######## sad_search_ctrl_flat ########
sad_search_ctrl_flat, sequential cells grouped by signal name:
Bar = 20 µm. Other sequential cells in the stronger gray, the rest of the logic in the fainter gray.
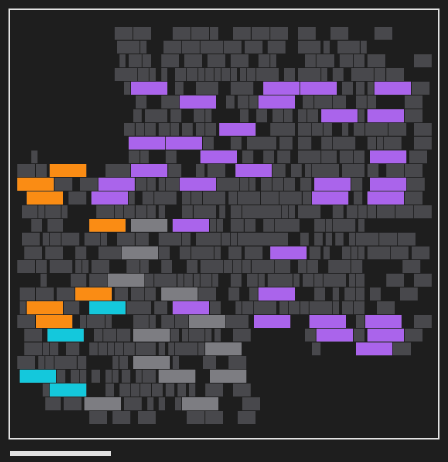

[config.mk]
export PLATFORM = sky130hd
export DESIGN_NAME = sad_search_ctrl_flat
export DESIGN_NICKNAME = d
export VERILOG_FILES = /design/src/rtl/sad_pkg.sv /design/src/rtl/sad_search_ctrl_if.sv /design/src/rtl/sad_min_track.sv /design/src/rtl/sad_search_ctrl.sv /design/src/flat_wrapper.sv
export SDC_FILE = /design/constraint.sdc
export NUM_CORES = 1
export LEC_CHECK = 0
export CAP_MARGIN = 10
export CORE_UTILIZATION = 49
export CTS_CLUSTER_DIAMETER = 100
export CTS_CLUSTER_SIZE = 10
export DETAILED_ROUTE_END_ITERATION = 7
export PLACE_DENSITY = 0.88
export SYNTH_ARGS = -nofsm -noshare
export SYNTH_HDL_FRONTEND = slang
export SYNTH_SLANG_ARGS = --single-unit
[constraint.sdc]
create_clock -name clk -period 3.65 [get_ports clk]
set_input_delay 0.365 -clock clk [delete_from_list [all_inputs] [get_ports clk]]
set_output_delay 0.365 -clock clk [all_outputs]
set_load 0.01 [all_outputs]
[src/rtl/sad_pkg.sv]
// sad_pkg: FSM states, default sizes and the SAD init constant for sad_search_ctrl
package sad_pkg;
  localparam int SAD_DW = 8;
  localparam int SAD_SW = 32;
  localparam int SAD_BLK_LEN = 16;
  localparam int SAD_NCAND = 8;
  localparam logic [63:0] SAD_INIT = '1;
  typedef enum logic [2:0] {IDLE, START, FEED, WAIT, CMP, DONE} state_e;
endpackage

[src/rtl/sad_search_ctrl_if.sv]
// sad_search_ctrl_if: sample-RAM and SAD-core bus; master = controller, slave = RAMs plus core
interface sad_search_ctrl_if
  import sad_pkg::*;
#(
  parameter int DW  = SAD_DW,
  parameter int SW  = SAD_SW,
  parameter int RAW = 4,
  parameter int CAW = 7
);
  logic [RAW-1:0] ref_addr;
  logic [CAW-1:0] cand_addr;
  logic [DW-1:0]  ref_data;
  logic [DW-1:0]  cand_data;
  logic           sad_enb;
  logic [DW-1:0]  sad_dta;
  logic [DW-1:0]  sad_dtb;
  logic [SW-1:0]  sad_dt;
  logic           sad_busy;
  modport master (output ref_addr, cand_addr, sad_enb, sad_dta, sad_dtb,
                  input  ref_data, cand_data, sad_dt, sad_busy);
  modport slave  (input  ref_addr, cand_addr, sad_enb, sad_dta, sad_dtb,
                  output ref_data, cand_data, sad_dt, sad_busy);
endinterface

[src/rtl/sad_min_track.sv]
// sad_min_track: running minimum SAD and its index, strict-less update; threshold hit with SAD_SEARCH_THRESH_EN
module sad_min_track
  import sad_pkg::*;
#(
  parameter int SW = SAD_SW,
  parameter int IW = 3
) (
  input  logic          clk,
  input  logic          rst,
  input  logic          clr_i,
  input  logic          en_i,
  input  logic [SW-1:0] sad_i,
  input  logic [IW-1:0] idx_i,
`ifdef SAD_SEARCH_THRESH_EN
  input  logic [SW-1:0] thresh_i,
  output logic          hit_o,
`endif
  output logic [SW-1:0] best_sad_o,
  output logic [IW-1:0] best_idx_o
);
  logic [SW-1:0] best_sad_q;
  logic [IW-1:0] best_idx_q;
  logic          lt;
  assign lt = sad_i < best_sad_q;
  assign best_sad_o = best_sad_q;
  assign best_idx_o = best_idx_q;
`ifdef SAD_SEARCH_THRESH_EN
  logic [SW-1:0] thresh_q;
  assign hit_o = (lt ? sad_i : best_sad_q) <= thresh_q;
  // threshold is captured when a search is accepted
  always_ff @(posedge clk)
    thresh_q <= rst ? '0 : clr_i ? thresh_i : thresh_q;
`endif
  // clear on reset or new search; ties keep the earlier (lower) index
  always_ff @(posedge clk)
    if (rst || clr_i) begin
      best_sad_q <= SW'(SAD_INIT);
      best_idx_q <= '0;
    end else if (en_i && lt) begin
      best_sad_q <= sad_i;
      best_idx_q <= idx_i;
    end
endmodule

[src/rtl/sad_search_ctrl.sv]
// sad_search_ctrl: sequences the SAD core over NCAND candidates, reports min SAD and index; SAD_SEARCH_THRESH_EN adds early exit
module sad_search_ctrl
  import sad_pkg::*;
#(
  parameter int DW      = SAD_DW,
  parameter int SW      = SAD_SW,
  parameter int BLK_LEN = SAD_BLK_LEN,
  parameter int NCAND   = SAD_NCAND,
  parameter int RAW     = $clog2(BLK_LEN),
  parameter int CAW     = $clog2(NCAND * BLK_LEN),
  parameter int IW      = NCAND > 1 ? $clog2(NCAND) : 1
) (
  input  logic          clk,
  input  logic          rst,
  input  logic          start_i,
  output logic          busy_o,
  output logic          done_o,
  output logic [IW-1:0] best_idx_o,
  output logic [SW-1:0] best_sad_o,
  sad_search_ctrl_if.master bus
`ifdef SAD_SEARCH_THRESH_EN
  ,
  input  logic [SW-1:0] thresh_i,
  output logic          early_o
`endif
);
  state_e         state_q;
  logic [IW-1:0]  cand_q;
  logic [RAW-1:0] ref_q;
  logic [CAW-1:0] caddr_q;
  logic           busy_q, done_q, enb_q;
  logic           clr, en, hit, last;
  assign clr = state_q == IDLE && start_i;
  assign en = state_q == CMP;
  assign last = cand_q == IW'(NCAND - 1);
  assign busy_o = busy_q;
  assign done_o = done_q;
  assign bus.ref_addr = ref_q;
  assign bus.cand_addr = caddr_q;
  assign bus.sad_enb = enb_q;
  assign bus.sad_dta = bus.ref_data;
  assign bus.sad_dtb = bus.cand_data;
`ifdef SAD_SEARCH_THRESH_EN
  logic early_q;
  assign early_o = early_q;
`else
  assign hit = 1'b0;
`endif
  sad_min_track #(.SW(SW), .IW(IW)) u_min (
    .clk(clk),
    .rst(rst),
    .clr_i(clr),
    .en_i(en),
    .sad_i(bus.sad_dt),
    .idx_i(cand_q),
`ifdef SAD_SEARCH_THRESH_EN
    .thresh_i(thresh_i),
    .hit_o(hit),
`endif
    .best_sad_o(best_sad_o),
    .best_idx_o(best_idx_o)
  );
  // search FSM; candidate blocks are contiguous so the candidate address just keeps counting
  always_ff @(posedge clk)
    if (rst) begin
      state_q <= IDLE;
      cand_q <= '0;
      ref_q <= '0;
      caddr_q <= '0;
      busy_q <= 1'b0;
      done_q <= 1'b0;
      enb_q <= 1'b0;
`ifdef SAD_SEARCH_THRESH_EN
      early_q <= 1'b0;
`endif
    end else begin
      done_q <= 1'b0;
      enb_q <= 1'b0;
      case (state_q)
        IDLE: if (start_i) begin
          state_q <= START;
          cand_q <= '0;
          ref_q <= '0;
          caddr_q <= '0;
          busy_q <= 1'b1;
          enb_q <= 1'b1;
`ifdef SAD_SEARCH_THRESH_EN
          early_q <= 1'b0;
`endif
        end
        START: begin
          state_q <= FEED;
          ref_q <= RAW'(1);
          caddr_q <= caddr_q + 1'b1;
        end
        FEED: if (ref_q == RAW'(BLK_LEN - 1)) state_q <= WAIT;
        else begin
          ref_q <= ref_q + 1'b1;
          caddr_q <= caddr_q + 1'b1;
        end
        WAIT: if (!bus.sad_busy) state_q <= CMP;
        CMP: if (last || hit) begin
          state_q <= DONE;
          done_q <= 1'b1;
          busy_q <= 1'b0;
`ifdef SAD_SEARCH_THRESH_EN
          early_q <= hit;
`endif
        end else begin
          state_q <= START;
          cand_q <= cand_q + 1'b1;
          ref_q <= '0;
          caddr_q <= caddr_q + 1'b1;
          enb_q <= 1'b1;
        end
        DONE: state_q <= IDLE;
        default: state_q <= IDLE;
      endcase
    end
endmodule

[src/flat_wrapper.sv]
// flat-port wrapper written by rule: the top's interface ports become plain ports
module sad_search_ctrl_flat import sad_pkg::*;
#(
  parameter int DW      = SAD_DW,
  parameter int SW      = SAD_SW,
  parameter int BLK_LEN = SAD_BLK_LEN,
  parameter int NCAND   = SAD_NCAND,
  parameter int RAW     = $clog2(BLK_LEN),
  parameter int CAW     = $clog2(NCAND * BLK_LEN),
  parameter int IW      = NCAND > 1 ? $clog2(NCAND) : 1
)
  (clk, rst, start_i, busy_o, done_o, best_idx_o, best_sad_o, bus_ref_addr, bus_cand_addr, bus_sad_enb, bus_sad_dta, bus_sad_dtb, bus_ref_data, bus_cand_data, bus_sad_dt, bus_sad_busy);
  sad_search_ctrl_if #(.DW(DW), .SW(SW), .RAW(RAW), .CAW(CAW)) bus_i ();
  input  logic clk;
  input  logic rst;
  input  logic start_i;
  output logic busy_o;
  output logic done_o;
  output logic [IW-1:0] best_idx_o;
  output logic [SW-1:0] best_sad_o;
  output wire logic [$bits(bus_i.ref_addr)-1:0] bus_ref_addr;
  output wire logic [$bits(bus_i.cand_addr)-1:0] bus_cand_addr;
  output wire logic [$bits(bus_i.sad_enb)-1:0] bus_sad_enb;
  output wire logic [$bits(bus_i.sad_dta)-1:0] bus_sad_dta;
  output wire logic [$bits(bus_i.sad_dtb)-1:0] bus_sad_dtb;
  input wire logic [$bits(bus_i.ref_data)-1:0] bus_ref_data;
  input wire logic [$bits(bus_i.cand_data)-1:0] bus_cand_data;
  input wire logic [$bits(bus_i.sad_dt)-1:0] bus_sad_dt;
  input wire logic [$bits(bus_i.sad_busy)-1:0] bus_sad_busy;
  assign bus_ref_addr = bus_i.ref_addr;
  assign bus_cand_addr = bus_i.cand_addr;
  assign bus_sad_enb = bus_i.sad_enb;
  assign bus_sad_dta = bus_i.sad_dta;
  assign bus_sad_dtb = bus_i.sad_dtb;
  assign bus_i.ref_data = bus_ref_data;
  assign bus_i.cand_data = bus_cand_data;
  assign bus_i.sad_dt = bus_sad_dt;
  assign bus_i.sad_busy = bus_sad_busy;
  sad_search_ctrl #(.DW(DW), .SW(SW), .BLK_LEN(BLK_LEN), .NCAND(NCAND), .RAW(RAW), .CAW(CAW), .IW(IW)) u_core (.clk(clk), .rst(rst), .start_i(start_i), .busy_o(busy_o), .done_o(done_o), .best_idx_o(best_idx_o), .best_sad_o(best_sad_o), .bus(bus_i));
endmodule
######## itrx_aib_phy_bscan_seq ########
[src/rtl/itrx_aib_phy_bscan_seq.sv]
// itrx_aib_phy_bscan_seq
// Boundary-scan loopback sequencer for the AIB bscan decoder, tck domain.
// Owns the decoder's latched-IR input while a run is active and walks
// CLKSEL, SHIFT_EN, pattern load, TRANSMIT_EN, settle, unload/compare,
// TRANSMIT_DIS and SHIFT_DIS. When idle the TAP's latched IR passes through.
//
// Build option: define AIB_BSCAN_SEQ_INTEST_EN to insert INTEN after XEN and
// INTDIS after XDIS (internal loopback). Undefined gives the plain sequence.
//
// Ports:
//   tck            JTAG clock, all state on posedge
//   reset_n        asynchronous active-low reset
//   tap_ir_latched latched IR from the TAP
//   ir_latched     IR to the bscan decoder (sequencer IR while busy)
//   start          request a run, sampled only in IDLE
//   abort          terminate an active run
//   pattern        load/expected data, captured on start
//   scan_out       serial data into the chain, LSB first, 0 outside LOAD
//   scan_in        serial data from the chain
//   clkdr_en       chain shift clock gate enable
//   busy           run active
//   done           one-cycle completion pulse
//   pass           result of last run, valid from done until next start
//   mismatch_cnt   saturating count of unload mismatches
//
// state  | meaning
// IDLE   | TAP IR passes through, waiting for start
// CLKSEL | issue CLKSEL code
// SHEN   | issue SHIFT_EN code
// LOAD   | shift pattern into chain, CHAIN_LEN cycles
// XEN    | issue TRANSMIT_EN code
// INTEN  | issue internal-loopback enable code (optional)
// SETTLE | hold, SETTLE_CYC cycles
// UNLOAD | shift chain out and compare, CHAIN_LEN cycles
// XDIS   | issue TRANSMIT_DIS code
// INTDIS | issue internal-loopback disable code (optional)
// SHDIS  | issue SHIFT_DIS code
// DONE   | completion pulse, result registered

module itrx_aib_phy_bscan_seq #(
  parameter int LATCHED_IR_WID = 7,
  parameter int CHAIN_LEN      = 16,
  parameter int CNT_WID        = 8,
  parameter int SETTLE_CYC     = 4
) (
  input  logic                      tck,
  input  logic                      reset_n,
  input  logic [LATCHED_IR_WID-1:0] tap_ir_latched,
  output logic [LATCHED_IR_WID-1:0] ir_latched,
  input  logic                      start,
  input  logic                      abort,
  input  logic [CHAIN_LEN-1:0]      pattern,
  output logic                      scan_out,
  input  logic                      scan_in,
  output logic                      clkdr_en,
  output logic                      busy,
  output logic                      done,
  output logic                      pass,
  output logic [CNT_WID-1:0]        mismatch_cnt
);

  // The shift/settle counter is sized from the lengths it must count so a
  // narrow mismatch counter cannot truncate the sequence.
  localparam int MAXC = (CHAIN_LEN > SETTLE_CYC) ? CHAIN_LEN : SETTLE_CYC;
  localparam int SW   = $clog2(MAXC);
  localparam int IW   = $clog2(CHAIN_LEN);
  localparam logic [SW-1:0] CHAIN_LAST  = SW'(CHAIN_LEN - 1);
  localparam logic [SW-1:0] SETTLE_LAST = SW'(SETTLE_CYC - 1);

  localparam logic [LATCHED_IR_WID-1:0] IR_HOLD   = LATCHED_IR_WID'(7'h7F);
  localparam logic [LATCHED_IR_WID-1:0] IR_CLKSEL = LATCHED_IR_WID'(7'h18);
  localparam logic [LATCHED_IR_WID-1:0] IR_SHEN   = LATCHED_IR_WID'(7'h0C);
  localparam logic [LATCHED_IR_WID-1:0] IR_XEN    = LATCHED_IR_WID'(7'h0E);
  localparam logic [LATCHED_IR_WID-1:0] IR_INTEN  = LATCHED_IR_WID'(7'h16);
  localparam logic [LATCHED_IR_WID-1:0] IR_XDIS   = LATCHED_IR_WID'(7'h0F);
  localparam logic [LATCHED_IR_WID-1:0] IR_INTDIS = LATCHED_IR_WID'(7'h17);
  localparam logic [LATCHED_IR_WID-1:0] IR_SHDIS  = LATCHED_IR_WID'(7'h0D);

  typedef enum logic [3:0] {
    S_IDLE, S_CLKSEL, S_SHEN, S_LOAD, S_XEN, S_INTEN, S_SETTLE,
    S_UNLOAD, S_XDIS, S_INTDIS, S_SHDIS, S_DONE
  } state_t;

  state_t                    state, state_nxt;
  logic [SW-1:0]             cnt, cnt_init;
  logic [IW-1:0]             idx;
  logic [CHAIN_LEN-1:0]      shadow;
  logic [LATCHED_IR_WID-1:0] seq_ir, ir_nxt;
  logic                      aborted;

  // State register
  always_ff @(posedge tck or negedge reset_n) begin
    if (!reset_n) state <= S_IDLE;
    else          state <= state_nxt;
  end

  // Next-state logic
  always_comb begin
    state_nxt = state;
    case (state)
      S_IDLE:   if (start) state_nxt = S_CLKSEL;
      S_CLKSEL: state_nxt = S_SHEN;
      S_SHEN:   state_nxt = S_LOAD;
      S_LOAD:   if (cnt == '0) state_nxt = S_XEN;
`ifdef AIB_BSCAN_SEQ_INTEST_EN
      S_XEN:    state_nxt = S_INTEN;
`else
      S_XEN:    state_nxt = S_SETTLE;
`endif
      S_INTEN:  state_nxt = S_SETTLE;
      S_SETTLE: if (cnt == '0) state_nxt = S_UNLOAD;
      S_UNLOAD: if (cnt == '0) state_nxt = S_XDIS;
`ifdef AIB_BSCAN_SEQ_INTEST_EN
      S_XDIS:   state_nxt = S_INTDIS;
`else
      S_XDIS:   state_nxt = S_SHDIS;
`endif
      S_INTDIS: state_nxt = S_SHDIS;
      S_SHDIS:  state_nxt = S_DONE;
      S_DONE:   state_nxt = S_IDLE;
      default:  state_nxt = S_IDLE;
    endcase
    // Abort skips straight to the disable tail; once there it is too late.
    if (abort && (state inside {S_CLKSEL, S_SHEN, S_LOAD, S_XEN, S_INTEN,
                                S_SETTLE, S_UNLOAD}))
      state_nxt = S_XDIS;
  end

  // Outputs and per-state datapath controls
  always_comb begin
    busy     = (state != S_IDLE);
    done     = (state == S_DONE);
    clkdr_en = (state == S_LOAD) || (state == S_UNLOAD);
    // Down-counter runs LAST..0, so the bit index counts up from 0.
    idx      = IW'(CHAIN_LAST - cnt);
    scan_out = (state == S_LOAD) ? shadow[idx] : 1'b0;

    cnt_init = '0;
    if (state_nxt == S_LOAD || state_nxt == S_UNLOAD) cnt_init = CHAIN_LAST;
    else if (state_nxt == S_SETTLE)                   cnt_init = SETTLE_LAST;

    // seq_ir is registered from the upcoming state so it lines up with it.
    case (state_nxt)
      S_CLKSEL: ir_nxt = IR_CLKSEL;
      S_SHEN:   ir_nxt = IR_SHEN;
      S_XEN:    ir_nxt = IR_XEN;
      S_INTEN:  ir_nxt = IR_INTEN;
      S_XDIS:   ir_nxt = IR_XDIS;
      S_INTDIS: ir_nxt = IR_INTDIS;
      S_SHDIS:  ir_nxt = IR_SHDIS;
      default:  ir_nxt = IR_HOLD;
    endcase
  end

  assign ir_latched = busy ? seq_ir : tap_ir_latched;

  always_ff @(posedge tck or negedge reset_n) begin
    if (!reset_n) begin
      seq_ir       <= IR_HOLD;
      cnt          <= '0;
      shadow       <= '0;
      mismatch_cnt <= '0;
      pass         <= 1'b0;
      aborted      <= 1'b0;
    end else begin
      seq_ir <= ir_nxt;
      if (state_nxt != state) cnt <= cnt_init;
      else if (cnt != '0)     cnt <= cnt - 1'b1;

      if (state == S_IDLE && start) begin
        shadow       <= pattern;
        mismatch_cnt <= '0;
        pass         <= 1'b0;
        aborted      <= 1'b0;
      end else begin
        if (state == S_UNLOAD && scan_in != shadow[idx] && mismatch_cnt != '1)
          mismatch_cnt <= mismatch_cnt + 1'b1;
        if (state == S_SHDIS)
          pass <= (mismatch_cnt == '0) && !aborted;
        // A late abort still spoils the result, overriding the line above.
        if (busy && abort) begin
          aborted <= 1'b1;
          pass    <= 1'b0;
        end
      end
    end
  end

endmodule

[config.mk]
export PLATFORM = sky130hd
export DESIGN_NAME = itrx_aib_phy_bscan_seq
export DESIGN_NICKNAME = d
export VERILOG_FILES = /design/src/rtl/itrx_aib_phy_bscan_seq.sv
export SDC_FILE = /design/constraint.sdc
export NUM_CORES = 1
export LEC_CHECK = 0
export CAP_MARGIN = 40
export CORE_MARGIN = 2
export CORE_UTILIZATION = 50
export DETAILED_ROUTE_END_ITERATION = 8
export PLACE_DENSITY = 0.84
export SYNTH_ARGS = -nofsm -noshare
export SYNTH_HDL_FRONTEND = slang
export SYNTH_SLANG_ARGS = --single-unit
[constraint.sdc]
create_clock -name tck -period 6.1 [get_ports tck]
set_input_delay 0.61 -clock tck [delete_from_list [all_inputs] [get_ports tck]]
set_output_delay 0.61 -clock tck [all_outputs]
set_load 0.02 [all_outputs]
itrx_aib_phy_bscan_seq, placement by cell class:
Bar = 20 µm.
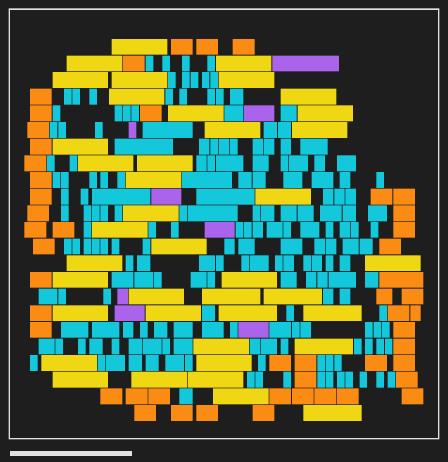
- yellow: registers (cells 40)
- orange: remaining buffers and delay cells (cells 49)
- purple: clock drivers and dummy loads (cells 8)
- cyan: remaining logic cells (cells 190)
Design Area, Final: 0.00278 mm²
flop share of the area: 36.3%

==> out/metrics.yaml, itrx_aib_phy_bscan_seq <==
yosys:
  synth_nets: 274
  ys_sh_xor_pct: 3.63
  ys.warnings.count: 0
  yosysTopAreaCell: "dfrtp_1"
  top_area_share_pct: 39.1
  yosys.area_share.aoi_pct: 9.27
route:
  antenna_left: 0
  wire_per_inst_um: 13.2
  dr_wl_met2_mm: 2.12
final_layout:
  final_cells: 337
  largest_reg_flops: 16
  comb_cells: 180
  largest_register: "shadow"
  buffers: 49
  antennaDiodeCount: 0
status:
  outcome: "complete, no violations"
power:
  swShare_pct: 39.3
  power_switching_w: 0.000501
  pg_seq_w: 0.000466
floorplan:
  io_pins: 48
  dieArea_mm2: 0.00489
cts:
  cts-buffers-inserted: 5
grt:
  grt_overflow: 0
  grt_max_degree: 29
critical_path:
  critPathCaptureType: "primary output"
  path_buffers: 2
  crit_chain: "nor4_2 -> clkinv_1 -> nand2_1 -> nand2_1 -> clkdlybuf4s50_1"
flow_run:
  max_cap_violations: 0
  warnings: 27
timing:
  rsz0062_at_grt: "false"
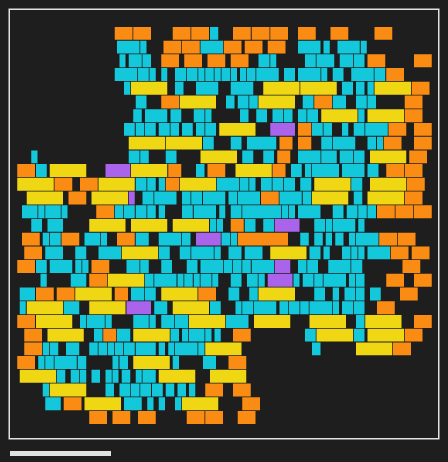
sad_search_ctrl_flat: placement by cell class
Bar = 20 µm.
- orange: remaining buffers and delay cells (cells 95)
- purple: clock drivers and dummy loads (cells 8)
- yellow: registers (cells 55)
- cyan: remaining logic cells (cells 305)
Design Area, Final: 0.00421 mm²
core area: 0.00649 mm²

## Picture notes: 'sequential cells grouped by signal name' of sad_search_ctrl_flat
- purple: `u_core.u_min.best_sad_o` (sequential cells 32)
- orange: `u_core.bus.cand_addr` (sequential cells 7; where west)
- cyan: `u_core.bus.ref_addr` (sequential cells 4; where south-west)
seq pwr: 0.000655 W
flop share of the area: 26.1%

==> out/metrics.yaml, sad_search_ctrl_flat <==
final_layout:
  area_share_nonclk_buffers_pct: 22.4
  synthToLayoutAreaGrowth_pct: 25.2
  comb_area_mm2: 0.00185
cts:
  cts-buffers-inserted: 5
route:
  route.detailed.drc: 12
placed_design:
  dp_hpwl_mm: 6.33
  place_inst: 531
power:
  power_switching_w: 0.000373
  power.density_cell_area_mw_per_mm2: 304
yosys:
  synth-cells-yosys: 406
  synth-simple-area-share_pct: 18.6
  syn_area_mm2: 0.00337
  ys.warnings.count: 0
critical_path:
  slowest_stage: "nor2_2"
  r2r_end: "u_core.u_min.best_sad_o[15]"
status:
  outcome: "complete, but fails checks"
  violations: "design-rule violations"
flow_run:
  warnings: 26
timing:
  max_freq_mhz: 340
  finalMaxSlewViolations: 0
grt:
  grt_use_met3_pct: 5.16

######## cpu_debug_ctrl ########
cpu_debug_ctrl, track usage over the die:
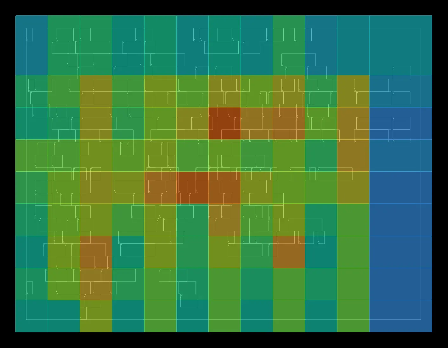

**config.mk**
```make
export PLATFORM = sky130hd
export DESIGN_NAME = cpu_debug_ctrl
export DESIGN_NICKNAME = d
export VERILOG_FILES = /design/src/rtl/cpu_debug_ctrl.sv
export SDC_FILE = /design/constraint.sdc
export NUM_CORES = 1
export LEC_CHECK = 0
export CAP_MARGIN = 20
export CELL_PAD_IN_SITES_DETAIL_PLACEMENT = 0
export CELL_PAD_IN_SITES_GLOBAL_PLACEMENT = 2
export CORE_ASPECT_RATIO = 0.75
export CORE_MARGIN = 2
export CORE_UTILIZATION = 29
export DETAILED_ROUTE_END_ITERATION = 6
export PLACE_DENSITY = 0.8
export SYNTH_ARGS = -nofsm -noshare
export SYNTH_HDL_FRONTEND = slang
export SYNTH_SLANG_ARGS = --single-unit
```
**constraint.sdc**
```tcl
create_clock -name clock -period 3.5 [get_ports clock]
set_clock_uncertainty 0.2 [all_clocks]
set_input_delay 0.7 -clock clock [delete_from_list [all_inputs] [get_ports clock]]
set_output_delay 0.7 -clock clock [all_outputs]
set_load 0.01 [all_outputs]
```
**src/rtl/cpu_debug_ctrl.sv**
```systemverilog
// cpu_debug_ctrl: run/halt/step control, resource selection and hex scan display
// for the CDEC8 board shell. Optional PC breakpoint is built only when the
// CPU_DBG_BREAKPOINT_EN macro is defined.
module cpu_debug_ctrl #(
    parameter int                      AW       = 8,
    parameter int                      DW       = 8,
    parameter int                      DIGITS   = DW / 4,
    parameter int                      NUM_RES  = 4,
    parameter int                      SEL_W    = 2,
    parameter logic [NUM_RES*AW-1:0]   RES_MAP  = {8'h0e, 8'h01, 8'h08, 8'h00},
    parameter int                      SCAN_DIV = 1024
) (
    input  logic              clock,
    input  logic              reset,
    input  logic              run_sw,
    input  logic              step_btn,
    input  logic              endseq,
    input  logic [AW-1:0]     pc_in,
    input  logic [AW-1:0]     bp_adrs,
    input  logic              bp_en,
    input  logic [SEL_W-1:0]  ressel,
    output logic [AW-1:0]     resad,
    input  logic [DW-1:0]     resdt,
    output logic              cpu_ce,
    output logic              bp_hit,
    output logic [1:0]        mode,
    output logic [7:0]        seg,
    output logic [DIGITS-1:0] dig_en
);

    localparam int CNT_W = (SCAN_DIV > 1) ? $clog2(SCAN_DIV) : 1;
    localparam int IDX_W = (DIGITS > 1) ? $clog2(DIGITS) : 1;
    localparam logic [DIGITS-1:0] DIG_ONE = 1;

    typedef enum logic [1:0] {
        HALT = 2'b00,
        STEP = 2'b01,
        RUN  = 2'b10,
        DONE = 2'b11
    } state_t;

    state_t            state, next_state;
    logic              step_d;
    logic              step_edge;
    logic              bp_match;
    logic [DW-1:0]     disp_q;
    logic [CNT_W-1:0]  scan_cnt;
    logic [IDX_W-1:0]  idx;
    logic [3:0]        nib;

    function automatic logic [7:0] sseg_dec(input logic [3:0] n);
        case (n)
            4'h0: sseg_dec = 8'h3F;
            4'h1: sseg_dec = 8'h06;
            4'h2: sseg_dec = 8'h5B;
            4'h3: sseg_dec = 8'h4F;
            4'h4: sseg_dec = 8'h66;
            4'h5: sseg_dec = 8'h6D;
            4'h6: sseg_dec = 8'h7D;
            4'h7: sseg_dec = 8'h07;
            4'h8: sseg_dec = 8'h7F;
            4'h9: sseg_dec = 8'h6F;
            4'hA: sseg_dec = 8'h77;
            4'hB: sseg_dec = 8'h7C;
            4'hC: sseg_dec = 8'h39;
            4'hD: sseg_dec = 8'h5E;
            4'hE: sseg_dec = 8'h79;
            default: sseg_dec = 8'h71;
        endcase
    endfunction

    assign step_edge = step_btn & ~step_d;

`ifdef CPU_DBG_BREAKPOINT_EN
    logic bp_armed;

    assign bp_match = bp_en && (pc_in == bp_adrs) && bp_armed;

    // Arm the breakpoint only after the first RUN cycle so a resume always executes
    always_ff @(posedge clock) begin
        if (reset)
            bp_armed <= 1'b0;
        else if (state != RUN && next_state == RUN)
            bp_armed <= 1'b0;
        else if (state == RUN)
            bp_armed <= 1'b1;
    end

    // Sticky breakpoint-stop flag; endseq wins over a simultaneous match
    always_ff @(posedge clock) begin
        if (reset)
            bp_hit <= 1'b0;
        else if (state == HALT && (next_state == RUN || next_state == STEP))
            bp_hit <= 1'b0;
        else if (state == RUN && bp_match && !endseq)
            bp_hit <= 1'b1;
    end
`else
    logic unused_bp;

    assign unused_bp = ^{bp_adrs, bp_en};
    assign bp_match  = 1'b0;
    assign bp_hit    = 1'b0;
`endif

    // Run-control state register and step-edge detector
    always_ff @(posedge clock) begin
        if (reset) begin
            state  <= HALT;
            step_d <= 1'b0;
        end else begin
            state  <= next_state;
            step_d <= step_btn;
        end
    end

    // Next-state selection: run_sw beats step in HALT; endseq > breakpoint > run_sw low in RUN
    always_comb begin
        next_state = state;
        case (state)
            HALT: begin
                if (run_sw)
                    next_state = RUN;
                else if (step_edge)
                    next_state = STEP;
            end
            STEP: next_state = HALT;
            RUN: begin
                if (endseq)
                    next_state = DONE;
                else if (bp_match)
                    next_state = HALT;
                else if (!run_sw)
                    next_state = HALT;
            end
            default: next_state = DONE;
        endcase
    end

    // Clock enable is combinational so reset and a breakpoint match gate it in-cycle
    always_comb begin
        cpu_ce = 1'b0;
        mode   = state;
        if (!reset && (state == STEP || (state == RUN && !bp_match)))
            cpu_ce = 1'b1;
    end

    // Resource-address lookup; out-of-range selectors fall back to entry 0
    always_ff @(posedge clock) begin
        if (reset)
            resad <= RES_MAP[AW-1:0];
        else if (32'(ressel) < NUM_RES)
            resad <= RES_MAP[32'(ressel) * AW +: AW];
        else
            resad <= RES_MAP[AW-1:0];
    end

    assign nib = disp_q[{idx, 2'b00} +: 4];

    // Display capture, digit scan timing, and registered segment/enable pair
    always_ff @(posedge clock) begin
        if (reset) begin
            disp_q   <= '0;
            scan_cnt <= '0;
            idx      <= '0;
            seg      <= sseg_dec(4'h0);
            dig_en   <= DIG_ONE;
        end else begin
            disp_q <= resdt;
            seg    <= sseg_dec(nib);
            dig_en <= DIG_ONE << idx;
            if (scan_cnt == CNT_W'(SCAN_DIV - 1)) begin
                scan_cnt <= '0;
                if (idx == IDX_W'(DIGITS - 1))
                    idx <= '0;
                else
                    idx <= idx + 1'b1;
            end else begin
                scan_cnt <= scan_cnt + 1'b1;
            end
        end
    end

endmodule

```
######## mux8_1 ########
$ cat src/rtl/mux8_1.sv
// mux8_1 -- 8-to-1 lane selector with registered copy.
//
// Picks lane s of eight packed DATA_W-bit lanes onto a combinational output,
// and also registers the selected lane, the select, and a select-change pulse
// for downstream synchronous logic.
//
// Ports:
//   clk        in   1         rising-edge clock
//   rst        in   1         synchronous reset, active-high
//   s          in   3         lane select 0..7
//   in         in   8*DATA_W  packed lanes, lane k = in[k*DATA_W +: DATA_W]
//   out        out  DATA_W    combinational selected lane
//   out_q      out  DATA_W    registered selected lane (1-cycle lag)
//   s_q        out  3         registered select (1-cycle lag)
//   sel_change out  1         one-cycle pulse when registered s changes
//   sel_oh     out  8         combinational one-hot of s
//                             (only with MUX8_1_SEL_ONEHOT_EN defined)
//
// Optional feature macro: MUX8_1_SEL_ONEHOT_EN
module mux8_1 #(
    parameter int DATA_W = 1
) (
    input  logic                clk,
    input  logic                rst,
    input  logic [2:0]          s,
    input  logic [8*DATA_W-1:0] in,
    output logic [DATA_W-1:0]   out,
    output logic [DATA_W-1:0]   out_q,
    output logic [2:0]          s_q,
    output logic                sel_change
`ifdef MUX8_1_SEL_ONEHOT_EN
    ,
    output logic [7:0]          sel_oh
`endif
);

    // Flat bus viewed as a packed lane array; lane 0 sits at the LSBs.
    logic [7:0][DATA_W-1:0] lanes;

    assign lanes = in;

    // Unresolved select (X/Z) falls to the default and yields zeros.
    always_comb begin
        out = '0;
        case (s)
            3'd0:    out = lanes[0];
            3'd1:    out = lanes[1];
            3'd2:    out = lanes[2];
            3'd3:    out = lanes[3];
            3'd4:    out = lanes[4];
            3'd5:    out = lanes[5];
            3'd6:    out = lanes[6];
            3'd7:    out = lanes[7];
            default: out = '0;
        endcase
    end

    // sel_change compares the incoming select against the already-registered
    // one, so it pulses in the same cycle s_q takes the new value.
    always_ff @(posedge clk) begin
        if (rst) begin
            out_q      <= '0;
            s_q        <= 3'd0;
            sel_change <= 1'b0;
        end else begin
            out_q      <= out;
            s_q        <= s;
            sel_change <= (s != s_q);
        end
    end

`ifdef MUX8_1_SEL_ONEHOT_EN
    always_comb begin
        sel_oh = 8'h00;
        case (s)
            3'd0:    sel_oh = 8'b0000_0001;
            3'd1:    sel_oh = 8'b0000_0010;
            3'd2:    sel_oh = 8'b0000_0100;
            3'd3:    sel_oh = 8'b0000_1000;
            3'd4:    sel_oh = 8'b0001_0000;
            3'd5:    sel_oh = 8'b0010_0000;
            3'd6:    sel_oh = 8'b0100_0000;
            3'd7:    sel_oh = 8'b1000_0000;
            default: sel_oh = 8'h00;
        endcase
    end
`endif

endmodule

$ cat config.mk
export PLATFORM = sky130hd
export DESIGN_NAME = mux8_1
export DESIGN_NICKNAME = d
export VERILOG_FILES = /design/src/rtl/mux8_1.sv
export SDC_FILE = /design/constraint.sdc
export NUM_CORES = 1
export LEC_CHECK = 0
export ABC_AREA = 1
export CORE_AREA = 2 2 39 41
export CTS_BUF_LIST = sky130_fd_sc_hd__clkbuf_8
export CTS_CLUSTER_SIZE = 40
export DETAILED_ROUTE_END_ITERATION = 10
export DIE_AREA = 0 0 41 43
export PLACE_DENSITY = 0.5
export REMOVE_ABC_BUFFERS = 1
export SYNTH_ARGS = -nofsm -noshare
export SYNTH_HDL_FRONTEND = slang
export SYNTH_SLANG_ARGS = --single-unit
export TNS_END_PERCENT = 100
$ cat constraint.sdc
create_clock -name clk -period 0.8 [get_ports clk]
set_input_delay 0.08 -clock clk [delete_from_list [all_inputs] [get_ports clk]]
set_output_delay 0.08 -clock clk [all_outputs]
set_load 0.05 [all_outputs]
######## roll_scheduler ########
## config.mk

```make
export PLATFORM = sky130hd
export DESIGN_NAME = roll_scheduler
export DESIGN_NICKNAME = d
export VERILOG_FILES = /design/src/rtl/roll_scheduler.sv
export SDC_FILE = /design/constraint.sdc
export NUM_CORES = 1
export LEC_CHECK = 0
export ABC_AREA = 1
export CAP_MARGIN = 0
export CORE_MARGIN = 2
export CORE_UTILIZATION = 46
export CTS_BUF_LIST = sky130_fd_sc_hd__clkbuf_4 sky130_fd_sc_hd__clkbuf_8 sky130_fd_sc_hd__clkbuf_16
export DETAILED_ROUTE_END_ITERATION = 7
export MAX_ROUTING_LAYER = met4
export PLACE_DENSITY_LB_ADDON = 0.1
export SLEW_MARGIN = 10
export SYNTH_ARGS = -nofsm -noshare
export SYNTH_HDL_FRONTEND = slang
export SYNTH_SLANG_ARGS = --single-unit
```

## constraint.sdc

```tcl
create_clock -name i_clk -period 1.52 [get_ports i_clk]
set_clock_uncertainty 0.2 [all_clocks]
set_input_delay 0.304 -clock i_clk [delete_from_list [all_inputs] [get_ports i_clk]]
set_output_delay 0.304 -clock i_clk [all_outputs]
set_load 0.02 [all_outputs]
```

## src/rtl/roll_scheduler.sv

```systemverilog
// rtl/roll_scheduler.sv - two-player start arbitration onto one shared roll generator
// Optional generator timeout is enabled by defining ROLL_SCHED_TIMEOUT_EN.
module roll_scheduler #(
  parameter int W           = 4,
  parameter int TIMEOUT_CYC = 1048576
) (
  input  logic         i_clk,
  input  logic         i_rst,
  input  logic [1:0]   i_start,
  output logic         o_gen_start,
  output logic         o_gen_sel,
  input  logic         i_gen_done,
  input  logic [W-1:0] i_gen_value,
  output logic [W-1:0] o_value0,
  output logic [W-1:0] o_value1,
  output logic [1:0]   o_dark,
  output logic [1:0]   o_winner,
  output logic         o_err
);

  typedef enum logic [1:0] {S_IDLE, S_GRANT, S_WAIT} state_t;

  state_t         r_state;
  state_t         w_state_nxt;
  logic [1:0]     r_prev;
  logic [1:0]     r_pending;
  logic [1:0]     r_have;
  logic           r_sel;
  logic           r_last;
  logic [W-1:0]   r_value0;
  logic [W-1:0]   r_value1;
  logic [1:0]     r_winner;
  logic           r_err;

  logic [1:0]     w_rise;
  logic [1:0]     w_serving;
  logic [1:0]     w_grant_mask;
  logic [1:0]     w_latch_mask;
  logic           w_grant;
  logic           w_grant_sel;
  logic           w_latch;
  logic           w_timeout;
  logic           w_gen_start;
  logic           w_to_hit;

  assign w_rise    = i_start & ~r_prev;
  assign w_serving = (r_state != S_IDLE) ? (2'b01 << r_sel) : 2'b00;

`ifdef ROLL_SCHED_TIMEOUT_EN
  localparam int CW = (TIMEOUT_CYC > 2) ? $clog2(TIMEOUT_CYC) : 1;
  logic [CW-1:0] r_cnt;

  assign w_to_hit = (r_cnt == CW'(TIMEOUT_CYC - 1));

  // Counter is held at zero outside WAIT, so it restarts on every entry.
  always_ff @(posedge i_clk) begin
    if (i_rst || r_state != S_WAIT) begin
      r_cnt <= '0;
    end else if (!w_to_hit) begin
      r_cnt <= r_cnt + 1'b1;
    end
  end
`else
  assign w_to_hit = 1'b0;
`endif

  always_comb begin
    w_state_nxt = r_state;
    w_grant     = 1'b0;
    w_grant_sel = r_sel;
    w_latch     = 1'b0;
    w_timeout   = 1'b0;
    w_gen_start = 1'b0;
    case (r_state)
      S_IDLE: begin
        if (r_pending != 2'b00) begin
          w_grant     = 1'b1;
          w_grant_sel = (r_pending == 2'b11) ? ~r_last : r_pending[1];
          w_state_nxt = S_GRANT;
        end
      end
      S_GRANT: begin
        w_gen_start = 1'b1;
        w_state_nxt = S_WAIT;
      end
      S_WAIT: begin
        if (i_gen_done) begin
          w_latch     = 1'b1;
          w_state_nxt = S_IDLE;
        end else if (w_to_hit) begin
          w_timeout   = 1'b1;
          w_state_nxt = S_IDLE;
        end
      end
      default: w_state_nxt = S_IDLE;
    endcase
  end

  assign w_grant_mask = w_grant ? (2'b01 << w_grant_sel) : 2'b00;
  assign w_latch_mask = w_latch ? (2'b01 << r_sel) : 2'b00;

  always_ff @(posedge i_clk) begin
    if (i_rst) begin
      r_state   <= S_IDLE;
      r_prev    <= 2'b11;
      r_pending <= 2'b00;
      r_have    <= 2'b00;
      r_sel     <= 1'b0;
      r_last    <= 1'b1;
      r_value0  <= '0;
      r_value1  <= '0;
      r_winner  <= 2'b00;
      r_err     <= 1'b0;
    end else begin
      r_state   <= w_state_nxt;
      r_prev    <= i_start;
      // A rise for an already pending or in-service player is dropped.
      r_pending <= (r_pending | (w_rise & ~w_serving)) & ~w_grant_mask;
      r_have    <= (r_have & ~w_grant_mask) | w_latch_mask;
      if (w_grant) begin
        r_sel  <= w_grant_sel;
        r_last <= w_grant_sel;
      end
      if (w_latch && !r_sel) r_value0 <= i_gen_value;
      if (w_latch && r_sel)  r_value1 <= i_gen_value;
      if (r_have != 2'b11)            r_winner <= 2'b00;
      else if (r_value0 > r_value1)   r_winner <= 2'b01;
      else if (r_value1 > r_value0)   r_winner <= 2'b10;
      else                            r_winner <= 2'b11;
      if (w_timeout) r_err <= 1'b1;
    end
  end

  assign o_gen_start = w_gen_start;
  assign o_gen_sel   = r_sel;
  assign o_value0    = r_value0;
  assign o_value1    = r_value1;
  assign o_dark      = ~r_have;
  assign o_winner    = r_winner;
  assign o_err       = r_err;

endmodule

```

######## coin_input_conditioner ########
==> src/rtl/coin_input_conditioner.sv <==
// Coin sensor conditioner: synchronize, debounce and edge-detect two coin sensors, then queue coin events
// and release them as single-cycle N/D pulses that never overlap a dispense. Optional macro: COIN_CREDIT_STATS_EN.
module coin_input_conditioner #(
    parameter int DEBOUNCE_CYCLES = 4,
    parameter int FIFO_DEPTH      = 4,
    localparam int LW             = $clog2(FIFO_DEPTH + 1)
) (
    input  logic          clk,
    input  logic          reset,
    input  logic          nickel_raw,
    input  logic          dime_raw,
    input  logic          newspaper,
    output logic          N,
    output logic          D,
    output logic          coin_return,
    output logic [LW-1:0] fifo_level
`ifdef COIN_CREDIT_STATS_EN
    ,
    output logic [15:0]   credit_total
`endif
);

    localparam int AW = $clog2(FIFO_DEPTH);
    localparam logic [7:0] CNT_LAST = 8'(DEBOUNCE_CYCLES - 1);

    logic [1:0] raw_w;
    logic [1:0] rise_w;

    assign raw_w = {dime_raw, nickel_raw};

    // Index 0 is the nickel sensor, index 1 the dime sensor.
    genvar gi;
    generate
        for (gi = 0; gi < 2; gi++) begin : g_sensor
            logic       sync1_q;
            logic       sync2_q;
            logic       stable_q;
            logic       stable_d;
            logic       prev_q;
            logic [7:0] cnt_q;
            logic [7:0] cnt_d;

            always_comb begin
                stable_d = stable_q;
                cnt_d    = 8'd0;
                if (sync2_q != stable_q) begin
                    if (cnt_q == CNT_LAST) begin
                        stable_d = ~stable_q;
                    end else begin
                        cnt_d = cnt_q + 8'd1;
                    end
                end
            end

            always_ff @(posedge clk) begin
                if (reset) begin
                    sync1_q  <= 1'b0;
                    sync2_q  <= 1'b0;
                    cnt_q    <= 8'd0;
                    stable_q <= 1'b0;
                    prev_q   <= 1'b0;
                end else begin
                    sync1_q  <= raw_w[gi];
                    sync2_q  <= sync1_q;
                    cnt_q    <= cnt_d;
                    stable_q <= stable_d;
                    prev_q   <= stable_q;
                end
            end

            assign rise_w[gi] = stable_q & ~prev_q;
        end
    endgenerate

    logic [AW:0]   wr_ptr_q, wr_ptr_d;
    logic [AW:0]   rd_ptr_q, rd_ptr_d;
    logic          mem_q [FIFO_DEPTH];
    logic          pend_n_q, pend_n_d;
    logic          pend_d_q, pend_d_d;
    logic          n_q, n_d;
    logic          d_q, d_d;
    logic          ret_q, ret_d;
    logic [LW-1:0] level_q, level_d;
    logic          wr_req;
    logic          wr_bit;
    logic          full_w;
    logic          empty_w;
    logic          push_w;
    logic          pop_w;
    logic          head_w;

    assign full_w  = (wr_ptr_q[AW] != rd_ptr_q[AW]) && (wr_ptr_q[AW-1:0] == rd_ptr_q[AW-1:0]);
    assign empty_w = (wr_ptr_q == rd_ptr_q);
    assign head_w  = mem_q[rd_ptr_q[AW-1:0]];

    // One write per edge: a held dime goes first, then nickels, then a fresh dime;
    // whatever loses arbitration waits in its pending flag for the next edge.
    always_comb begin
        wr_req   = 1'b0;
        wr_bit   = 1'b0;
        pend_n_d = pend_n_q | rise_w[0];
        pend_d_d = pend_d_q | rise_w[1];
        if (pend_d_q) begin
            wr_req   = 1'b1;
            wr_bit   = 1'b1;
            pend_d_d = rise_w[1];
        end else if (pend_n_q || rise_w[0]) begin
            wr_req   = 1'b1;
            wr_bit   = 1'b0;
            pend_n_d = pend_n_q & rise_w[0];
        end else if (rise_w[1]) begin
            wr_req   = 1'b1;
            wr_bit   = 1'b1;
            pend_d_d = 1'b0;
        end
    end

    // Pop only when the previous cycle was idle, so pulses are always separated by a gap.
    always_comb begin
        push_w   = wr_req & ~full_w;
        pop_w    = ~empty_w & ~newspaper & ~n_q & ~d_q;
        ret_d    = wr_req & full_w;
        n_d      = pop_w & ~head_w;
        d_d      = pop_w & head_w;
        wr_ptr_d = push_w ? wr_ptr_q + 1'b1 : wr_ptr_q;
        rd_ptr_d = pop_w ? rd_ptr_q + 1'b1 : rd_ptr_q;
        case ({push_w, pop_w})
            2'b10:   level_d = level_q + 1'b1;
            2'b01:   level_d = level_q - 1'b1;
            default: level_d = level_q;
        endcase
    end

    always_ff @(posedge clk) begin
        if (reset) begin
            wr_ptr_q <= '0;
            rd_ptr_q <= '0;
            pend_n_q <= 1'b0;
            pend_d_q <= 1'b0;
            n_q      <= 1'b0;
            d_q      <= 1'b0;
            ret_q    <= 1'b0;
            level_q  <= '0;
            for (int i = 0; i < FIFO_DEPTH; i++) begin
                mem_q[i] <= 1'b0;
            end
        end else begin
            wr_ptr_q <= wr_ptr_d;
            rd_ptr_q <= rd_ptr_d;
            pend_n_q <= pend_n_d;
            pend_d_q <= pend_d_d;
            n_q      <= n_d;
            d_q      <= d_d;
            ret_q    <= ret_d;
            level_q  <= level_d;
            if (push_w) begin
                mem_q[wr_ptr_q[AW-1:0]] <= wr_bit;
            end
        end
    end

    assign N           = n_q;
    assign D           = d_q;
    assign coin_return = ret_q;
    assign fifo_level  = level_q;

`ifdef COIN_CREDIT_STATS_EN
    logic [15:0] credit_q;
    logic [16:0] credit_sum;

    assign credit_sum = {1'b0, credit_q} + (n_d ? 17'd5 : 17'd0) + (d_d ? 17'd10 : 17'd0);

    always_ff @(posedge clk) begin
        if (reset) begin
            credit_q <= 16'd0;
        end else begin
            credit_q <= credit_sum[16] ? 16'hFFFF : credit_sum[15:0];
        end
    end

    assign credit_total = credit_q;
`endif

endmodule
==> config.mk <==
export PLATFORM = sky130hd
export DESIGN_NAME = coin_input_conditioner
export DESIGN_NICKNAME = d
export VERILOG_FILES = /design/src/rtl/coin_input_conditioner.sv
export SDC_FILE = /design/constraint.sdc
export NUM_CORES = 1
export LEC_CHECK = 0
export CELL_PAD_IN_SITES_DETAIL_PLACEMENT = 0
export CELL_PAD_IN_SITES_GLOBAL_PLACEMENT = 1
export CORE_MARGIN = 2
export CORE_UTILIZATION = 41
export CTS_BUF_LIST = sky130_fd_sc_hd__clkbuf_16
export CTS_CLUSTER_SIZE = 12
export DETAILED_ROUTE_END_ITERATION = 10
export PLACE_DENSITY = 0.74
export SYNTH_ARGS = -nofsm -noshare
export SYNTH_HDL_FRONTEND = slang
export SYNTH_SLANG_ARGS = --single-unit
export TNS_END_PERCENT = 5
==> constraint.sdc <==
create_clock -name clk -period 2.2 [get_ports clk]
set_input_delay 0.55 -clock clk [delete_from_list [all_inputs] [get_ports clk]]
set_output_delay 0.55 -clock clk [all_outputs]
set_load 0.02 [all_outputs]
######## vid_pattern_gen ########
===== src/rtl/vid_pattern_gen.sv =====
// vid_pattern_gen
//   Synthetic video source. It produces two cycle-aligned DVP-style streams:
//   an RGB565 gradient with a solid orange box, and an 8-bit skin mask that
//   is 8'hFF inside the same box. The box bounces across the frame by STEP
//   pixels in x and y at each frame end while move_en is high.
//
// Ports
//   clk, rst           pixel clock, synchronous active-high reset
//   en                 run request (level); a frame is never truncated
//   move_en            box advances at frame end when high
//   RGB_*              RGB stream: hsync = de = active, vsync high on active lines
//   face_*             mask stream, with syncs identical to the RGB ones
//   box_x, box_y       top-left corner of the box in the frame being output
//   busy               high while running (aligned with the stream outputs)
//   frame_done         one-cycle pulse on the last output cycle of each frame
//
// All outputs are registered and lag the internal counters by one cycle.

module vid_pattern_gen #(
    parameter logic [11:0] H_DISP  = 12'd480,
    parameter logic [11:0] V_DISP  = 12'd272,
    parameter logic [11:0] H_BLANK = 12'd40,
    parameter logic [11:0] V_BLANK = 12'd8,
    parameter logic [11:0] BOX_W   = 12'd64,
    parameter logic [11:0] BOX_H   = 12'd48,
    parameter logic [11:0] STEP    = 12'd4
) (
    input  logic        clk,
    input  logic        rst,
    input  logic        en,
    input  logic        move_en,
    output logic        RGB_hsync,
    output logic        RGB_vsync,
    output logic        RGB_de,
    output logic [15:0] RGB_data,
    output logic        face_hsync,
    output logic        face_vsync,
    output logic        face_de,
    output logic [7:0]  face_data,
    output logic [11:0] box_x,
    output logic [11:0] box_y,
    output logic        busy,
    output logic        frame_done
);

    localparam logic [11:0] H_LAST = H_DISP + H_BLANK - 12'd1;
    localparam logic [11:0] V_LAST = V_DISP + V_BLANK - 12'd1;

    typedef enum logic {IDLE = 1'b0, RUN = 1'b1} state_t;

    state_t      state_q, state_d;
    logic [11:0] h_cnt_q, h_cnt_d;
    logic [11:0] v_cnt_q, v_cnt_d;
    logic [11:0] pos_x_q, pos_x_d;
    logic [11:0] pos_y_q, pos_y_d;
    logic        dir_x_q, dir_x_d;
    logic        dir_y_q, dir_y_d;

    // Output registers. hsync and de are the same signal, so one flop drives both.
    logic        de_q, de_d;
    logic        vsync_q, vsync_d;
    logic [15:0] rgb_q, rgb_d;
    logic [7:0]  face_q, face_d;
    logic [11:0] box_x_q, box_x_d;
    logic [11:0] box_y_q, box_y_d;
    logic        busy_q, busy_d;
    logic        frame_done_q, frame_done_d;

    logic running, frame_end, line_active, active, inbox;

    assign running     = (state_q == RUN);
    assign frame_end   = running && (h_cnt_q == H_LAST) && (v_cnt_q == V_LAST);
    assign line_active = running && (v_cnt_q < V_DISP);
    assign active      = line_active && (h_cnt_q < H_DISP);
    assign inbox       = active
                       && (h_cnt_q >= pos_x_q) && (h_cnt_q <= pos_x_q + BOX_W - 12'd1)
                       && (v_cnt_q >= pos_y_q) && (v_cnt_q <= pos_y_q + BOX_H - 12'd1);

    // FSM, raster counters and box motion.
    always_comb begin
        // NOTE: every signal assigned here gets a default first, so no path can infer a latch.
        state_d = state_q;
        h_cnt_d = h_cnt_q;
        v_cnt_d = v_cnt_q;
        pos_x_d = pos_x_q;
        pos_y_d = pos_y_q;
        dir_x_d = dir_x_q;
        dir_y_d = dir_y_q;

        unique case (state_q)
            IDLE: begin
                h_cnt_d = '0;
                v_cnt_d = '0;
                if (en) state_d = RUN;
            end
            RUN: begin
                if (h_cnt_q == H_LAST) begin
                    h_cnt_d = '0;
                    v_cnt_d = (v_cnt_q == V_LAST) ? 12'd0 : v_cnt_q + 12'd1;
                end else begin
                    h_cnt_d = h_cnt_q + 12'd1;
                end
                // en is only honoured at frame end so frames are never cut short.
                if (frame_end && !en) state_d = IDLE;
            end
            default: state_d = IDLE;
        endcase

        // The box bounces: when the next step would leave the active area it
        // is clamped to the edge and the direction flips for the next frame.
        if (frame_end && move_en) begin
            if (dir_x_q) begin
                if (pos_x_q + BOX_W + STEP > H_DISP) begin
                    pos_x_d = H_DISP - BOX_W;
                    dir_x_d = 1'b0;
                end else begin
                    pos_x_d = pos_x_q + STEP;
                end
            end else begin
                if (pos_x_q < STEP) begin
                    pos_x_d = '0;
                    dir_x_d = 1'b1;
                end else begin
                    pos_x_d = pos_x_q - STEP;
                end
            end

            if (dir_y_q) begin
                if (pos_y_q + BOX_H + STEP > V_DISP) begin
                    pos_y_d = V_DISP - BOX_H;
                    dir_y_d = 1'b0;
                end else begin
                    pos_y_d = pos_y_q + STEP;
                end
            end else begin
                if (pos_y_q < STEP) begin
                    pos_y_d = '0;
                    dir_y_d = 1'b1;
                end else begin
                    pos_y_d = pos_y_q - STEP;
                end
            end
        end
    end

    // Stream outputs, computed from the current counters and registered.
    always_comb begin
        de_d         = active;
        vsync_d      = line_active;
        face_d       = inbox ? 8'hFF : 8'h00;
        rgb_d        = 16'h0000;
        if (inbox) begin
            rgb_d = 16'hFD20;
        end else if (active) begin
            rgb_d = {h_cnt_q[7:3], v_cnt_q[7:2], h_cnt_q[7:3]};
        end
        // The box copy lags the position register by one cycle so it changes
        // together with the first pixel of the frame that uses it.
        box_x_d      = pos_x_q;
        box_y_d      = pos_y_q;
        busy_d       = running;
        frame_done_d = frame_end;
    end

    always_ff @(posedge clk) begin
        if (rst) begin
            // NOTE: sequential state uses non-blocking assignments only, so every flop samples pre-edge values.
            state_q      <= IDLE;
            h_cnt_q      <= '0;
            v_cnt_q      <= '0;
            pos_x_q      <= '0;
            pos_y_q      <= '0;
            dir_x_q      <= 1'b1;
            dir_y_q      <= 1'b1;
            de_q         <= 1'b0;
            vsync_q      <= 1'b0;
            rgb_q        <= '0;
            face_q       <= '0;
            box_x_q      <= '0;
            box_y_q      <= '0;
            busy_q       <= 1'b0;
            frame_done_q <= 1'b0;
        end else begin
            state_q      <= state_d;
            h_cnt_q      <= h_cnt_d;
            v_cnt_q      <= v_cnt_d;
            pos_x_q      <= pos_x_d;
            pos_y_q      <= pos_y_d;
            dir_x_q      <= dir_x_d;
            dir_y_q      <= dir_y_d;
            de_q         <= de_d;
            vsync_q      <= vsync_d;
            rgb_q        <= rgb_d;
            face_q       <= face_d;
            box_x_q      <= box_x_d;
            box_y_q      <= box_y_d;
            busy_q       <= busy_d;
            frame_done_q <= frame_done_d;
        end
    end

    assign RGB_hsync  = de_q;
    assign RGB_de     = de_q;
    assign RGB_vsync  = vsync_q;
    assign RGB_data   = rgb_q;
    assign face_hsync = de_q;
    assign face_de    = de_q;
    assign face_vsync = vsync_q;
    assign face_data  = face_q;
    assign box_x      = box_x_q;
    assign box_y      = box_y_q;
    assign busy       = busy_q;
    assign frame_done = frame_done_q;

endmodule

===== config.mk =====
export PLATFORM = sky130hd
export DESIGN_NAME = vid_pattern_gen
export DESIGN_NICKNAME = d
export VERILOG_FILES = /design/src/rtl/vid_pattern_gen.sv
export SDC_FILE = /design/constraint.sdc
export NUM_CORES = 1
export LEC_CHECK = 0
export ABC_AREA = 1
export CORE_UTILIZATION = 30
export CTS_CLUSTER_DIAMETER = 40
export DETAILED_ROUTE_END_ITERATION = 10
export PLACE_DENSITY = 0.52
export SKIP_LAST_GASP = 1
export SLEW_MARGIN = 20
export SYNTH_ARGS = -nofsm -noshare
export SYNTH_HDL_FRONTEND = slang
export SYNTH_SLANG_ARGS = --single-unit

===== constraint.sdc =====
create_clock -name clk -period 3.1 [get_ports clk]
set_input_delay 0.465 -clock clk [delete_from_list [all_inputs] [get_ports clk]]
set_output_delay 0.465 -clock clk [all_outputs]
set_load 0.02 [all_outputs]

coin_input_conditioner, sequential cells grouped by signal name:
Bar = 20 µm. Other sequential cells in the stronger gray, the rest of the logic in the fainter gray.
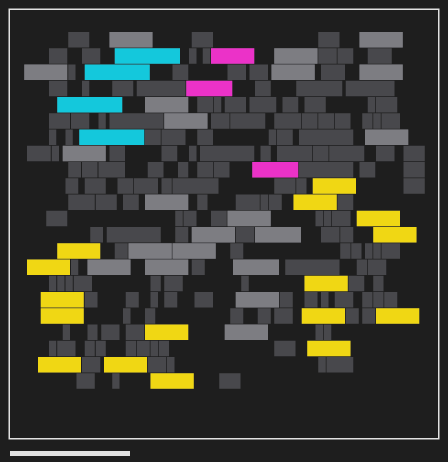
- magenta: `rd_ptr_q` (sequential cells 3)
- yellow: `g_sensor.cnt_q` (sequential cells 16)
- cyan: `mem_q` (sequential cells 4; where north-west)
final core utilization: 53.5%
flop share of the area: 39.5%
seq pwr: 0.000818 W
register area: 926 µm²

==> out/metrics.yaml, coin_input_conditioner <==
yosys:
  yosysTopAreaCell: "dfxtp_1"
  yosysMostFrequentCell: "dfxtp_1"
critical_path:
  cp_data_arrival_time_ps: 2280
  crit_type: "reg2reg"
  critPathLaunchType: "flop"
  crit_path_max_fanout: 2
grt:
  antenna_found_initial: 0
  grt_overflow: 0
power:
  clock_power_share_pct: 44.1
  pg_clk_w: 0.000672
floorplan:
  io_pins: 11
  die_width_um: 71.6
  core_mm2: 0.00438
final_layout:
  comb_area_um2: 966
  comb_cells: 125
worst_hold_path:
  worstHoldEndpoint: "g_sensor[0].sync2_q"
status:
  outcome: "complete, no violations"
placed_design:
  port_buffers: 10
timing:
  setup_tns_ps: 0
cts:
  postCtsSetupBuffers: 4
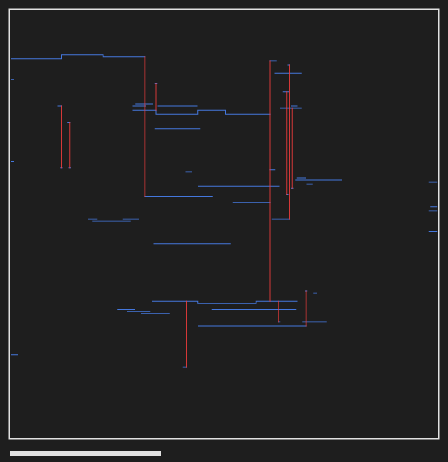
vid_pattern_gen: metal layers overlaid
Bar = 50 µm. Only two layers are drawn.
- blue: M3 (wire length 451 µm)
- red: M4 (wire length 322 µm)

==> out/metrics.yaml, vid_pattern_gen <==
status:
  outcome: "complete, no violations"
yosys:
  syn_area_mm2: 0.00585
  synth.top_cells.by_count: "173 x nand2_1, 117 x nor2_1, 93 x inv_1"
  syn_avg_cell_area_um2: 7.01
  synth-seq-cells: 88
  area_leaders: "dfxtp_1 30%, ha_1 13%, nand2_1 11%, nor2_1 7.5%, xor2_1 6.3%"
critical_path:
  crit_chain: "inv_2 -> ha_4 -> inv_2 -> nand3_1 -> nand2_1 -> nand2_2 -> inv_2 -> nand4_1 -> nor3_2 -> xor2_1 -> inv_1 -> ha_4 -> nand4_1 -> nor2_1 -> nand4_1 -> a21oi_2 -> nand4_1 -> inv_2 -> buf_6 -> nor2_1"
  reg2reg_slack_ps: 260
  r2r_end: "RGB_data[3]"
  path_buffers: 6
power:
  power.share.combinational_pct: 5.4
  pg_comb_w: 0.000125
  internal_power_w: 0.00174
final_layout:
  clk_share_pct: 3.88
  final_util_pct: 38.0
  buffers: 93
floorplan:
  core_mm2: 0.0189
  die_h_um: 142
  rows: 50
timing:
  period_used_pct: 91.7
  worst_pin_slew_ps: 581
  slew_headroom_pct: 61.0
  setup_tns_ps: 0
grt:
  gr-usage-met2_pct: 28.4
  gr-usage-met1_pct: 21.3
  grt_max_degree: 21
  grt_usage_pct: 16.7
route:
  drtPass1Iterations: 5
  antenna_left: 0
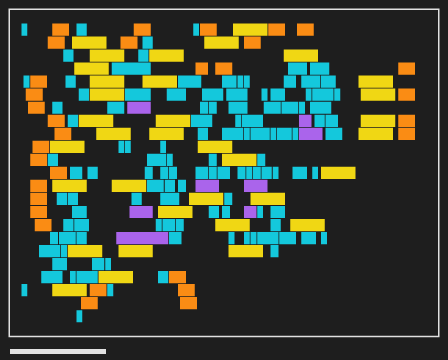
cpu_debug_ctrl: placement by cell class
Bar = 20 µm.
- purple: clock drivers and dummy loads (cells 8)
- yellow: registers (cells 34)
- orange: remaining buffers and delay cells (cells 31)
- cyan: remaining logic cells (cells 117)
num rows: 23
core area: 0.00530 mm²
final core utilization: 38.4%
flop share of the area: 33.5%
Design Area, Final: 0.00203 mm²

Notes on 'track usage over the die' of cpu_debug_ctrl above:
met2 global-route usage: 14.4%
gr usage total: 10.5%
GR Layer Usage met1: 14.5%
routed len/inst: 11.0 µm

==> out/metrics.yaml, cpu_debug_ctrl <==
status:
  outcome: "complete, no violations"
critical_path:
  r2r_end: "seg[3]"
  crit_type: "in2out"
  crit_chain: "clkdlybuf4s50_1 -> nor2b_1 -> clkdlybuf4s50_1"
timing:
  finalMaxSlewViolations: 0
  period_used_pct: 77.8
cts:
  cts_buffer_depth: 2
  clock_latency_ps: 280
power:
  clock_power_share_pct: 39.2
  internal_power_w: 0.000695
worst_hold_path:
  worstHoldStart: "scan_cnt[0]"
yosys:
  yosys.area_share.aoi_pct: 11.4
  ys_area_mm2: 0.00158
  yosysMostFrequentCell: "dfxtp_1"
  synth_cell_types: 45
floorplan:
  dieArea_mm2: 0.00608
final_layout:
  buffers: 31
  antennaDiodeCount: 0
grt:
  first_global_vias: 1024
route:
  wl_met3_um: 120
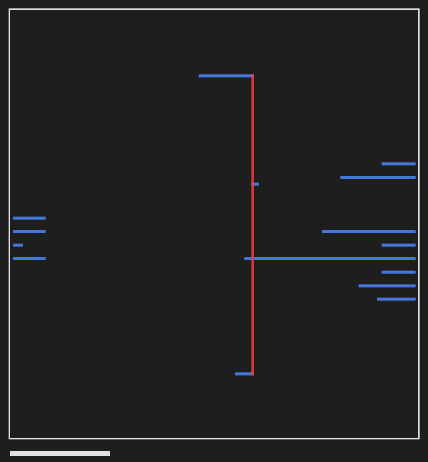
mux8_1: metal layers overlaid
Bar = 10 µm. Only two layers are drawn.
- red: M4 (wire length 29.9 µm)
- blue: M3 (wire length 68.3 µm)
Vias: 308
gr usage total: 10.9%

==> out/metrics.yaml, mux8_1 <==
status:
  outcome: "complete, but fails checks"
  violations: "negative setup slack"
timing:
  fin_ws_ps: -55.9
  rsz0062_at_grt: "true"
  finalSetupViolCount: 2
final_layout:
  final_nets: 76
critical_path:
  cp_data_required_time_ps: 720
  r2r_end: "sel_change"
  critPathCapture: "s_q[2]"
  crit_chain: "buf_6 -> buf_12"
  r2r-start: "s_q[2]"
route:
  dr_wl_met2_um: 321
  route.detailed.drc: 0
  viasPerCell: 3.95
flow_run:
  max_cap_violations: 0
floorplan:
  die_h_um: 43
  initial_utilization_pct: 17.2
yosys:
  postSynthSeqShare_pct: 42.1
  synthCells: 31
cts:
  clk_pin_slew_ps: 30
grt:
  grt_use_met3_pct: 3.14
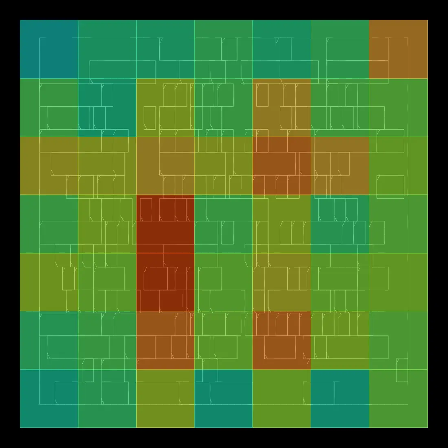
roll_scheduler: track usage over the die
final core utilization: 63.8%
gr busiest metal: met2

==> out/metrics.yaml, roll_scheduler <==
yosys:
  syn_avg_cell_area_um2: 6.96
  synthMuxAreaShare_pct: 0
  synth_cell_types: 16
  postSynthSeqShare_pct: 44.3
  yosys.area_share.aoi_pct: 5.12
route:
  via_count: 843
  drt-met1-wl_um: 754
  wire_per_inst_um: 9.43
placed_design:
  place_inst: 186
final_layout:
  clock_buffers: 4
  comb_cells: 82
floorplan:
  initial_utilization_pct: 47.6
  die_h_um: 48.3
  io_pins: 24
grt:
  antenna_found_initial: 0
worst_hold_path:
  worstHoldEndpoint: "r_last"
cts:
  h-tree-depth: 1
critical_path:
  cp_data_arrival_time_ps: 990
power:
  clock_power_share_pct: 31.1
  power.share.combinational_pct: 14.2
status:
  outcome: "complete, no violations"

######## ikaopll_bus_writer ########
ikaopll_bus_writer, sequential cells grouped by signal name:
Bar = 20 µm. Other sequential cells in the stronger gray, the rest of the logic in the fainter gray.
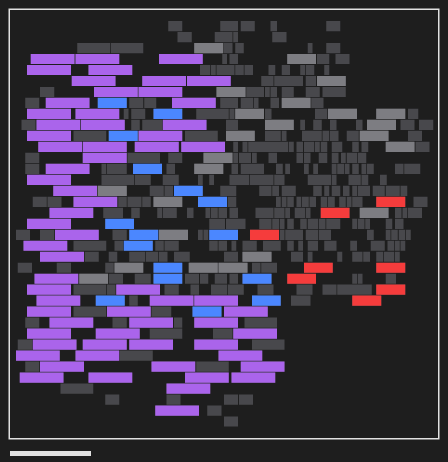

[src/rtl/ikaopll_bus_writer.sv]
// Host-side write initiator for the OPLL CPU port: queues {addr,data} pairs and
// replays each as an address bus cycle then a data bus cycle, paced by phiM ticks.
module ikaopll_bus_writer #(
   parameter int unsigned FIFO_AW    = 2,
   parameter int unsigned STROBE_LEN = 2,
   parameter int unsigned ADDR_WAIT  = 12,
   parameter int unsigned DATA_WAIT  = 84
) (
   input  logic               i_EMUCLK,
   input  logic               i_RST,
   input  logic               i_phiM_PCEN_n,
   input  logic               i_CMD_VALID,
   output logic               o_CMD_READY,
   input  logic [7:0]         i_CMD_ADDR,
   input  logic [7:0]         i_CMD_DATA,
   output logic               o_CS_n,
   output logic               o_WR_n,
   output logic               o_A0,
   output logic [7:0]         o_D,
   output logic               o_BUSY,
   output logic [FIFO_AW:0]   o_FIFO_LEVEL,
   output logic               o_DONE_STRB
);

   localparam int unsigned DEPTH = 32'd1 << FIFO_AW;
   localparam int unsigned LW    = FIFO_AW + 1;
   localparam int unsigned CW    = 8;

   // Zero-length phases are clamped to one tick.
   localparam int unsigned STROBE_N = (STROBE_LEN == 0) ? 32'd1 : STROBE_LEN;
   localparam int unsigned AWAIT_N  = (ADDR_WAIT  == 0) ? 32'd1 : ADDR_WAIT;
   localparam int unsigned DWAIT_N  = (DATA_WAIT  == 0) ? 32'd1 : DATA_WAIT;

   localparam logic [CW-1:0] STROBE_LD = CW'(STROBE_N - 32'd1);
   localparam logic [CW-1:0] AWAIT_LD  = CW'(AWAIT_N  - 32'd1);
   localparam logic [CW-1:0] DWAIT_LD  = CW'(DWAIT_N  - 32'd1);

   typedef enum logic [2:0] {
      ST_IDLE        = 3'd0,
      ST_ADDR_SETUP  = 3'd1,
      ST_ADDR_STROBE = 3'd2,
      ST_ADDR_WAIT   = 3'd3,
      ST_DATA_SETUP  = 3'd4,
      ST_DATA_STROBE = 3'd5,
      ST_DATA_WAIT   = 3'd6
   } state_t;

   typedef struct packed {
      logic [7:0] addr;
      logic [7:0] data;
   } cmd_t;

   state_t               r_state, w_state_nxt;
   logic [CW-1:0]        r_cnt, w_cnt_nxt;
   cmd_t                 r_mem [DEPTH];
   logic [FIFO_AW-1:0]   r_wr_ptr, r_rd_ptr;
   logic [LW-1:0]        r_level, w_level_nxt;
   cmd_t                 r_hold, w_hold_nxt;

   logic                 w_tick, w_full, w_push, w_pop, w_done_nxt;
   logic                 w_strobe_n_nxt, w_a0_nxt;
   logic [7:0]           w_d_nxt;

   logic                 r_cs_n, r_wr_n, r_a0, r_busy, r_done;
   logic [7:0]           r_d;

   assign w_tick      = ~i_phiM_PCEN_n;
   assign w_full      = (r_level == LW'(DEPTH));
   assign o_CMD_READY = ~w_full & ~i_RST;
   assign w_push      = i_CMD_VALID & o_CMD_READY;
   assign w_hold_nxt  = w_pop ? r_mem[r_rd_ptr] : r_hold;

   // FIFO storage
   always_ff @(posedge i_EMUCLK) begin
      if (w_push) begin
         r_mem[r_wr_ptr] <= {i_CMD_ADDR, i_CMD_DATA};
      end
   end

   always_comb begin
      w_level_nxt = r_level;
      case ({w_push, w_pop})
         2'b10:   w_level_nxt = r_level + LW'(1);
         2'b01:   w_level_nxt = r_level - LW'(1);
         default: w_level_nxt = r_level;
      endcase
   end

   // FIFO pointers and occupancy
   always_ff @(posedge i_EMUCLK) begin
      if (i_RST) begin
         r_wr_ptr <= '0;
         r_rd_ptr <= '0;
         r_level  <= '0;
      end else begin
         if (w_push) r_wr_ptr <= r_wr_ptr + FIFO_AW'(1);
         if (w_pop)  r_rd_ptr <= r_rd_ptr + FIFO_AW'(1);
         r_level <= w_level_nxt;
      end
   end

   // FSM state register
   always_ff @(posedge i_EMUCLK) begin
      if (i_RST) begin
         r_state <= ST_IDLE;
         r_cnt   <= '0;
         r_hold  <= '0;
      end else begin
         r_state <= w_state_nxt;
         r_cnt   <= w_cnt_nxt;
         r_hold  <= w_hold_nxt;
      end
   end

   // Next state: each timed phase exits on the tick where the counter reads 0
   always_comb begin
      w_state_nxt = r_state;
      w_cnt_nxt   = r_cnt;
      w_pop       = 1'b0;
      w_done_nxt  = 1'b0;
      if (w_tick) begin
         if (r_cnt != '0) w_cnt_nxt = r_cnt - CW'(1);
         case (r_state)
            ST_IDLE: begin
               if (r_level != '0) begin
                  w_pop       = 1'b1;
                  w_state_nxt = ST_ADDR_SETUP;
                  w_cnt_nxt   = '0;
               end
            end
            ST_ADDR_SETUP: begin
               if (r_cnt == '0) begin
                  w_state_nxt = ST_ADDR_STROBE;
                  w_cnt_nxt   = STROBE_LD;
               end
            end
            ST_ADDR_STROBE: begin
               if (r_cnt == '0) begin
                  w_state_nxt = ST_ADDR_WAIT;
                  w_cnt_nxt   = AWAIT_LD;
               end
            end
            ST_ADDR_WAIT: begin
               if (r_cnt == '0) begin
                  w_state_nxt = ST_DATA_SETUP;
                  w_cnt_nxt   = '0;
               end
            end
            ST_DATA_SETUP: begin
               if (r_cnt == '0) begin
                  w_state_nxt = ST_DATA_STROBE;
                  w_cnt_nxt   = STROBE_LD;
               end
            end
            ST_DATA_STROBE: begin
               if (r_cnt == '0) begin
                  w_state_nxt = ST_DATA_WAIT;
                  w_cnt_nxt   = DWAIT_LD;
               end
            end
            ST_DATA_WAIT: begin
               if (r_cnt == '0) begin
                  w_state_nxt = ST_IDLE;
                  w_cnt_nxt   = '0;
                  w_done_nxt  = 1'b1;
               end
            end
            default: begin
               w_state_nxt = ST_IDLE;
               w_cnt_nxt   = '0;
            end
         endcase
      end
   end

   // Bus drive for the state being entered; A0/D only move while strobe is high
   always_comb begin
      w_strobe_n_nxt = 1'b1;
      w_a0_nxt       = 1'b0;
      w_d_nxt        = '0;
      case (w_state_nxt)
         ST_ADDR_SETUP, ST_ADDR_WAIT: begin
            w_d_nxt = w_hold_nxt.addr;
         end
         ST_ADDR_STROBE: begin
            w_strobe_n_nxt = 1'b0;
            w_d_nxt        = w_hold_nxt.addr;
         end
         ST_DATA_SETUP, ST_DATA_WAIT: begin
            w_a0_nxt = 1'b1;
            w_d_nxt  = w_hold_nxt.data;
         end
         ST_DATA_STROBE: begin
            w_strobe_n_nxt = 1'b0;
            w_a0_nxt       = 1'b1;
            w_d_nxt        = w_hold_nxt.data;
         end
         default: begin
            w_strobe_n_nxt = 1'b1;
         end
      endcase
   end

   // Output registers: bus pins move only on ticks, status every clock
   always_ff @(posedge i_EMUCLK) begin
      if (i_RST) begin
         r_cs_n <= 1'b1;
         r_wr_n <= 1'b1;
         r_a0   <= 1'b0;
         r_d    <= '0;
         r_busy <= 1'b0;
         r_done <= 1'b0;
      end else begin
         if (w_tick) begin
            r_cs_n <= w_strobe_n_nxt;
            r_wr_n <= w_strobe_n_nxt;
            r_a0   <= w_a0_nxt;
            r_d    <= w_d_nxt;
         end
         r_done <= w_done_nxt;
         r_busy <= (w_state_nxt != ST_IDLE) | (w_level_nxt != '0);
      end
   end

   assign o_CS_n       = r_cs_n;
   assign o_WR_n       = r_wr_n;
   assign o_A0         = r_a0;
   assign o_D          = r_d;
   assign o_BUSY       = r_busy;
   assign o_FIFO_LEVEL = r_level;
   assign o_DONE_STRB  = r_done;

endmodule

[config.mk]
export PLATFORM = sky130hd
export DESIGN_NAME = ikaopll_bus_writer
export DESIGN_NICKNAME = d
export VERILOG_FILES = /design/src/rtl/ikaopll_bus_writer.sv
export SDC_FILE = /design/constraint.sdc
export NUM_CORES = 1
export LEC_CHECK = 0
export ABC_CLOCK_PERIOD_IN_PS = 6200
export CORE_UTILIZATION = 44
export DETAILED_ROUTE_END_ITERATION = 7
export GPL_ROUTABILITY_DRIVEN = 0
export GPL_TIMING_DRIVEN = 0
export PLACE_DENSITY = 0.73
export SETUP_SLACK_MARGIN = 0.05
export SYNTH_ARGS = -nofsm -noshare
export SYNTH_HDL_FRONTEND = slang
export SYNTH_SLANG_ARGS = --single-unit
[constraint.sdc]
create_clock -name i_EMUCLK -period 6.2 [get_ports i_EMUCLK]
set_clock_uncertainty 0.1 [all_clocks]
set_input_delay 0.62 -clock i_EMUCLK [delete_from_list [all_inputs] [get_ports i_EMUCLK]]
set_output_delay 0.62 -clock i_EMUCLK [all_outputs]
set_load 0.01 [all_outputs]
######## fetch_queue ########
$ cat src/rtl/if_pkg.sv
// if_pkg: shared fetch-stage types for the instruction fetch queue.
package if_pkg;
  localparam int WORD_W = 32;
  typedef struct packed {
    logic [WORD_W-1:0] pc;
    logic [WORD_W-1:0] instr;
  } fetch_entry_t;
  localparam fetch_entry_t FETCH_ENTRY_NOP = '0;
endpackage

$ cat src/rtl/fetch_queue_ram.sv
// fetch_queue_ram: unreset entry storage, one sync write port, one async read port.
module fetch_queue_ram import if_pkg::*; #(
  parameter int DEPTH = 4,
  localparam int AW = $clog2(DEPTH)
) (
  input  logic         clk,
  input  logic         we,
  input  logic [AW-1:0] waddr,
  input  fetch_entry_t wdata,
  input  logic [AW-1:0] raddr,
  output fetch_entry_t rdata
);
  fetch_entry_t mem [DEPTH];
  always_ff @(posedge clk)
    if (we) mem[waddr] <= wdata;
  assign rdata = mem[raddr];
endmodule

$ cat src/rtl/fetch_queue.sv
// fetch_queue: show-ahead fetch-to-decode FIFO with flush on taken branch.
// Optional same-cycle empty-queue bypass under FETCH_QUEUE_BYPASS_EN.
module fetch_queue import if_pkg::*; #(
  parameter int DEPTH = 4
) (
  input  logic                    clk,
  input  logic                    rst,
  input  logic                    flush,
  input  logic                    wr_en,
  input  logic [WORD_W-1:0]       PC_in,
  input  logic [WORD_W-1:0]       Instruction_in,
  input  logic                    rd_en,
  output logic [WORD_W-1:0]       PC,
  output logic [WORD_W-1:0]       Instruction,
  output logic                    valid,
  output logic                    full,
  output logic [$clog2(DEPTH):0]  count
);
  localparam int AW = $clog2(DEPTH);
  logic [AW-1:0] wr_ptr, rd_ptr;
  fetch_entry_t head;
  logic stored, byp, pop, push;
  assign stored = count != '0;
`ifdef FETCH_QUEUE_BYPASS_EN
  assign byp = !stored && wr_en && !flush;
`else
  assign byp = 1'b0;
`endif
  assign full = count == (AW+1)'(DEPTH);
  assign pop  = rd_en && stored && !flush;
  // a bypassed entry consumed in the same cycle is never stored
  assign push = wr_en && !flush && (!full || pop) && !(byp && rd_en);
  fetch_queue_ram #(.DEPTH(DEPTH)) u_ram (
    .clk   (clk),
    .we    (push),
    .waddr (wr_ptr),
    .wdata ({PC_in, Instruction_in}),
    .raddr (rd_ptr),
    .rdata (head)
  );
  always_ff @(posedge clk or negedge rst)
    if (!rst) begin
      wr_ptr <= '0;
      rd_ptr <= '0;
      count  <= '0;
    end else if (flush) begin
      wr_ptr <= '0;
      rd_ptr <= '0;
      count  <= '0;
    end else begin
      if (push) wr_ptr <= wr_ptr + 1'b1;
      if (pop) rd_ptr <= rd_ptr + 1'b1;
      count <= count + (AW+1)'(push) - (AW+1)'(pop);
    end
  always_comb begin
    valid = stored || byp;
    {PC, Instruction} = byp ? {PC_in, Instruction_in} : stored ? head : FETCH_ENTRY_NOP;
  end
endmodule

$ cat config.mk
export PLATFORM = sky130hd
export DESIGN_NAME = fetch_queue
export DESIGN_NICKNAME = d
export VERILOG_FILES = /design/src/rtl/if_pkg.sv /design/src/rtl/fetch_queue_ram.sv /design/src/rtl/fetch_queue.sv
export SDC_FILE = /design/constraint.sdc
export NUM_CORES = 1
export LEC_CHECK = 0
export ABC_AREA = 1
export CORE_MARGIN = 4
export CORE_UTILIZATION = 50
export CTS_BUF_LIST = sky130_fd_sc_hd__clkbuf_8
export DETAILED_ROUTE_END_ITERATION = 8
export PLACE_DENSITY = 0.81
export SLEW_MARGIN = 10
export SYNTH_ARGS = -nofsm -noshare
export SYNTH_HDL_FRONTEND = slang
export SYNTH_SLANG_ARGS = --single-unit
$ cat constraint.sdc
create_clock -name clk -period 9.1 [get_ports clk]
set_input_delay 1.82 -clock clk [delete_from_list [all_inputs] [get_ports clk]]
set_output_delay 1.82 -clock clk [all_outputs]
set_load 0.01 [all_outputs]
ikaopll_bus_writer, placement by cell class:
Bar = 20 µm.
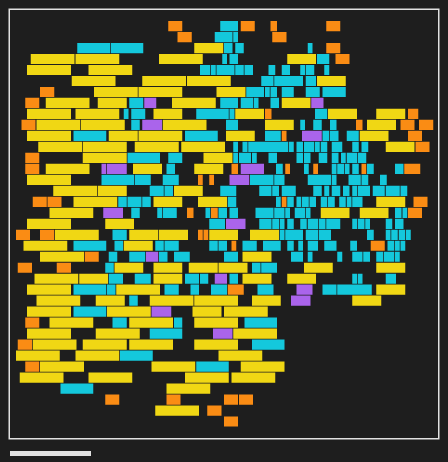
- yellow: registers (cells 112)
- purple: clock drivers and dummy loads (cells 16)
- cyan: remaining logic cells (cells 218)
- orange: remaining buffers and delay cells (cells 54)

Notes on 'sequential cells grouped by signal name' of ikaopll_bus_writer above:
- red: `r_cnt` (sequential cells 8; where east)
- blue: `r_hold` (sequential cells 16)
- purple: `r_mem` (sequential cells 64)

==> out/metrics.yaml, ikaopll_bus_writer <==
timing:
  slew_headroom_pct: 38.4
  finalMaxSlewViolations: 0
  min_period_ps: 3230
yosys:
  ys.warnings.count: 0
  synth.top_cells.by_count: "64 x edfxtp_1, 48 x dfxtp_1, 18 x nor2_1"
  ff_type: "edfxtp_1"
  synth_cell_types: 56
  synthMuxAreaShare_pct: 11.2
  yosysMostFrequentCell: "edfxtp_1"
final_layout:
  buffers: 54
critical_path:
  r2r-start: "r_state[0]"
power:
  swShare_pct: 36.2
  power.share.combinational_pct: 40.7
  power_switching_w: 0.000838
status:
  outcome: "complete, no violations"
floorplan:
  rows: 37
cts:
  postCtsSetupBuffers: 0
  cts_buffer_depth: 2
worst_hold_path:
  worstHoldPathCells: 2
placed_design:
  port_buffers: 35
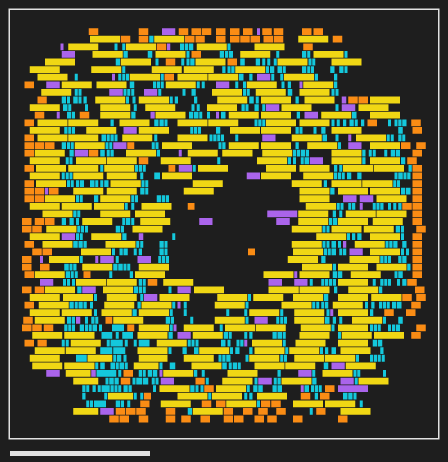
fetch_queue: placement by cell class
Bar = 50 µm.
- cyan: remaining logic cells (cells 571)
- purple: clock drivers and dummy loads (cells 69)
- yellow: registers (cells 263)
- orange: remaining buffers and delay cells (cells 145)
flop share of the area: 61.5%
core area: 0.0205 mm²
Design Area, Final: 0.0128 mm²

==> out/metrics.yaml, fetch_queue <==
timing:
  fin_ws_ps: 3590
  hold_viol: 0
  fin_worst_skew_ps: 13.9
  rsz0062_at_grt: "false"
power:
  pg_comb_w: 0.000937
  swShare_pct: 30.9
  total_power_w: 0.00328
  power.leakage_nw: 4.75
critical_path:
  critPathLaunchType: "flop"
  r2r_end: "u_ram.mem[1][33]"
  path_buffers: 3
floorplan:
  die_h_um: 153
cts:
  postCtsSetupBuffers: 0
  cts-root-buf: "clkbuf_8"
  cts_tree: "done"
final_layout:
  area_share_nonclk_buffers_pct: 11.2
  final_nets: 1096
  inv_count: 16
  nFillCells: 1579
status:
  outcome: "complete, no violations"
route:
  wl_met3_mm: 1.48
  viasPerCell: 5.16
yosys:
  fa_ha_area_share_pct: 0.783

######## maze_ram_arbiter ########
maze_ram_arbiter, metal layers overlaid:
Bar = 20 µm. Only two layers are drawn.
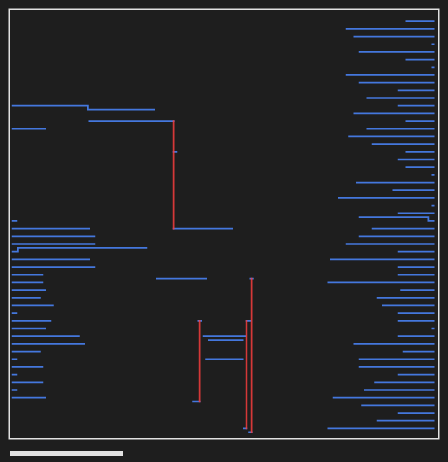

[src/rtl/maze_ram_arbiter.sv]
// Maze RAM controller: fills the RAM with CLEAR_VAL after reset or on command,
// then shares one RAM port round-robin between the game logic (r0, read/write)
// and the display scanner (r1, read-only).
module maze_ram_arbiter #(
  parameter int unsigned   AW        = 9,
  parameter int unsigned   DW        = 16,
  parameter int unsigned   DEPTH     = 512,
  parameter logic [DW-1:0] CLEAR_VAL = '0
) (
  input  logic          clk,
  input  logic          rst_n,
  input  logic          clear_start,
  output logic          busy,
  input  logic          r0_req,
  input  logic          r0_we,
  input  logic [AW-1:0] r0_addr,
  input  logic [DW-1:0] r0_wdata,
  output logic          r0_gnt,
  output logic          r0_rvalid,
  output logic [DW-1:0] r0_rdata,
  input  logic          r1_req,
  input  logic [AW-1:0] r1_addr,
  output logic          r1_gnt,
  output logic          r1_rvalid,
  output logic [DW-1:0] r1_rdata,
  output logic          ram_we,
  output logic [AW-1:0] ram_addr,
  output logic [DW-1:0] ram_din,
  input  logic [DW-1:0] ram_dout
);

  typedef enum logic [1:0] {
    S_INIT  = 2'd0,
    S_CLEAR = 2'd1,
    S_RUN   = 2'd2
  } state_t;

  localparam logic [AW-1:0] LAST_ADDR = AW'(DEPTH - 1);

  state_t        r_state;
  state_t        w_state_nxt;
  logic [AW-1:0] r_cnt;
  logic [AW-1:0] w_cnt_nxt;
  logic          r_prio;
  logic          w_prio_nxt;
  logic          r_r0_rvalid;
  logic          r_r1_rvalid;
  logic          w_r0_gnt;
  logic          w_r1_gnt;
  logic          w_busy;
  logic          w_ram_we;
  logic [AW-1:0] w_ram_addr;
  logic [DW-1:0] w_ram_din;

  // State, clear counter, round-robin pointer and read-valid flags
  always_ff @(posedge clk) begin
    if (!rst_n) begin
      r_state     <= S_INIT;
      r_cnt       <= '0;
      r_prio      <= 1'b0;
      r_r0_rvalid <= 1'b0;
      r_r1_rvalid <= 1'b0;
    end else begin
      r_state     <= w_state_nxt;
      r_cnt       <= w_cnt_nxt;
      r_prio      <= w_prio_nxt;
      r_r0_rvalid <= w_r0_gnt & ~r0_we;
      r_r1_rvalid <= w_r1_gnt;
    end
  end

  // Next state, fill sequencing and same-cycle arbitration of the RAM port
  always_comb begin
    w_state_nxt = r_state;
    w_cnt_nxt   = r_cnt;
    w_prio_nxt  = r_prio;
    w_r0_gnt    = 1'b0;
    w_r1_gnt    = 1'b0;
    w_busy      = 1'b1;
    w_ram_we    = 1'b0;
    w_ram_addr  = '0;
    w_ram_din   = '0;
    case (r_state)
      S_INIT: begin
        w_state_nxt = S_CLEAR;
      end
      S_CLEAR: begin
        w_ram_we   = 1'b1;
        w_ram_addr = r_cnt;
        w_ram_din  = CLEAR_VAL;
        if (r_cnt == LAST_ADDR) begin
          w_cnt_nxt   = '0;
          w_state_nxt = S_RUN;
        end else begin
          w_cnt_nxt = r_cnt + AW'(1);
        end
      end
      S_RUN: begin
        w_busy   = 1'b0;
        // prio=0 favours r0 on contention, prio=1 favours r1
        w_r0_gnt = r0_req & (~r1_req | ~r_prio);
        w_r1_gnt = r1_req & ~w_r0_gnt;
        if (w_r0_gnt) begin
          w_ram_we   = r0_we;
          w_ram_addr = r0_addr;
          w_ram_din  = r0_wdata;
          w_prio_nxt = 1'b1;
        end else if (w_r1_gnt) begin
          w_ram_addr = r1_addr;
          w_ram_din  = r0_wdata;
          w_prio_nxt = 1'b0;
        end
        // A grant in the same cycle still completes; the fill starts next cycle
        if (clear_start) begin
          w_state_nxt = S_CLEAR;
          w_cnt_nxt   = '0;
        end
      end
      default: begin
        w_state_nxt = S_INIT;
      end
    endcase
  end

  assign busy      = w_busy;
  assign r0_gnt    = w_r0_gnt;
  assign r1_gnt    = w_r1_gnt;
  assign ram_we    = w_ram_we;
  assign ram_addr  = w_ram_addr;
  assign ram_din   = w_ram_din;
  assign r0_rvalid = r_r0_rvalid;
  assign r1_rvalid = r_r1_rvalid;
  assign r0_rdata  = r_r0_rvalid ? ram_dout : '0;
  assign r1_rdata  = r_r1_rvalid ? ram_dout : '0;

endmodule
[config.mk]
export PLATFORM = sky130hd
export DESIGN_NAME = maze_ram_arbiter
export DESIGN_NICKNAME = d
export VERILOG_FILES = /design/src/rtl/maze_ram_arbiter.sv
export SDC_FILE = /design/constraint.sdc
export NUM_CORES = 1
export LEC_CHECK = 0
export CAP_MARGIN = 20
export CORE_MARGIN = 5
export CORE_UTILIZATION = 32
export DETAILED_ROUTE_END_ITERATION = 12
export GPL_TIMING_DRIVEN = 0
export PLACE_DENSITY = 0.8
export SYNTH_ARGS = -nofsm -noshare
export SYNTH_HDL_FRONTEND = slang
export SYNTH_SLANG_ARGS = --single-unit
[constraint.sdc]
create_clock -name clk -period 2.27 [get_ports clk]
set_input_delay 0.454 -clock clk [delete_from_list [all_inputs] [get_ports clk]]
set_output_delay 0.454 -clock clk [all_outputs]
set_load 0.01 [all_outputs]
######## inst_bank_scheduler ########
--- src/rtl/inst_bank_scheduler.sv ---
// Owns the single instruction-RAM port: the loader writes programs through it, and runs stream reads out to fetch through a FWFT skid FIFO.
// Define IBANK_CHECKSUM_EN to build the XOR checksum of the most recent load.
module inst_bank_scheduler #(
    parameter int NUM_INSTRUCTIONS  = 256,
    parameter int INSTRUCTION_WIDTH = 32,
    parameter int ADDR_WIDTH        = $clog2(NUM_INSTRUCTIONS),
    parameter int DATA_WIDTH        = INSTRUCTION_WIDTH,
    parameter int FIFO_DEPTH        = 4
) (
    input  logic                  clk,
    input  logic                  rst,
    input  logic                  load_valid,
    input  logic [ADDR_WIDTH-1:0] load_addr,
    input  logic [DATA_WIDTH-1:0] load_data,
    input  logic                  load_last,
    output logic                  load_ready,
    input  logic                  start,
    input  logic                  abort,
    output logic                  busy,
    output logic                  done,
    output logic [ADDR_WIDTH-1:0] ram_addr,
    output logic [DATA_WIDTH-1:0] ram_din,
    output logic                  ram_we,
    output logic                  ram_en,
    input  logic [DATA_WIDTH-1:0] ram_dout,
    output logic                  inst_valid,
    input  logic                  inst_ready,
    output logic [DATA_WIDTH-1:0] inst,
    output logic [ADDR_WIDTH-1:0] inst_pc,
    output logic [DATA_WIDTH-1:0] load_checksum
);

    localparam int PTR_W = (FIFO_DEPTH > 1) ? $clog2(FIFO_DEPTH) : 1;
    localparam int CNT_W = $clog2(FIFO_DEPTH + 1);
    localparam logic [ADDR_WIDTH-1:0] LAST_PC = '1;
    localparam logic [CNT_W:0] CREDIT_MAX = (CNT_W + 1)'(FIFO_DEPTH);

    typedef enum logic [1:0] {ST_IDLE, ST_LOAD, ST_RUN, ST_DRAIN} state_t;

    state_t state, state_next;

    logic                  loaded;
    logic                  wrapped;
    logic                  run_epoch;
    logic [ADDR_WIDTH-1:0] pc;

    logic                  vld_p1, vld_p2;
    logic                  epoch_p1, epoch_p2;
    logic [ADDR_WIDTH-1:0] pc_p1, pc_p2;

    logic [DATA_WIDTH-1:0] fifo_data [FIFO_DEPTH];
    logic [ADDR_WIDTH-1:0] fifo_pc   [FIFO_DEPTH];
    logic [PTR_W-1:0]      wr_ptr, rd_ptr;
    logic [CNT_W-1:0]      fifo_count;

    logic                  load_accept;
    logic                  run_start;
    logic                  issue;
    logic                  push;
    logic                  pop;
    logic                  flush;
    logic                  ret_live;
    logic [CNT_W:0]        outstanding;

    function automatic logic [PTR_W-1:0] ptr_inc(input logic [PTR_W-1:0] p);
        return (p == PTR_W'(FIFO_DEPTH - 1)) ? '0 : p + 1'b1;
    endfunction

    // Credits cover every word that will need a FIFO slot: queued words plus reads in flight.
    assign outstanding = {1'b0, fifo_count} + {{CNT_W{1'b0}}, vld_p1} + {{CNT_W{1'b0}}, vld_p2};
    assign ret_live    = vld_p2 && (epoch_p2 == run_epoch);
    assign inst_valid  = (fifo_count != '0);
    assign pop         = inst_valid && inst_ready;
    assign inst        = inst_valid ? fifo_data[rd_ptr] : '0;
    assign inst_pc     = inst_valid ? fifo_pc[rd_ptr] : '0;
    assign busy        = (state == ST_RUN) || (state == ST_DRAIN);

    always_comb begin
        state_next  = state;
        load_ready  = 1'b0;
        load_accept = 1'b0;
        run_start   = 1'b0;
        issue       = 1'b0;
        push        = 1'b0;
        flush       = 1'b0;
        done        = 1'b0;
        ram_en      = 1'b0;
        ram_we      = 1'b0;
        ram_addr    = pc;
        ram_din     = '0;

        case (state)
            ST_IDLE, ST_LOAD: begin
                load_ready = 1'b1;
                if (load_valid) begin
                    load_accept = 1'b1;
                    ram_en      = 1'b1;
                    ram_we      = 1'b1;
                    ram_addr    = load_addr;
                    ram_din     = load_data;
                    state_next  = load_last ? ST_IDLE : ST_LOAD;
                end else if (state == ST_IDLE && start && loaded) begin
                    run_start  = 1'b1;
                    state_next = ST_RUN;
                end
            end
            ST_RUN: begin
                if (abort) begin
                    flush      = 1'b1;
                    state_next = ST_IDLE;
                end else begin
                    if (!wrapped && outstanding < CREDIT_MAX) begin
                        issue  = 1'b1;
                        ram_en = 1'b1;
                    end
                    if (ret_live) begin
                        push = (ram_dout != '0);
                        if (ram_dout == '0 || pc_p2 == LAST_PC) state_next = ST_DRAIN;
                    end
                end
            end
            ST_DRAIN: begin
                if (abort) begin
                    flush      = 1'b1;
                    state_next = ST_IDLE;
                end else if (fifo_count == '0 && !vld_p1 && !vld_p2) begin
                    done       = 1'b1;
                    state_next = ST_IDLE;
                end
            end
            default: state_next = ST_IDLE;
        endcase
    end

    always_ff @(posedge clk) begin
        if (rst) begin
            state      <= ST_IDLE;
            loaded     <= 1'b0;
            wrapped    <= 1'b0;
            run_epoch  <= 1'b0;
            pc         <= '0;
            vld_p1     <= 1'b0;
            vld_p2     <= 1'b0;
            wr_ptr     <= '0;
            rd_ptr     <= '0;
            fifo_count <= '0;
        end else begin
            state <= state_next;
            if (load_accept) loaded <= load_last;

            if (run_start) begin
                pc        <= '0;
                wrapped   <= 1'b0;
                run_epoch <= ~run_epoch;
            end else if (flush) begin
                run_epoch <= ~run_epoch;
            end else if (issue) begin
                pc <= pc + 1'b1;
                if (pc == LAST_PC) wrapped <= 1'b1;
            end

            // p1: read issued last cycle; p2: its word is on ram_dout now
            vld_p1 <= issue;
            vld_p2 <= vld_p1;

            if (flush) begin
                wr_ptr     <= '0;
                rd_ptr     <= '0;
                fifo_count <= '0;
            end else begin
                if (push) wr_ptr <= ptr_inc(wr_ptr);
                if (pop)  rd_ptr <= ptr_inc(rd_ptr);
                case ({push, pop})
                    2'b10:   fifo_count <= fifo_count + 1'b1;
                    2'b01:   fifo_count <= fifo_count - 1'b1;
                    default: fifo_count <= fifo_count;
                endcase
            end
        end
    end

    always_ff @(posedge clk) begin
        pc_p1    <= pc;
        epoch_p1 <= run_epoch;
        pc_p2    <= pc_p1;
        epoch_p2 <= epoch_p1;
        if (push) begin
            fifo_data[wr_ptr] <= ram_dout;
            fifo_pc[wr_ptr]   <= pc_p2;
        end
    end

`ifdef IBANK_CHECKSUM_EN
    logic [DATA_WIDTH-1:0] checksum;

    // The first beat accepted from IDLE opens a new load and restarts the accumulator.
    always_ff @(posedge clk) begin
        if (rst) begin
            checksum <= '0;
        end else if (load_accept) begin
            checksum <= (state == ST_IDLE) ? load_data : (checksum ^ load_data);
        end
    end

    assign load_checksum = checksum;
`else
    assign load_checksum = '0;
`endif

endmodule

--- config.mk ---
export PLATFORM = sky130hd
export DESIGN_NAME = inst_bank_scheduler
export DESIGN_NICKNAME = d
export VERILOG_FILES = /design/src/rtl/inst_bank_scheduler.sv
export SDC_FILE = /design/constraint.sdc
export NUM_CORES = 1
export LEC_CHECK = 0
export ABC_AREA = 1
export CORE_UTILIZATION = 40
export CTS_CLUSTER_SIZE = 25
export DETAILED_ROUTE_END_ITERATION = 7
export PLACE_DENSITY_LB_ADDON = 0.3
export SLEW_MARGIN = 0
export SYNTH_ARGS = -nofsm -noshare
export SYNTH_HDL_FRONTEND = slang
export SYNTH_SLANG_ARGS = --single-unit
--- constraint.sdc ---
create_clock -name clk -period 3.3 [get_ports clk]
set_input_delay 0.495 -clock clk [delete_from_list [all_inputs] [get_ports clk]]
set_output_delay 0.495 -clock clk [all_outputs]
set_load 0.01 [all_outputs]
maze_ram_arbiter, placement by cell class:
Bar = 20 µm.
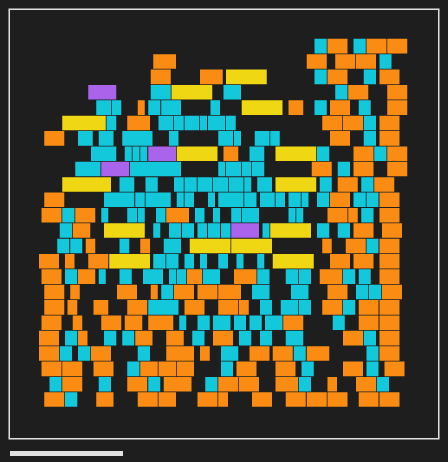
- yellow: registers (cells 14)
- orange: remaining buffers and delay cells (cells 133)
- cyan: remaining logic cells (cells 160)
- purple: clock drivers and dummy loads (cells 4)
core area: 0.00426 mm²
Design Area, Final: 0.00270 mm²
num rows: 24

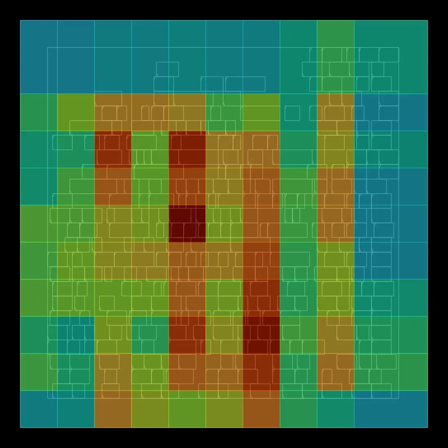
maze_ram_arbiter: track usage over the die
final core utilization: 63.4%
gr usage total: 18.2%
met3 usage: 7.26%
GR Layer Usage met1: 19.5%
met2 global-route usage: 33.3%

About 'metal layers overlaid' of maze_ram_arbiter:
- blue: M3 (wire length 786 µm)
- red: M4 (wire length 79.6 µm)
Vias: 1,926
DRT Wirelength: 5.65 mm

==> out/metrics.yaml, maze_ram_arbiter <==
route:
  drtIter0Drc: 98
  dr_wl_met2_mm: 2.76
  wire_per_inst_um: 15.6
  route.detailed.drc: 0
placed_design:
  port_buffers: 118
grt:
  grt_overflow: 0
  grt_max_degree: 20
  busiest_layer: "met2"
yosys:
  syn_area_mm2: 0.00138
  yosysTopAreaCell: "and2_1"
  ys_sh_xor_pct: 0
  yosysMostFrequentCell: "and2_1"
  synthCells: 191
status:
  outcome: "complete, no violations"
critical_path:
  critPathCaptureType: "primary output"
  critPathCapture: "ram_addr[3]"
  r2r_end: "r_cnt[7]"
  slowest_stage: "dfxtp_4"
timing:
  slew_headroom_pct: 69.2
  period_used_pct: 99.0
  min_period_ps: 2250
final_layout:
  inv_count: 8
  comb_cells: 152
  seq_share_pct: 10.6
  nFillCells: 409
floorplan:
  io_pins: 119
  die_h_um: 75.8
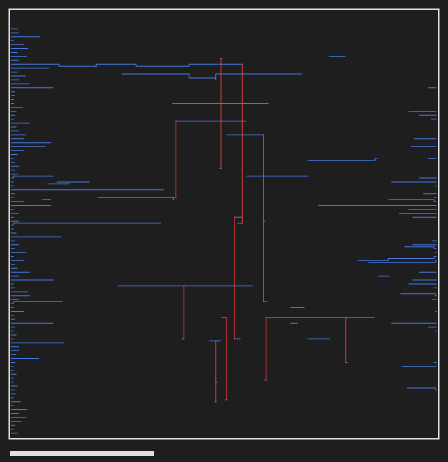
inst_bank_scheduler: metal layers overlaid
Bar = 50 µm. Only two layers are drawn.
- red: M4 (wire length 325 µm)
- blue: M3 (wire length 1,230 µm)

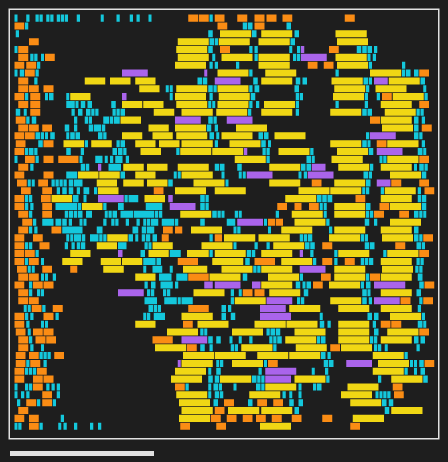
inst_bank_scheduler: placement by cell class
Bar = 50 µm.
- yellow: registers (cells 202)
- orange: remaining buffers and delay cells (cells 177)
- purple: clock drivers and dummy loads (cells 38)
- cyan: remaining logic cells (cells 582)

==> out/metrics.yaml, inst_bank_scheduler <==
power:
  ir_drop_mv: 0.291
  power.group.top: "sequential cells"
  power_switching_w: 0.00110
  power.leakage_nw: 3.99
  power.share.combinational_pct: 6.9
  internal_power_w: 0.00442
cts:
  postCtsSetupBuffers: 0
  ctsResizeCount: 0
  clock_sinks: 202
yosys:
  synth-simple-area-share_pct: 16.3
  synth-seq-cells: 202
  postSynthSeqShare_pct: 65.9
timing:
  period_used_pct: 90.2
final_layout:
  fin_area_mm2: 0.0112
  layout-drive-gt1-share_pct: 6.61
  antennaDiodeCount: 1
  synthToLayoutAreaGrowth_pct: 30.4
flow_run:
  warnings: 29
  max_cap_violations: 0
placed_design:
  place_worst_setup_slack_ps: 437
worst_hold_path:
  hp-class: "reg2reg"
  worstHoldStart: "pc_p1[7]"
critical_path:
  critPathCaptureType: "primary output"
  path_buffers: 3
grt:
  grt_max_degree: 50
status:
  outcome: "complete, no violations"

######## piso_tx_flat ########
piso_tx_flat, placement by cell class:
Bar = 10 µm.
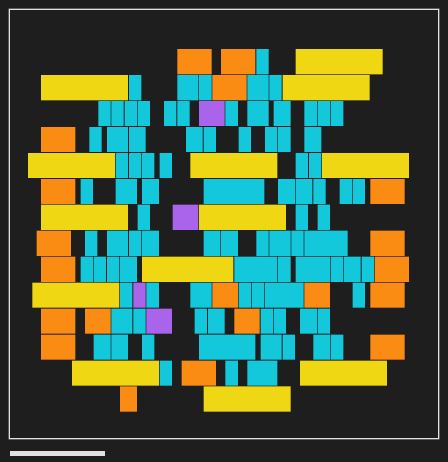

`config.mk`:
```
export PLATFORM = sky130hd
export DESIGN_NAME = piso_tx_flat
export DESIGN_NICKNAME = d
export VERILOG_FILES = /design/src/rtl/piso_tx_pkg.sv /design/src/rtl/piso_tx_if.sv /design/src/rtl/piso_shreg.sv /design/src/rtl/piso_tx.sv /design/src/flat_wrapper.sv
export SDC_FILE = /design/constraint.sdc
export NUM_CORES = 1
export LEC_CHECK = 0
export ABC_AREA = 1
export CAP_MARGIN = 20
export CORE_MARGIN = 1.5
export CORE_UTILIZATION = 46
export DETAILED_ROUTE_END_ITERATION = 7
export PLACE_DENSITY = 0.78
export SYNTH_ARGS = -nofsm -noshare
export SYNTH_HDL_FRONTEND = slang
export SYNTH_SLANG_ARGS = --single-unit
export TNS_END_PERCENT = 30
```
`constraint.sdc`:
```
create_clock -name clk -period 3.1 [get_ports clk]
set_clock_uncertainty 0.2 [all_clocks]
set_input_delay 0.93 -clock clk [delete_from_list [all_inputs] [get_ports clk]]
set_output_delay 0.93 -clock clk [all_outputs]
set_load 0.02 [all_outputs]
```
`src/rtl/piso_tx_pkg.sv`:
```
// Shared types for the piso_tx serial transmitter: state encoding and frame length.
// Optional macro PISO_TX_PARITY_EN appends one even-parity bit to every frame.
package piso_tx_pkg;

    typedef enum logic {
        PISO_IDLE  = 1'b0,
        PISO_SHIFT = 1'b1
    } state_e;

    // Bits per frame: data word plus the optional parity bit.
    function automatic int frame_len(input int n);
`ifdef PISO_TX_PARITY_EN
        return n + 1;
`else
        return n;
`endif
    endfunction

endpackage

```
`src/rtl/piso_tx_if.sv`:
```
// Load handshake and serial output bundle of piso_tx.
// master: word source / bit consumer; slave: the transmitter.
interface piso_tx_if #(
    parameter int N = 8
);
    logic         load_valid;
    logic         load_ready;
    logic [N-1:0] load_data;
    logic         shift_en;
    logic         sout;
    logic         sout_valid;
    logic         frame_first;
    logic         frame_last;

    modport master (
        output load_valid, load_data, shift_en,
        input  load_ready, sout, sout_valid,
        input  frame_first, frame_last
    );

    modport slave (
        input  load_valid, load_data, shift_en,
        output load_ready, sout, sout_valid,
        output frame_first, frame_last
    );
endinterface

```
`src/rtl/piso_shreg.sv`:
```
// N-bit shift register with per-bit load/shift/hold mux and async clear.
// Ports: clk, rst_n, load (parallel load), shift (advance one bit), din, head (bit on the wire).
module piso_shreg #(
    parameter int N         = 8,
    parameter bit MSB_FIRST = 1'b1
) (
    input  logic         clk,
    input  logic         rst_n,
    input  logic         load,
    input  logic         shift,
    input  logic [N-1:0] din,
    output logic         head
);
    logic [N-1:0] bits_q;
    logic [N-1:0] bits_d;
    logic [N-1:0] shifted;

    always_comb begin
        if (MSB_FIRST) begin
            shifted = {bits_q[N-2:0], 1'b0};
        end else begin
            shifted = {1'b0, bits_q[N-1:1]};
        end
    end

    // Each bit behaves like an enable-gated D flop; load wins over shift.
    always_comb begin
        bits_d = bits_q;
        for (int i = 0; i < N; i++) begin
            if (load) begin
                bits_d[i] = din[i];
            end else if (shift) begin
                bits_d[i] = shifted[i];
            end
        end
    end

    always_ff @(posedge clk or negedge rst_n) begin
        if (!rst_n) begin
            bits_q <= '0;
        end else begin
            bits_q <= bits_d;
        end
    end

    assign head = MSB_FIRST ? bits_q[N-1] : bits_q[0];
endmodule

```
`src/rtl/piso_tx.sv`:
```
// Parallel-in/serial-out transmitter with frame markers and stall support.
// Ports: clk, rst_n, bus (piso_tx_if.slave). Macro PISO_TX_PARITY_EN adds even parity.
module piso_tx
    import piso_tx_pkg::*;
#(
    parameter int n         = 8,
    parameter bit MSB_FIRST = 1'b1
) (
    input  logic       clk,
    input  logic       rst_n,
    piso_tx_if.slave   bus
);
    localparam int FRAME_LEN = frame_len(n);
    localparam int CW        = $clog2(n + 1);
    localparam logic [CW-1:0] LAST_CNT = CW'(FRAME_LEN - 1);

    state_e        state_q;
    state_e        state_d;
    logic [CW-1:0] cnt_q;
    logic [CW-1:0] cnt_d;

    logic is_shift;
    logic at_first;
    logic at_last;
    logic consume;
    logic ready;
    logic accept;
    logic head_bit;
    logic tx_bit;

    assign is_shift = (state_q == PISO_SHIFT);
    assign at_first = is_shift && (cnt_q == '0);
    assign at_last  = is_shift && (cnt_q == LAST_CNT);
    assign consume  = is_shift && bus.shift_en;
    // Reopen on the edge that consumes the last bit so frames abut.
    assign ready    = !is_shift || (at_last && bus.shift_en);
    assign accept   = bus.load_valid && ready;

    always_comb begin
        state_d = state_q;
        cnt_d   = cnt_q;
        if (accept) begin
            state_d = PISO_SHIFT;
            cnt_d   = '0;
        end else if (consume) begin
            if (at_last) begin
                state_d = PISO_IDLE;
                cnt_d   = '0;
            end else begin
                cnt_d = cnt_q + 1'b1;
            end
        end
    end

    always_ff @(posedge clk or negedge rst_n) begin
        if (!rst_n) begin
            state_q <= PISO_IDLE;
            cnt_q   <= '0;
        end else begin
            state_q <= state_d;
            cnt_q   <= cnt_d;
        end
    end

    piso_shreg #(
        .N         (n),
        .MSB_FIRST (MSB_FIRST)
    ) u_shreg (
        .clk   (clk),
        .rst_n (rst_n),
        .load  (accept),
        .shift (consume && !accept),
        .din   (bus.load_data),
        .head  (head_bit)
    );

`ifdef PISO_TX_PARITY_EN
    logic par_q;
    logic par_d;

    // Latched at accept so later load_data changes cannot alter it.
    always_comb begin
        par_d = par_q;
        if (accept) begin
            par_d = ^bus.load_data;
        end
    end

    always_ff @(posedge clk or negedge rst_n) begin
        if (!rst_n) begin
            par_q <= 1'b0;
        end else begin
            par_q <= par_d;
        end
    end

    assign tx_bit = (cnt_q == CW'(n)) ? par_q : head_bit;
`else
    assign tx_bit = head_bit;
`endif

    assign bus.load_ready  = ready;
    assign bus.sout        = is_shift && tx_bit;
    assign bus.sout_valid  = is_shift;
    assign bus.frame_first = at_first;
    assign bus.frame_last  = at_last;
endmodule
```
`src/flat_wrapper.sv`:
```
// flat-port wrapper written by rule: the top's interface ports become plain ports
module piso_tx_flat import piso_tx_pkg::*;
#(
    parameter int n         = 8,
    parameter bit MSB_FIRST = 1'b1
)
  (clk, rst_n, bus_load_valid, bus_load_data, bus_shift_en, bus_load_ready, bus_sout, bus_sout_valid, bus_frame_first, bus_frame_last);
  piso_tx_if bus_i ();
  input  logic clk;
  input  logic rst_n;
  input wire logic [$bits(bus_i.load_valid)-1:0] bus_load_valid;
  input wire logic [$bits(bus_i.load_data)-1:0] bus_load_data;
  input wire logic [$bits(bus_i.shift_en)-1:0] bus_shift_en;
  output wire logic [$bits(bus_i.load_ready)-1:0] bus_load_ready;
  output wire logic [$bits(bus_i.sout)-1:0] bus_sout;
  output wire logic [$bits(bus_i.sout_valid)-1:0] bus_sout_valid;
  output wire logic [$bits(bus_i.frame_first)-1:0] bus_frame_first;
  output wire logic [$bits(bus_i.frame_last)-1:0] bus_frame_last;
  assign bus_i.load_valid = bus_load_valid;
  assign bus_i.load_data = bus_load_data;
  assign bus_i.shift_en = bus_shift_en;
  assign bus_load_ready = bus_i.load_ready;
  assign bus_sout = bus_i.sout;
  assign bus_sout_valid = bus_i.sout_valid;
  assign bus_frame_first = bus_i.frame_first;
  assign bus_frame_last = bus_i.frame_last;
  piso_tx #(.n(n), .MSB_FIRST(MSB_FIRST)) u_core (.clk(clk), .rst_n(rst_n), .bus(bus_i));
endmodule
```
######## valid_delay_line ########
===== config.mk =====
export PLATFORM = sky130hd
export DESIGN_NAME = valid_delay_line
export DESIGN_NICKNAME = d
export VERILOG_FILES = /design/src/rtl/valid_delay_line.sv
export SDC_FILE = /design/constraint.sdc
export NUM_CORES = 1
export LEC_CHECK = 0
export ABC_AREA = 1
export ABC_CLOCK_PERIOD_IN_PS = 800
export CAP_MARGIN = 30
export CORE_AREA = 8 8 45 47
export CTS_BUF_LIST = sky130_fd_sc_hd__clkbuf_4
export CTS_CLUSTER_SIZE = 10
export DETAILED_ROUTE_END_ITERATION = 7
export DIE_AREA = 0 0 53 55
export SYNTH_ARGS = -nofsm -noshare
export SYNTH_HDL_FRONTEND = slang
export SYNTH_SLANG_ARGS = --single-unit

===== constraint.sdc =====
create_clock -name clk -period 0.8 [get_ports clk]
set_input_delay 0.12 -clock clk [delete_from_list [all_inputs] [get_ports clk]]
set_output_delay 0.12 -clock clk [all_outputs]
set_load 0.02 [all_outputs]

===== src/rtl/valid_delay_line.sv =====
// valid_delay_line
// Fixed-depth shift register that carries a valid bit together with a data
// word. It has no stall, so it accepts one entry per clock.
// The asynchronous reset clears only the valid bits. Data words are
// don't-care whenever their valid bit is low.
//
// Ports:
//   clk        rising-edge clock
//   rst_n      asynchronous active-low reset (valid bits only)
//   in_valid   valid bit pushed on each edge
//   in_data    data word pushed on each edge
//   out_valid  valid bit of the entry pushed DEPTH edges ago
//   out_data   data word of the entry pushed DEPTH edges ago
module valid_delay_line #(
    parameter int DEPTH = 3,
    parameter int WIDTH = 4
) (
    input  logic             clk,
    input  logic             rst_n,
    input  logic             in_valid,
    input  logic [WIDTH-1:0] in_data,
    output logic             out_valid,
    output logic [WIDTH-1:0] out_data
);

    logic [DEPTH-1:0] vld;
    logic [WIDTH-1:0] data [DEPTH];

    always_ff @(posedge clk or negedge rst_n) begin
        if (!rst_n) begin
            vld <= '0;
        end else begin
            vld[0] <= in_valid;
            for (int i = 1; i < DEPTH; i++) begin
                vld[i] <= vld[i-1];
            end
        end
    end

    always_ff @(posedge clk) begin
        data[0] <= in_data;
        for (int i = 1; i < DEPTH; i++) begin
            data[i] <= data[i-1];
        end
    end

    assign out_valid = vld[DEPTH-1];
    assign out_data  = data[DEPTH-1];

endmodule


######## effective_address_unit ########
### config.mk
export PLATFORM = sky130hd
export DESIGN_NAME = effective_address_unit
export DESIGN_NICKNAME = d
export VERILOG_FILES = /design/src/rtl/effective_address_unit.sv
export SDC_FILE = /design/constraint.sdc
export NUM_CORES = 1
export LEC_CHECK = 0
export CAP_MARGIN = 20
export CORE_ASPECT_RATIO = 0.8
export CORE_MARGIN = 10
export CORE_UTILIZATION = 47
export CTS_CLUSTER_DIAMETER = 30
export CTS_CLUSTER_SIZE = 24
export DETAILED_ROUTE_END_ITERATION = 6
export PLACE_DENSITY = 0.85
export SLEW_MARGIN = 20
export SYNTH_ARGS = -nofsm -noshare
export SYNTH_HDL_FRONTEND = slang
export SYNTH_SLANG_ARGS = --single-unit
### constraint.sdc
create_clock -name clk -period 2.1 [get_ports clk]
set_clock_uncertainty 0.05 [all_clocks]
set_input_delay 0.525 -clock clk [delete_from_list [all_inputs] [get_ports clk]]
set_output_delay 0.525 -clock clk [all_outputs]
set_load 0.01 [all_outputs]
### src/rtl/effective_address_unit.sv
// Effective-address unit for PDP-8 memory-reference instructions.
// Resolves page-zero / current-page and direct / indirect addressing. Indirect
// references through the auto-index pointers are read, incremented and
// written back before the address is reported.
module effective_address_unit #(
  parameter logic [11:0] AUTO_INDEX_LO = 12'o0010,
  parameter logic [11:0] AUTO_INDEX_HI = 12'o0017
) (
  input  logic        clk,
  input  logic        rst,
  input  logic        start,
  input  logic [11:0] instruction,
  input  logic [11:0] pc,
  output logic        busy,
  output logic        done,
  output logic [11:0] ea,
  output logic        auto_indexed,
  output logic        not_mri,
  output logic [11:0] mem_address,
  output logic [11:0] mem_write_data,
  output logic        mem_read_enable,
  output logic        mem_read_type,
  output logic        mem_write_enable,
  input  logic [11:0] mem_read_data
);

  // memory_utils read-type encoding for an ordinary data read
  localparam logic READ_DATA = 1'b0;

  typedef enum logic [2:0] {
    IDLE,
    EVAL,
    IND_READ,
    IND_WAIT,
    AUTO_WRITE,
    DONE
  } state_t;

  state_t      state;
  state_t      state_next;
  logic [11:0] instr_q;
  logic [11:0] pc_q;
  logic [11:0] ptr;
  logic [2:0]  opcode;
  logic        is_mri;
  logic        is_indirect;
  logic        is_auto;

  // Decode of the latched instruction; the pointer uses the latched pc page
  assign opcode      = instr_q[11:9];
  assign is_mri      = (opcode < 3'd6);
  assign is_indirect = instr_q[8];
  assign ptr         = instr_q[7] ? {pc_q[11:7], instr_q[6:0]} : {5'b0, instr_q[6:0]};
  // Auto-index is decided on the pointer address alone, whatever the page bit
  assign is_auto     = (ptr >= AUTO_INDEX_LO) && (ptr <= AUTO_INDEX_HI);

  // State register
  always_ff @(posedge clk) begin
    // NOTE: sequential state uses non-blocking assignments so every register
    // samples pre-edge values, independent of block evaluation order.
    if (rst) state <= IDLE;
    else     state <= state_next;
  end

  // Next-state logic
  always_comb begin
    // NOTE: default assignment first so no path leaves state_next unassigned,
    // which would otherwise infer a latch.
    state_next = state;
    case (state)
      IDLE:       if (start) state_next = EVAL;
      EVAL:       state_next = (is_mri && is_indirect) ? IND_READ : DONE;
      IND_READ:   state_next = IND_WAIT;
      IND_WAIT:   state_next = is_auto ? AUTO_WRITE : DONE;
      AUTO_WRITE: state_next = DONE;
      DONE:       state_next = IDLE;
      default:    state_next = IDLE;
    endcase
  end

  // Status and memory strobes decoded from state; reset to IDLE drops them at once
  always_comb begin
    busy             = (state != IDLE);
    done             = (state == DONE);
    mem_read_enable  = (state == IND_READ);
    mem_write_enable = (state == AUTO_WRITE);
    mem_read_type    = READ_DATA;
  end

  // Datapath: request capture, pointer address, write-back data and results
  always_ff @(posedge clk) begin
    if (rst) begin
      instr_q        <= '0;
      pc_q           <= '0;
      ea             <= '0;
      auto_indexed   <= 1'b0;
      not_mri        <= 1'b0;
      mem_address    <= '0;
      mem_write_data <= '0;
    end else begin
      case (state)
        IDLE: begin
          if (start) begin
            instr_q      <= instruction;
            pc_q         <= pc;
            auto_indexed <= 1'b0;
            not_mri      <= 1'b0;
          end
        end
        EVAL: begin
          if (!is_mri) begin
            ea      <= '0;
            not_mri <= 1'b1;
          end else if (!is_indirect) begin
            ea <= ptr;
          end else begin
            mem_address <= ptr;
          end
        end
        IND_WAIT: begin
          // Incremented pointer wraps modulo 4096; the carry is dropped
          if (is_auto) mem_write_data <= mem_read_data + 12'd1;
          else         ea             <= mem_read_data;
        end
        AUTO_WRITE: begin
          ea           <= mem_write_data;
          auto_indexed <= 1'b1;
        end
        default: ;
      endcase
    end
  end

endmodule
effective_address_unit, placement by cell class:
Bar = 20 µm.
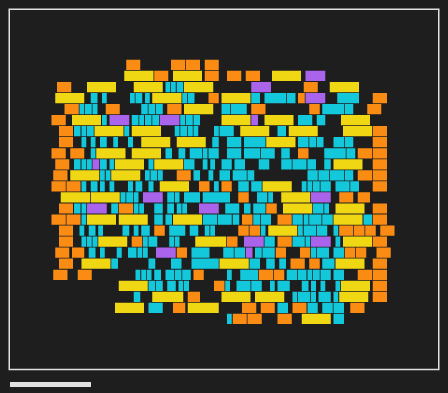
- orange: remaining buffers and delay cells (cells 96)
- yellow: registers (cells 57)
- purple: clock drivers and dummy loads (cells 15)
- cyan: remaining logic cells (cells 242)
num rows: 24
final core utilization: 67.6%
flop share of the area: 30.5%
core area: 0.00556 mm²
Design Area, Final: 0.00376 mm²

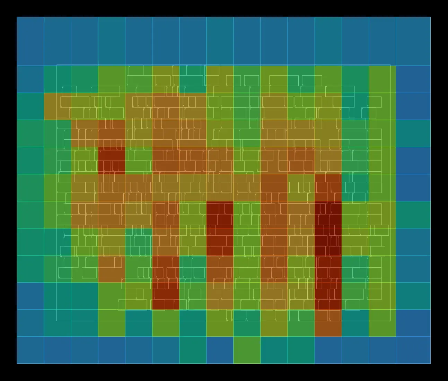
effective_address_unit: track usage over the die
gr usage total: 16.1%
GR Layer Usage met1: 19.0%
met3 usage: 7.04%
gr busiest metal: met2
met2 global-route usage: 25.7%

==> out/metrics.yaml, effective_address_unit <==
timing:
  worst_pin_slew_ps: 563
  max_freq_mhz: 505
  min_period_ps: 1980
  finalSetupViolCount: 0
yosys:
  synthMuxAreaShare_pct: 5.75
  synth_nets: 365
  postSynthSeqShare_pct: 41.6
power:
  total_power_w: 0.00250
cts:
  clock_latency_ps: 330
  h-tree-depth: 3
  clock_sinks: 57
  cts-root-buf: "clkbuf_8"
critical_path:
  max_stage_delay_ps: 340
  critPathLaunchType: "flop"
  r2r-start: "instr_q[4]"
  slowest_stage: "dfxtp_2"
  cp_data_arrival_time_ps: 1410
  r2r.worst_path.cells: 4
route:
  antenna_left: 0
  route.detailed.drc: 0
floorplan:
  die_width_um: 105
  die_h_um: 88.3
final_layout:
  nFillCells: 458
  inv_count: 4
  largest_cell_class: "combinational gates"
  seqCellArea_mm2: 0.00114
worst_hold_path:
  worstHoldEndpoint: "mem_address[6]"
  hp-class: "reg2reg"
status:
  outcome: "complete, no violations"
grt:
  antenna_found_initial: 0
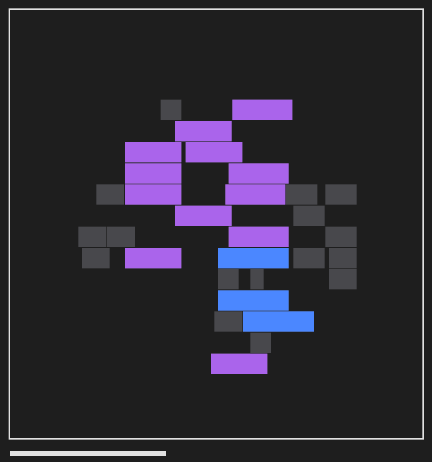
valid_delay_line: sequential cells grouped by signal name
Bar = 20 µm. Other cells in gray.
- blue: `vld` (sequential cells 3)
- purple: `data` (sequential cells 12; where center)
seq pwr: 0.000802 W
register area: 320 µm²
final core utilization: 35.7%
flop share of the area: 64.8%

==> out/metrics.yaml, valid_delay_line <==
cts:
  cts-buffers-inserted: 3
  cts_tree: "done"
  h-tree-depth: 1
  cts-root-buf: "clkbuf_4"
power:
  power.share.combinational_pct: 6.2
  swShare_pct: 20.5
  pg_comb_w: 0.0000802
floorplan:
  rows: 14
timing:
  fin_ws_ps: -103
  finalSetupViolCount: 5
grt:
  grt_pass1_wl_um: 676
critical_path:
  path_buffers: 1
  critPathCapture: "out_valid"
  crit_chain: "buf_6"
route:
  wire_per_inst_um: 10.5
  dr_wl_met2_um: 191
status:
  violations: "negative setup slack"
  outcome: "complete, but fails checks"
final_layout:
  final_cells: 47
  largest_cell_class: "registers"
yosys:
  ys.warnings.count: 0
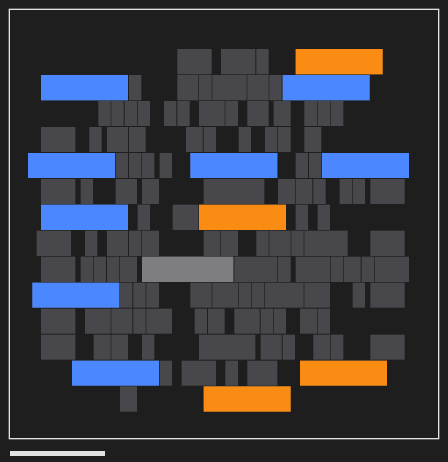
piso_tx_flat: sequential cells grouped by signal name
Bar = 10 µm. Other sequential cells in the stronger gray, the rest of the logic in the fainter gray.
- orange: `u_core.cnt_q` (sequential cells 4)
- blue: `u_core.u_shreg.bits_q` (sequential cells 8)
seq pwr: 0.000285 W
final core utilization: 64.0%
register area: 327 µm²
flop share of the area: 32.4%

About 'placement by cell class' of piso_tx_flat:
- yellow: registers (cells 13)
- orange: remaining buffers and delay cells (cells 20)
- cyan: remaining logic cells (cells 91)
- purple: clock drivers and dummy loads (cells 4)

==> out/metrics.yaml, piso_tx_flat <==
status:
  outcome: "complete, no violations"
placed_design:
  place_inst: 140
  place_worst_setup_slack_ps: -324
final_layout:
  inv_count: 24
  final_cells: 144
  lay_top_count: "nand2_1"
yosys:
  synth.top_cells.by_count: "28 x nand2_1, 23 x inv_1, 13 x dfrtp_1"
  synth-cells-yosys: 107
  syn_avg_cell_area_um2: 7.53
  yosysMostFrequentCell: "nand2_1"
critical_path:
  crit_path_max_fanout: 3
  slowest_stage: "clkdlybuf4s50_1"
route:
  via_count: 703
  wire_per_inst_um: 11.0
  drtPass1Iterations: 4
  finalWirelength_mm: 1.58
timing:
  finalSetupViolCount: 0
power:
  pwr-share-seq_pct: 40.2
  power_switching_w: 0.000291
worst_hold_path:
  worstHoldStart: "u_core.u_shreg.bits_q[1]"
  worstHoldPathCells: 2
cts:
  cts_buffer_depth: 2
floorplan:
  dieArea_mm2: 0.00201


## Gallery

Sequential cells grouped by signal name.
image #1
Bar = 20 µm. Other sequential cells in the stronger gray, the rest of the logic in the fainter gray.
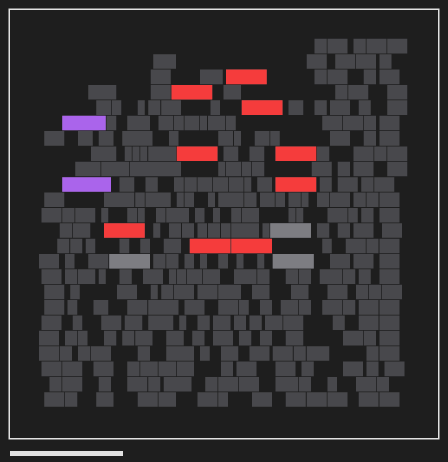
image #2
Bar = 10 µm. Other sequential cells in the stronger gray, the rest of the logic in the fainter gray.
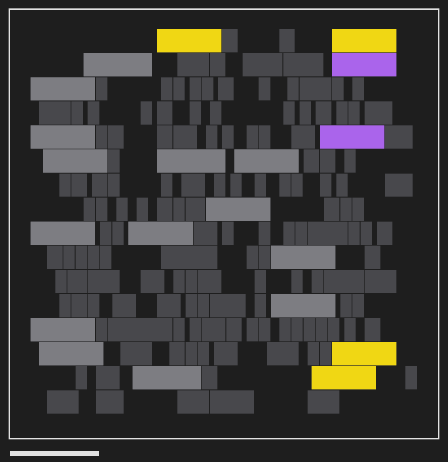
image #3
Bar = 50 µm. Other sequential cells in the stronger gray, the rest of the logic in the fainter gray.
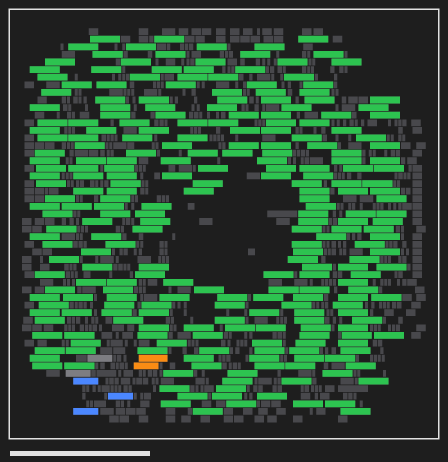
image #4
Bar = 20 µm. Other sequential cells in the stronger gray, the rest of the logic in the fainter gray.
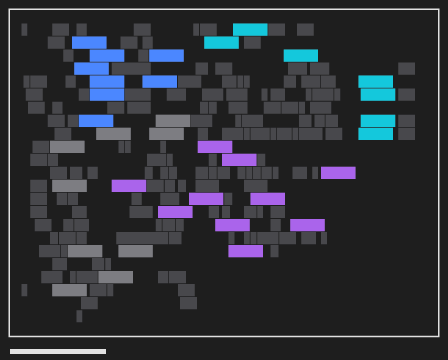
image #5
Bar = 20 µm. Other sequential cells in the stronger gray, the rest of the logic in the fainter gray.
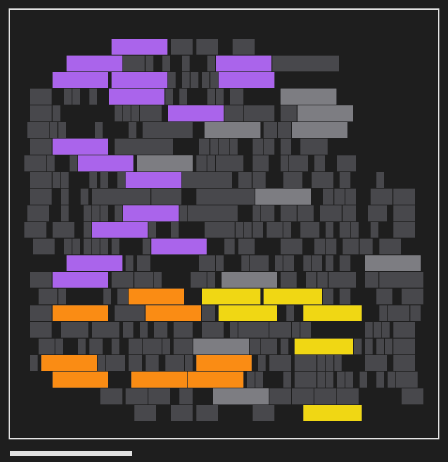
image #6
Bar = 50 µm. Other sequential cells in the stronger gray, the rest of the logic in the fainter gray.
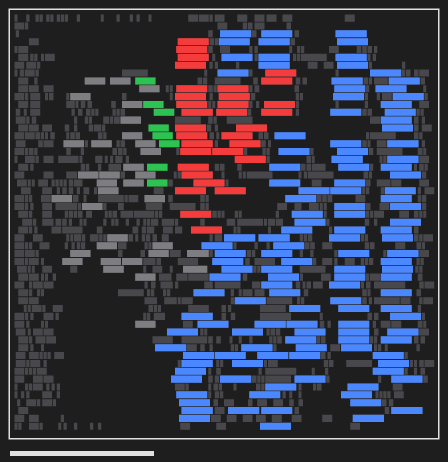
The one with the smallest die is image #2.
The one with the most sequential cells is image #3.
For cpu_debug_ctrl, see image #4.
For itrx_aib_phy_bscan_seq, see image #5.
For inst_bank_scheduler, see image #6.
For fetch_queue, see image #3.
For roll_scheduler, see image #2.
For maze_ram_arbiter, see image #1.


==> notes/layouts.md <==
Pictures saved along the way, in no particular order.

Selected gate families.
(a)
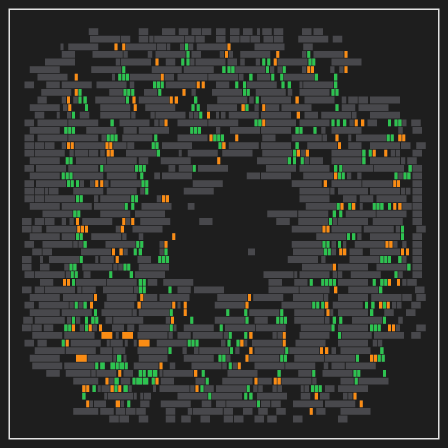
(b)
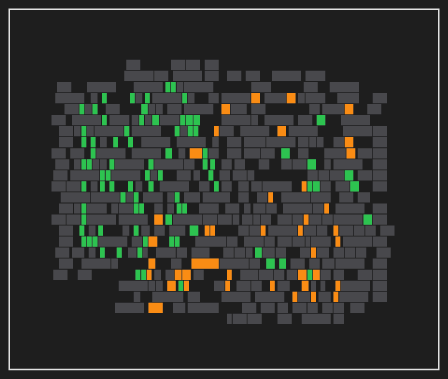
(c)
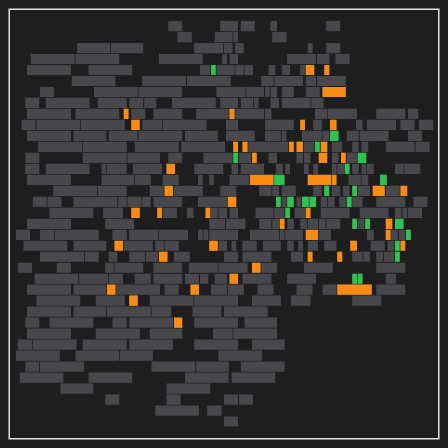
(d)
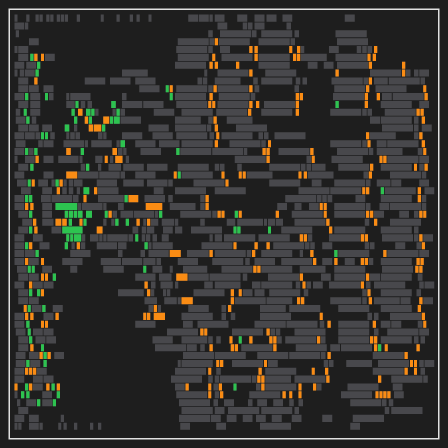
(e)
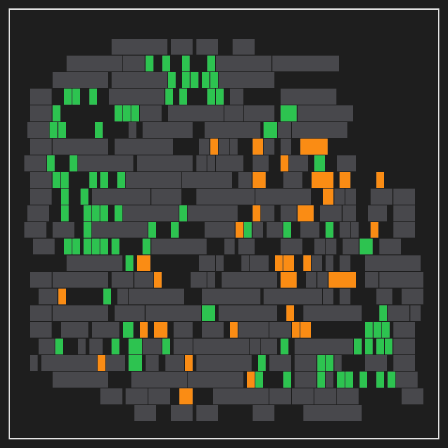
(f)
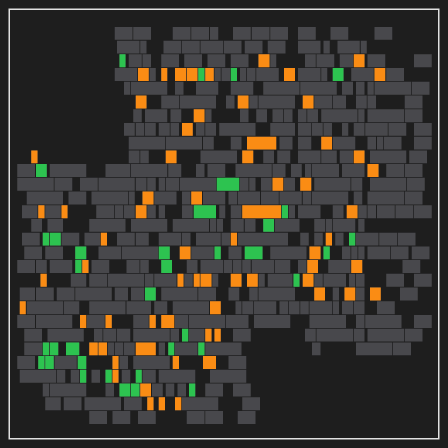
ikaopll_bus_writer: (c)
effective_address_unit: (b)
fetch_queue: (a)
inst_bank_scheduler: (d)
itrx_aib_phy_bscan_seq: (e)
sad_search_ctrl_flat: (f)
The one with the fewest cells is (e).

Power figures rest on the tool's default switching activity, not on a simulated workload.
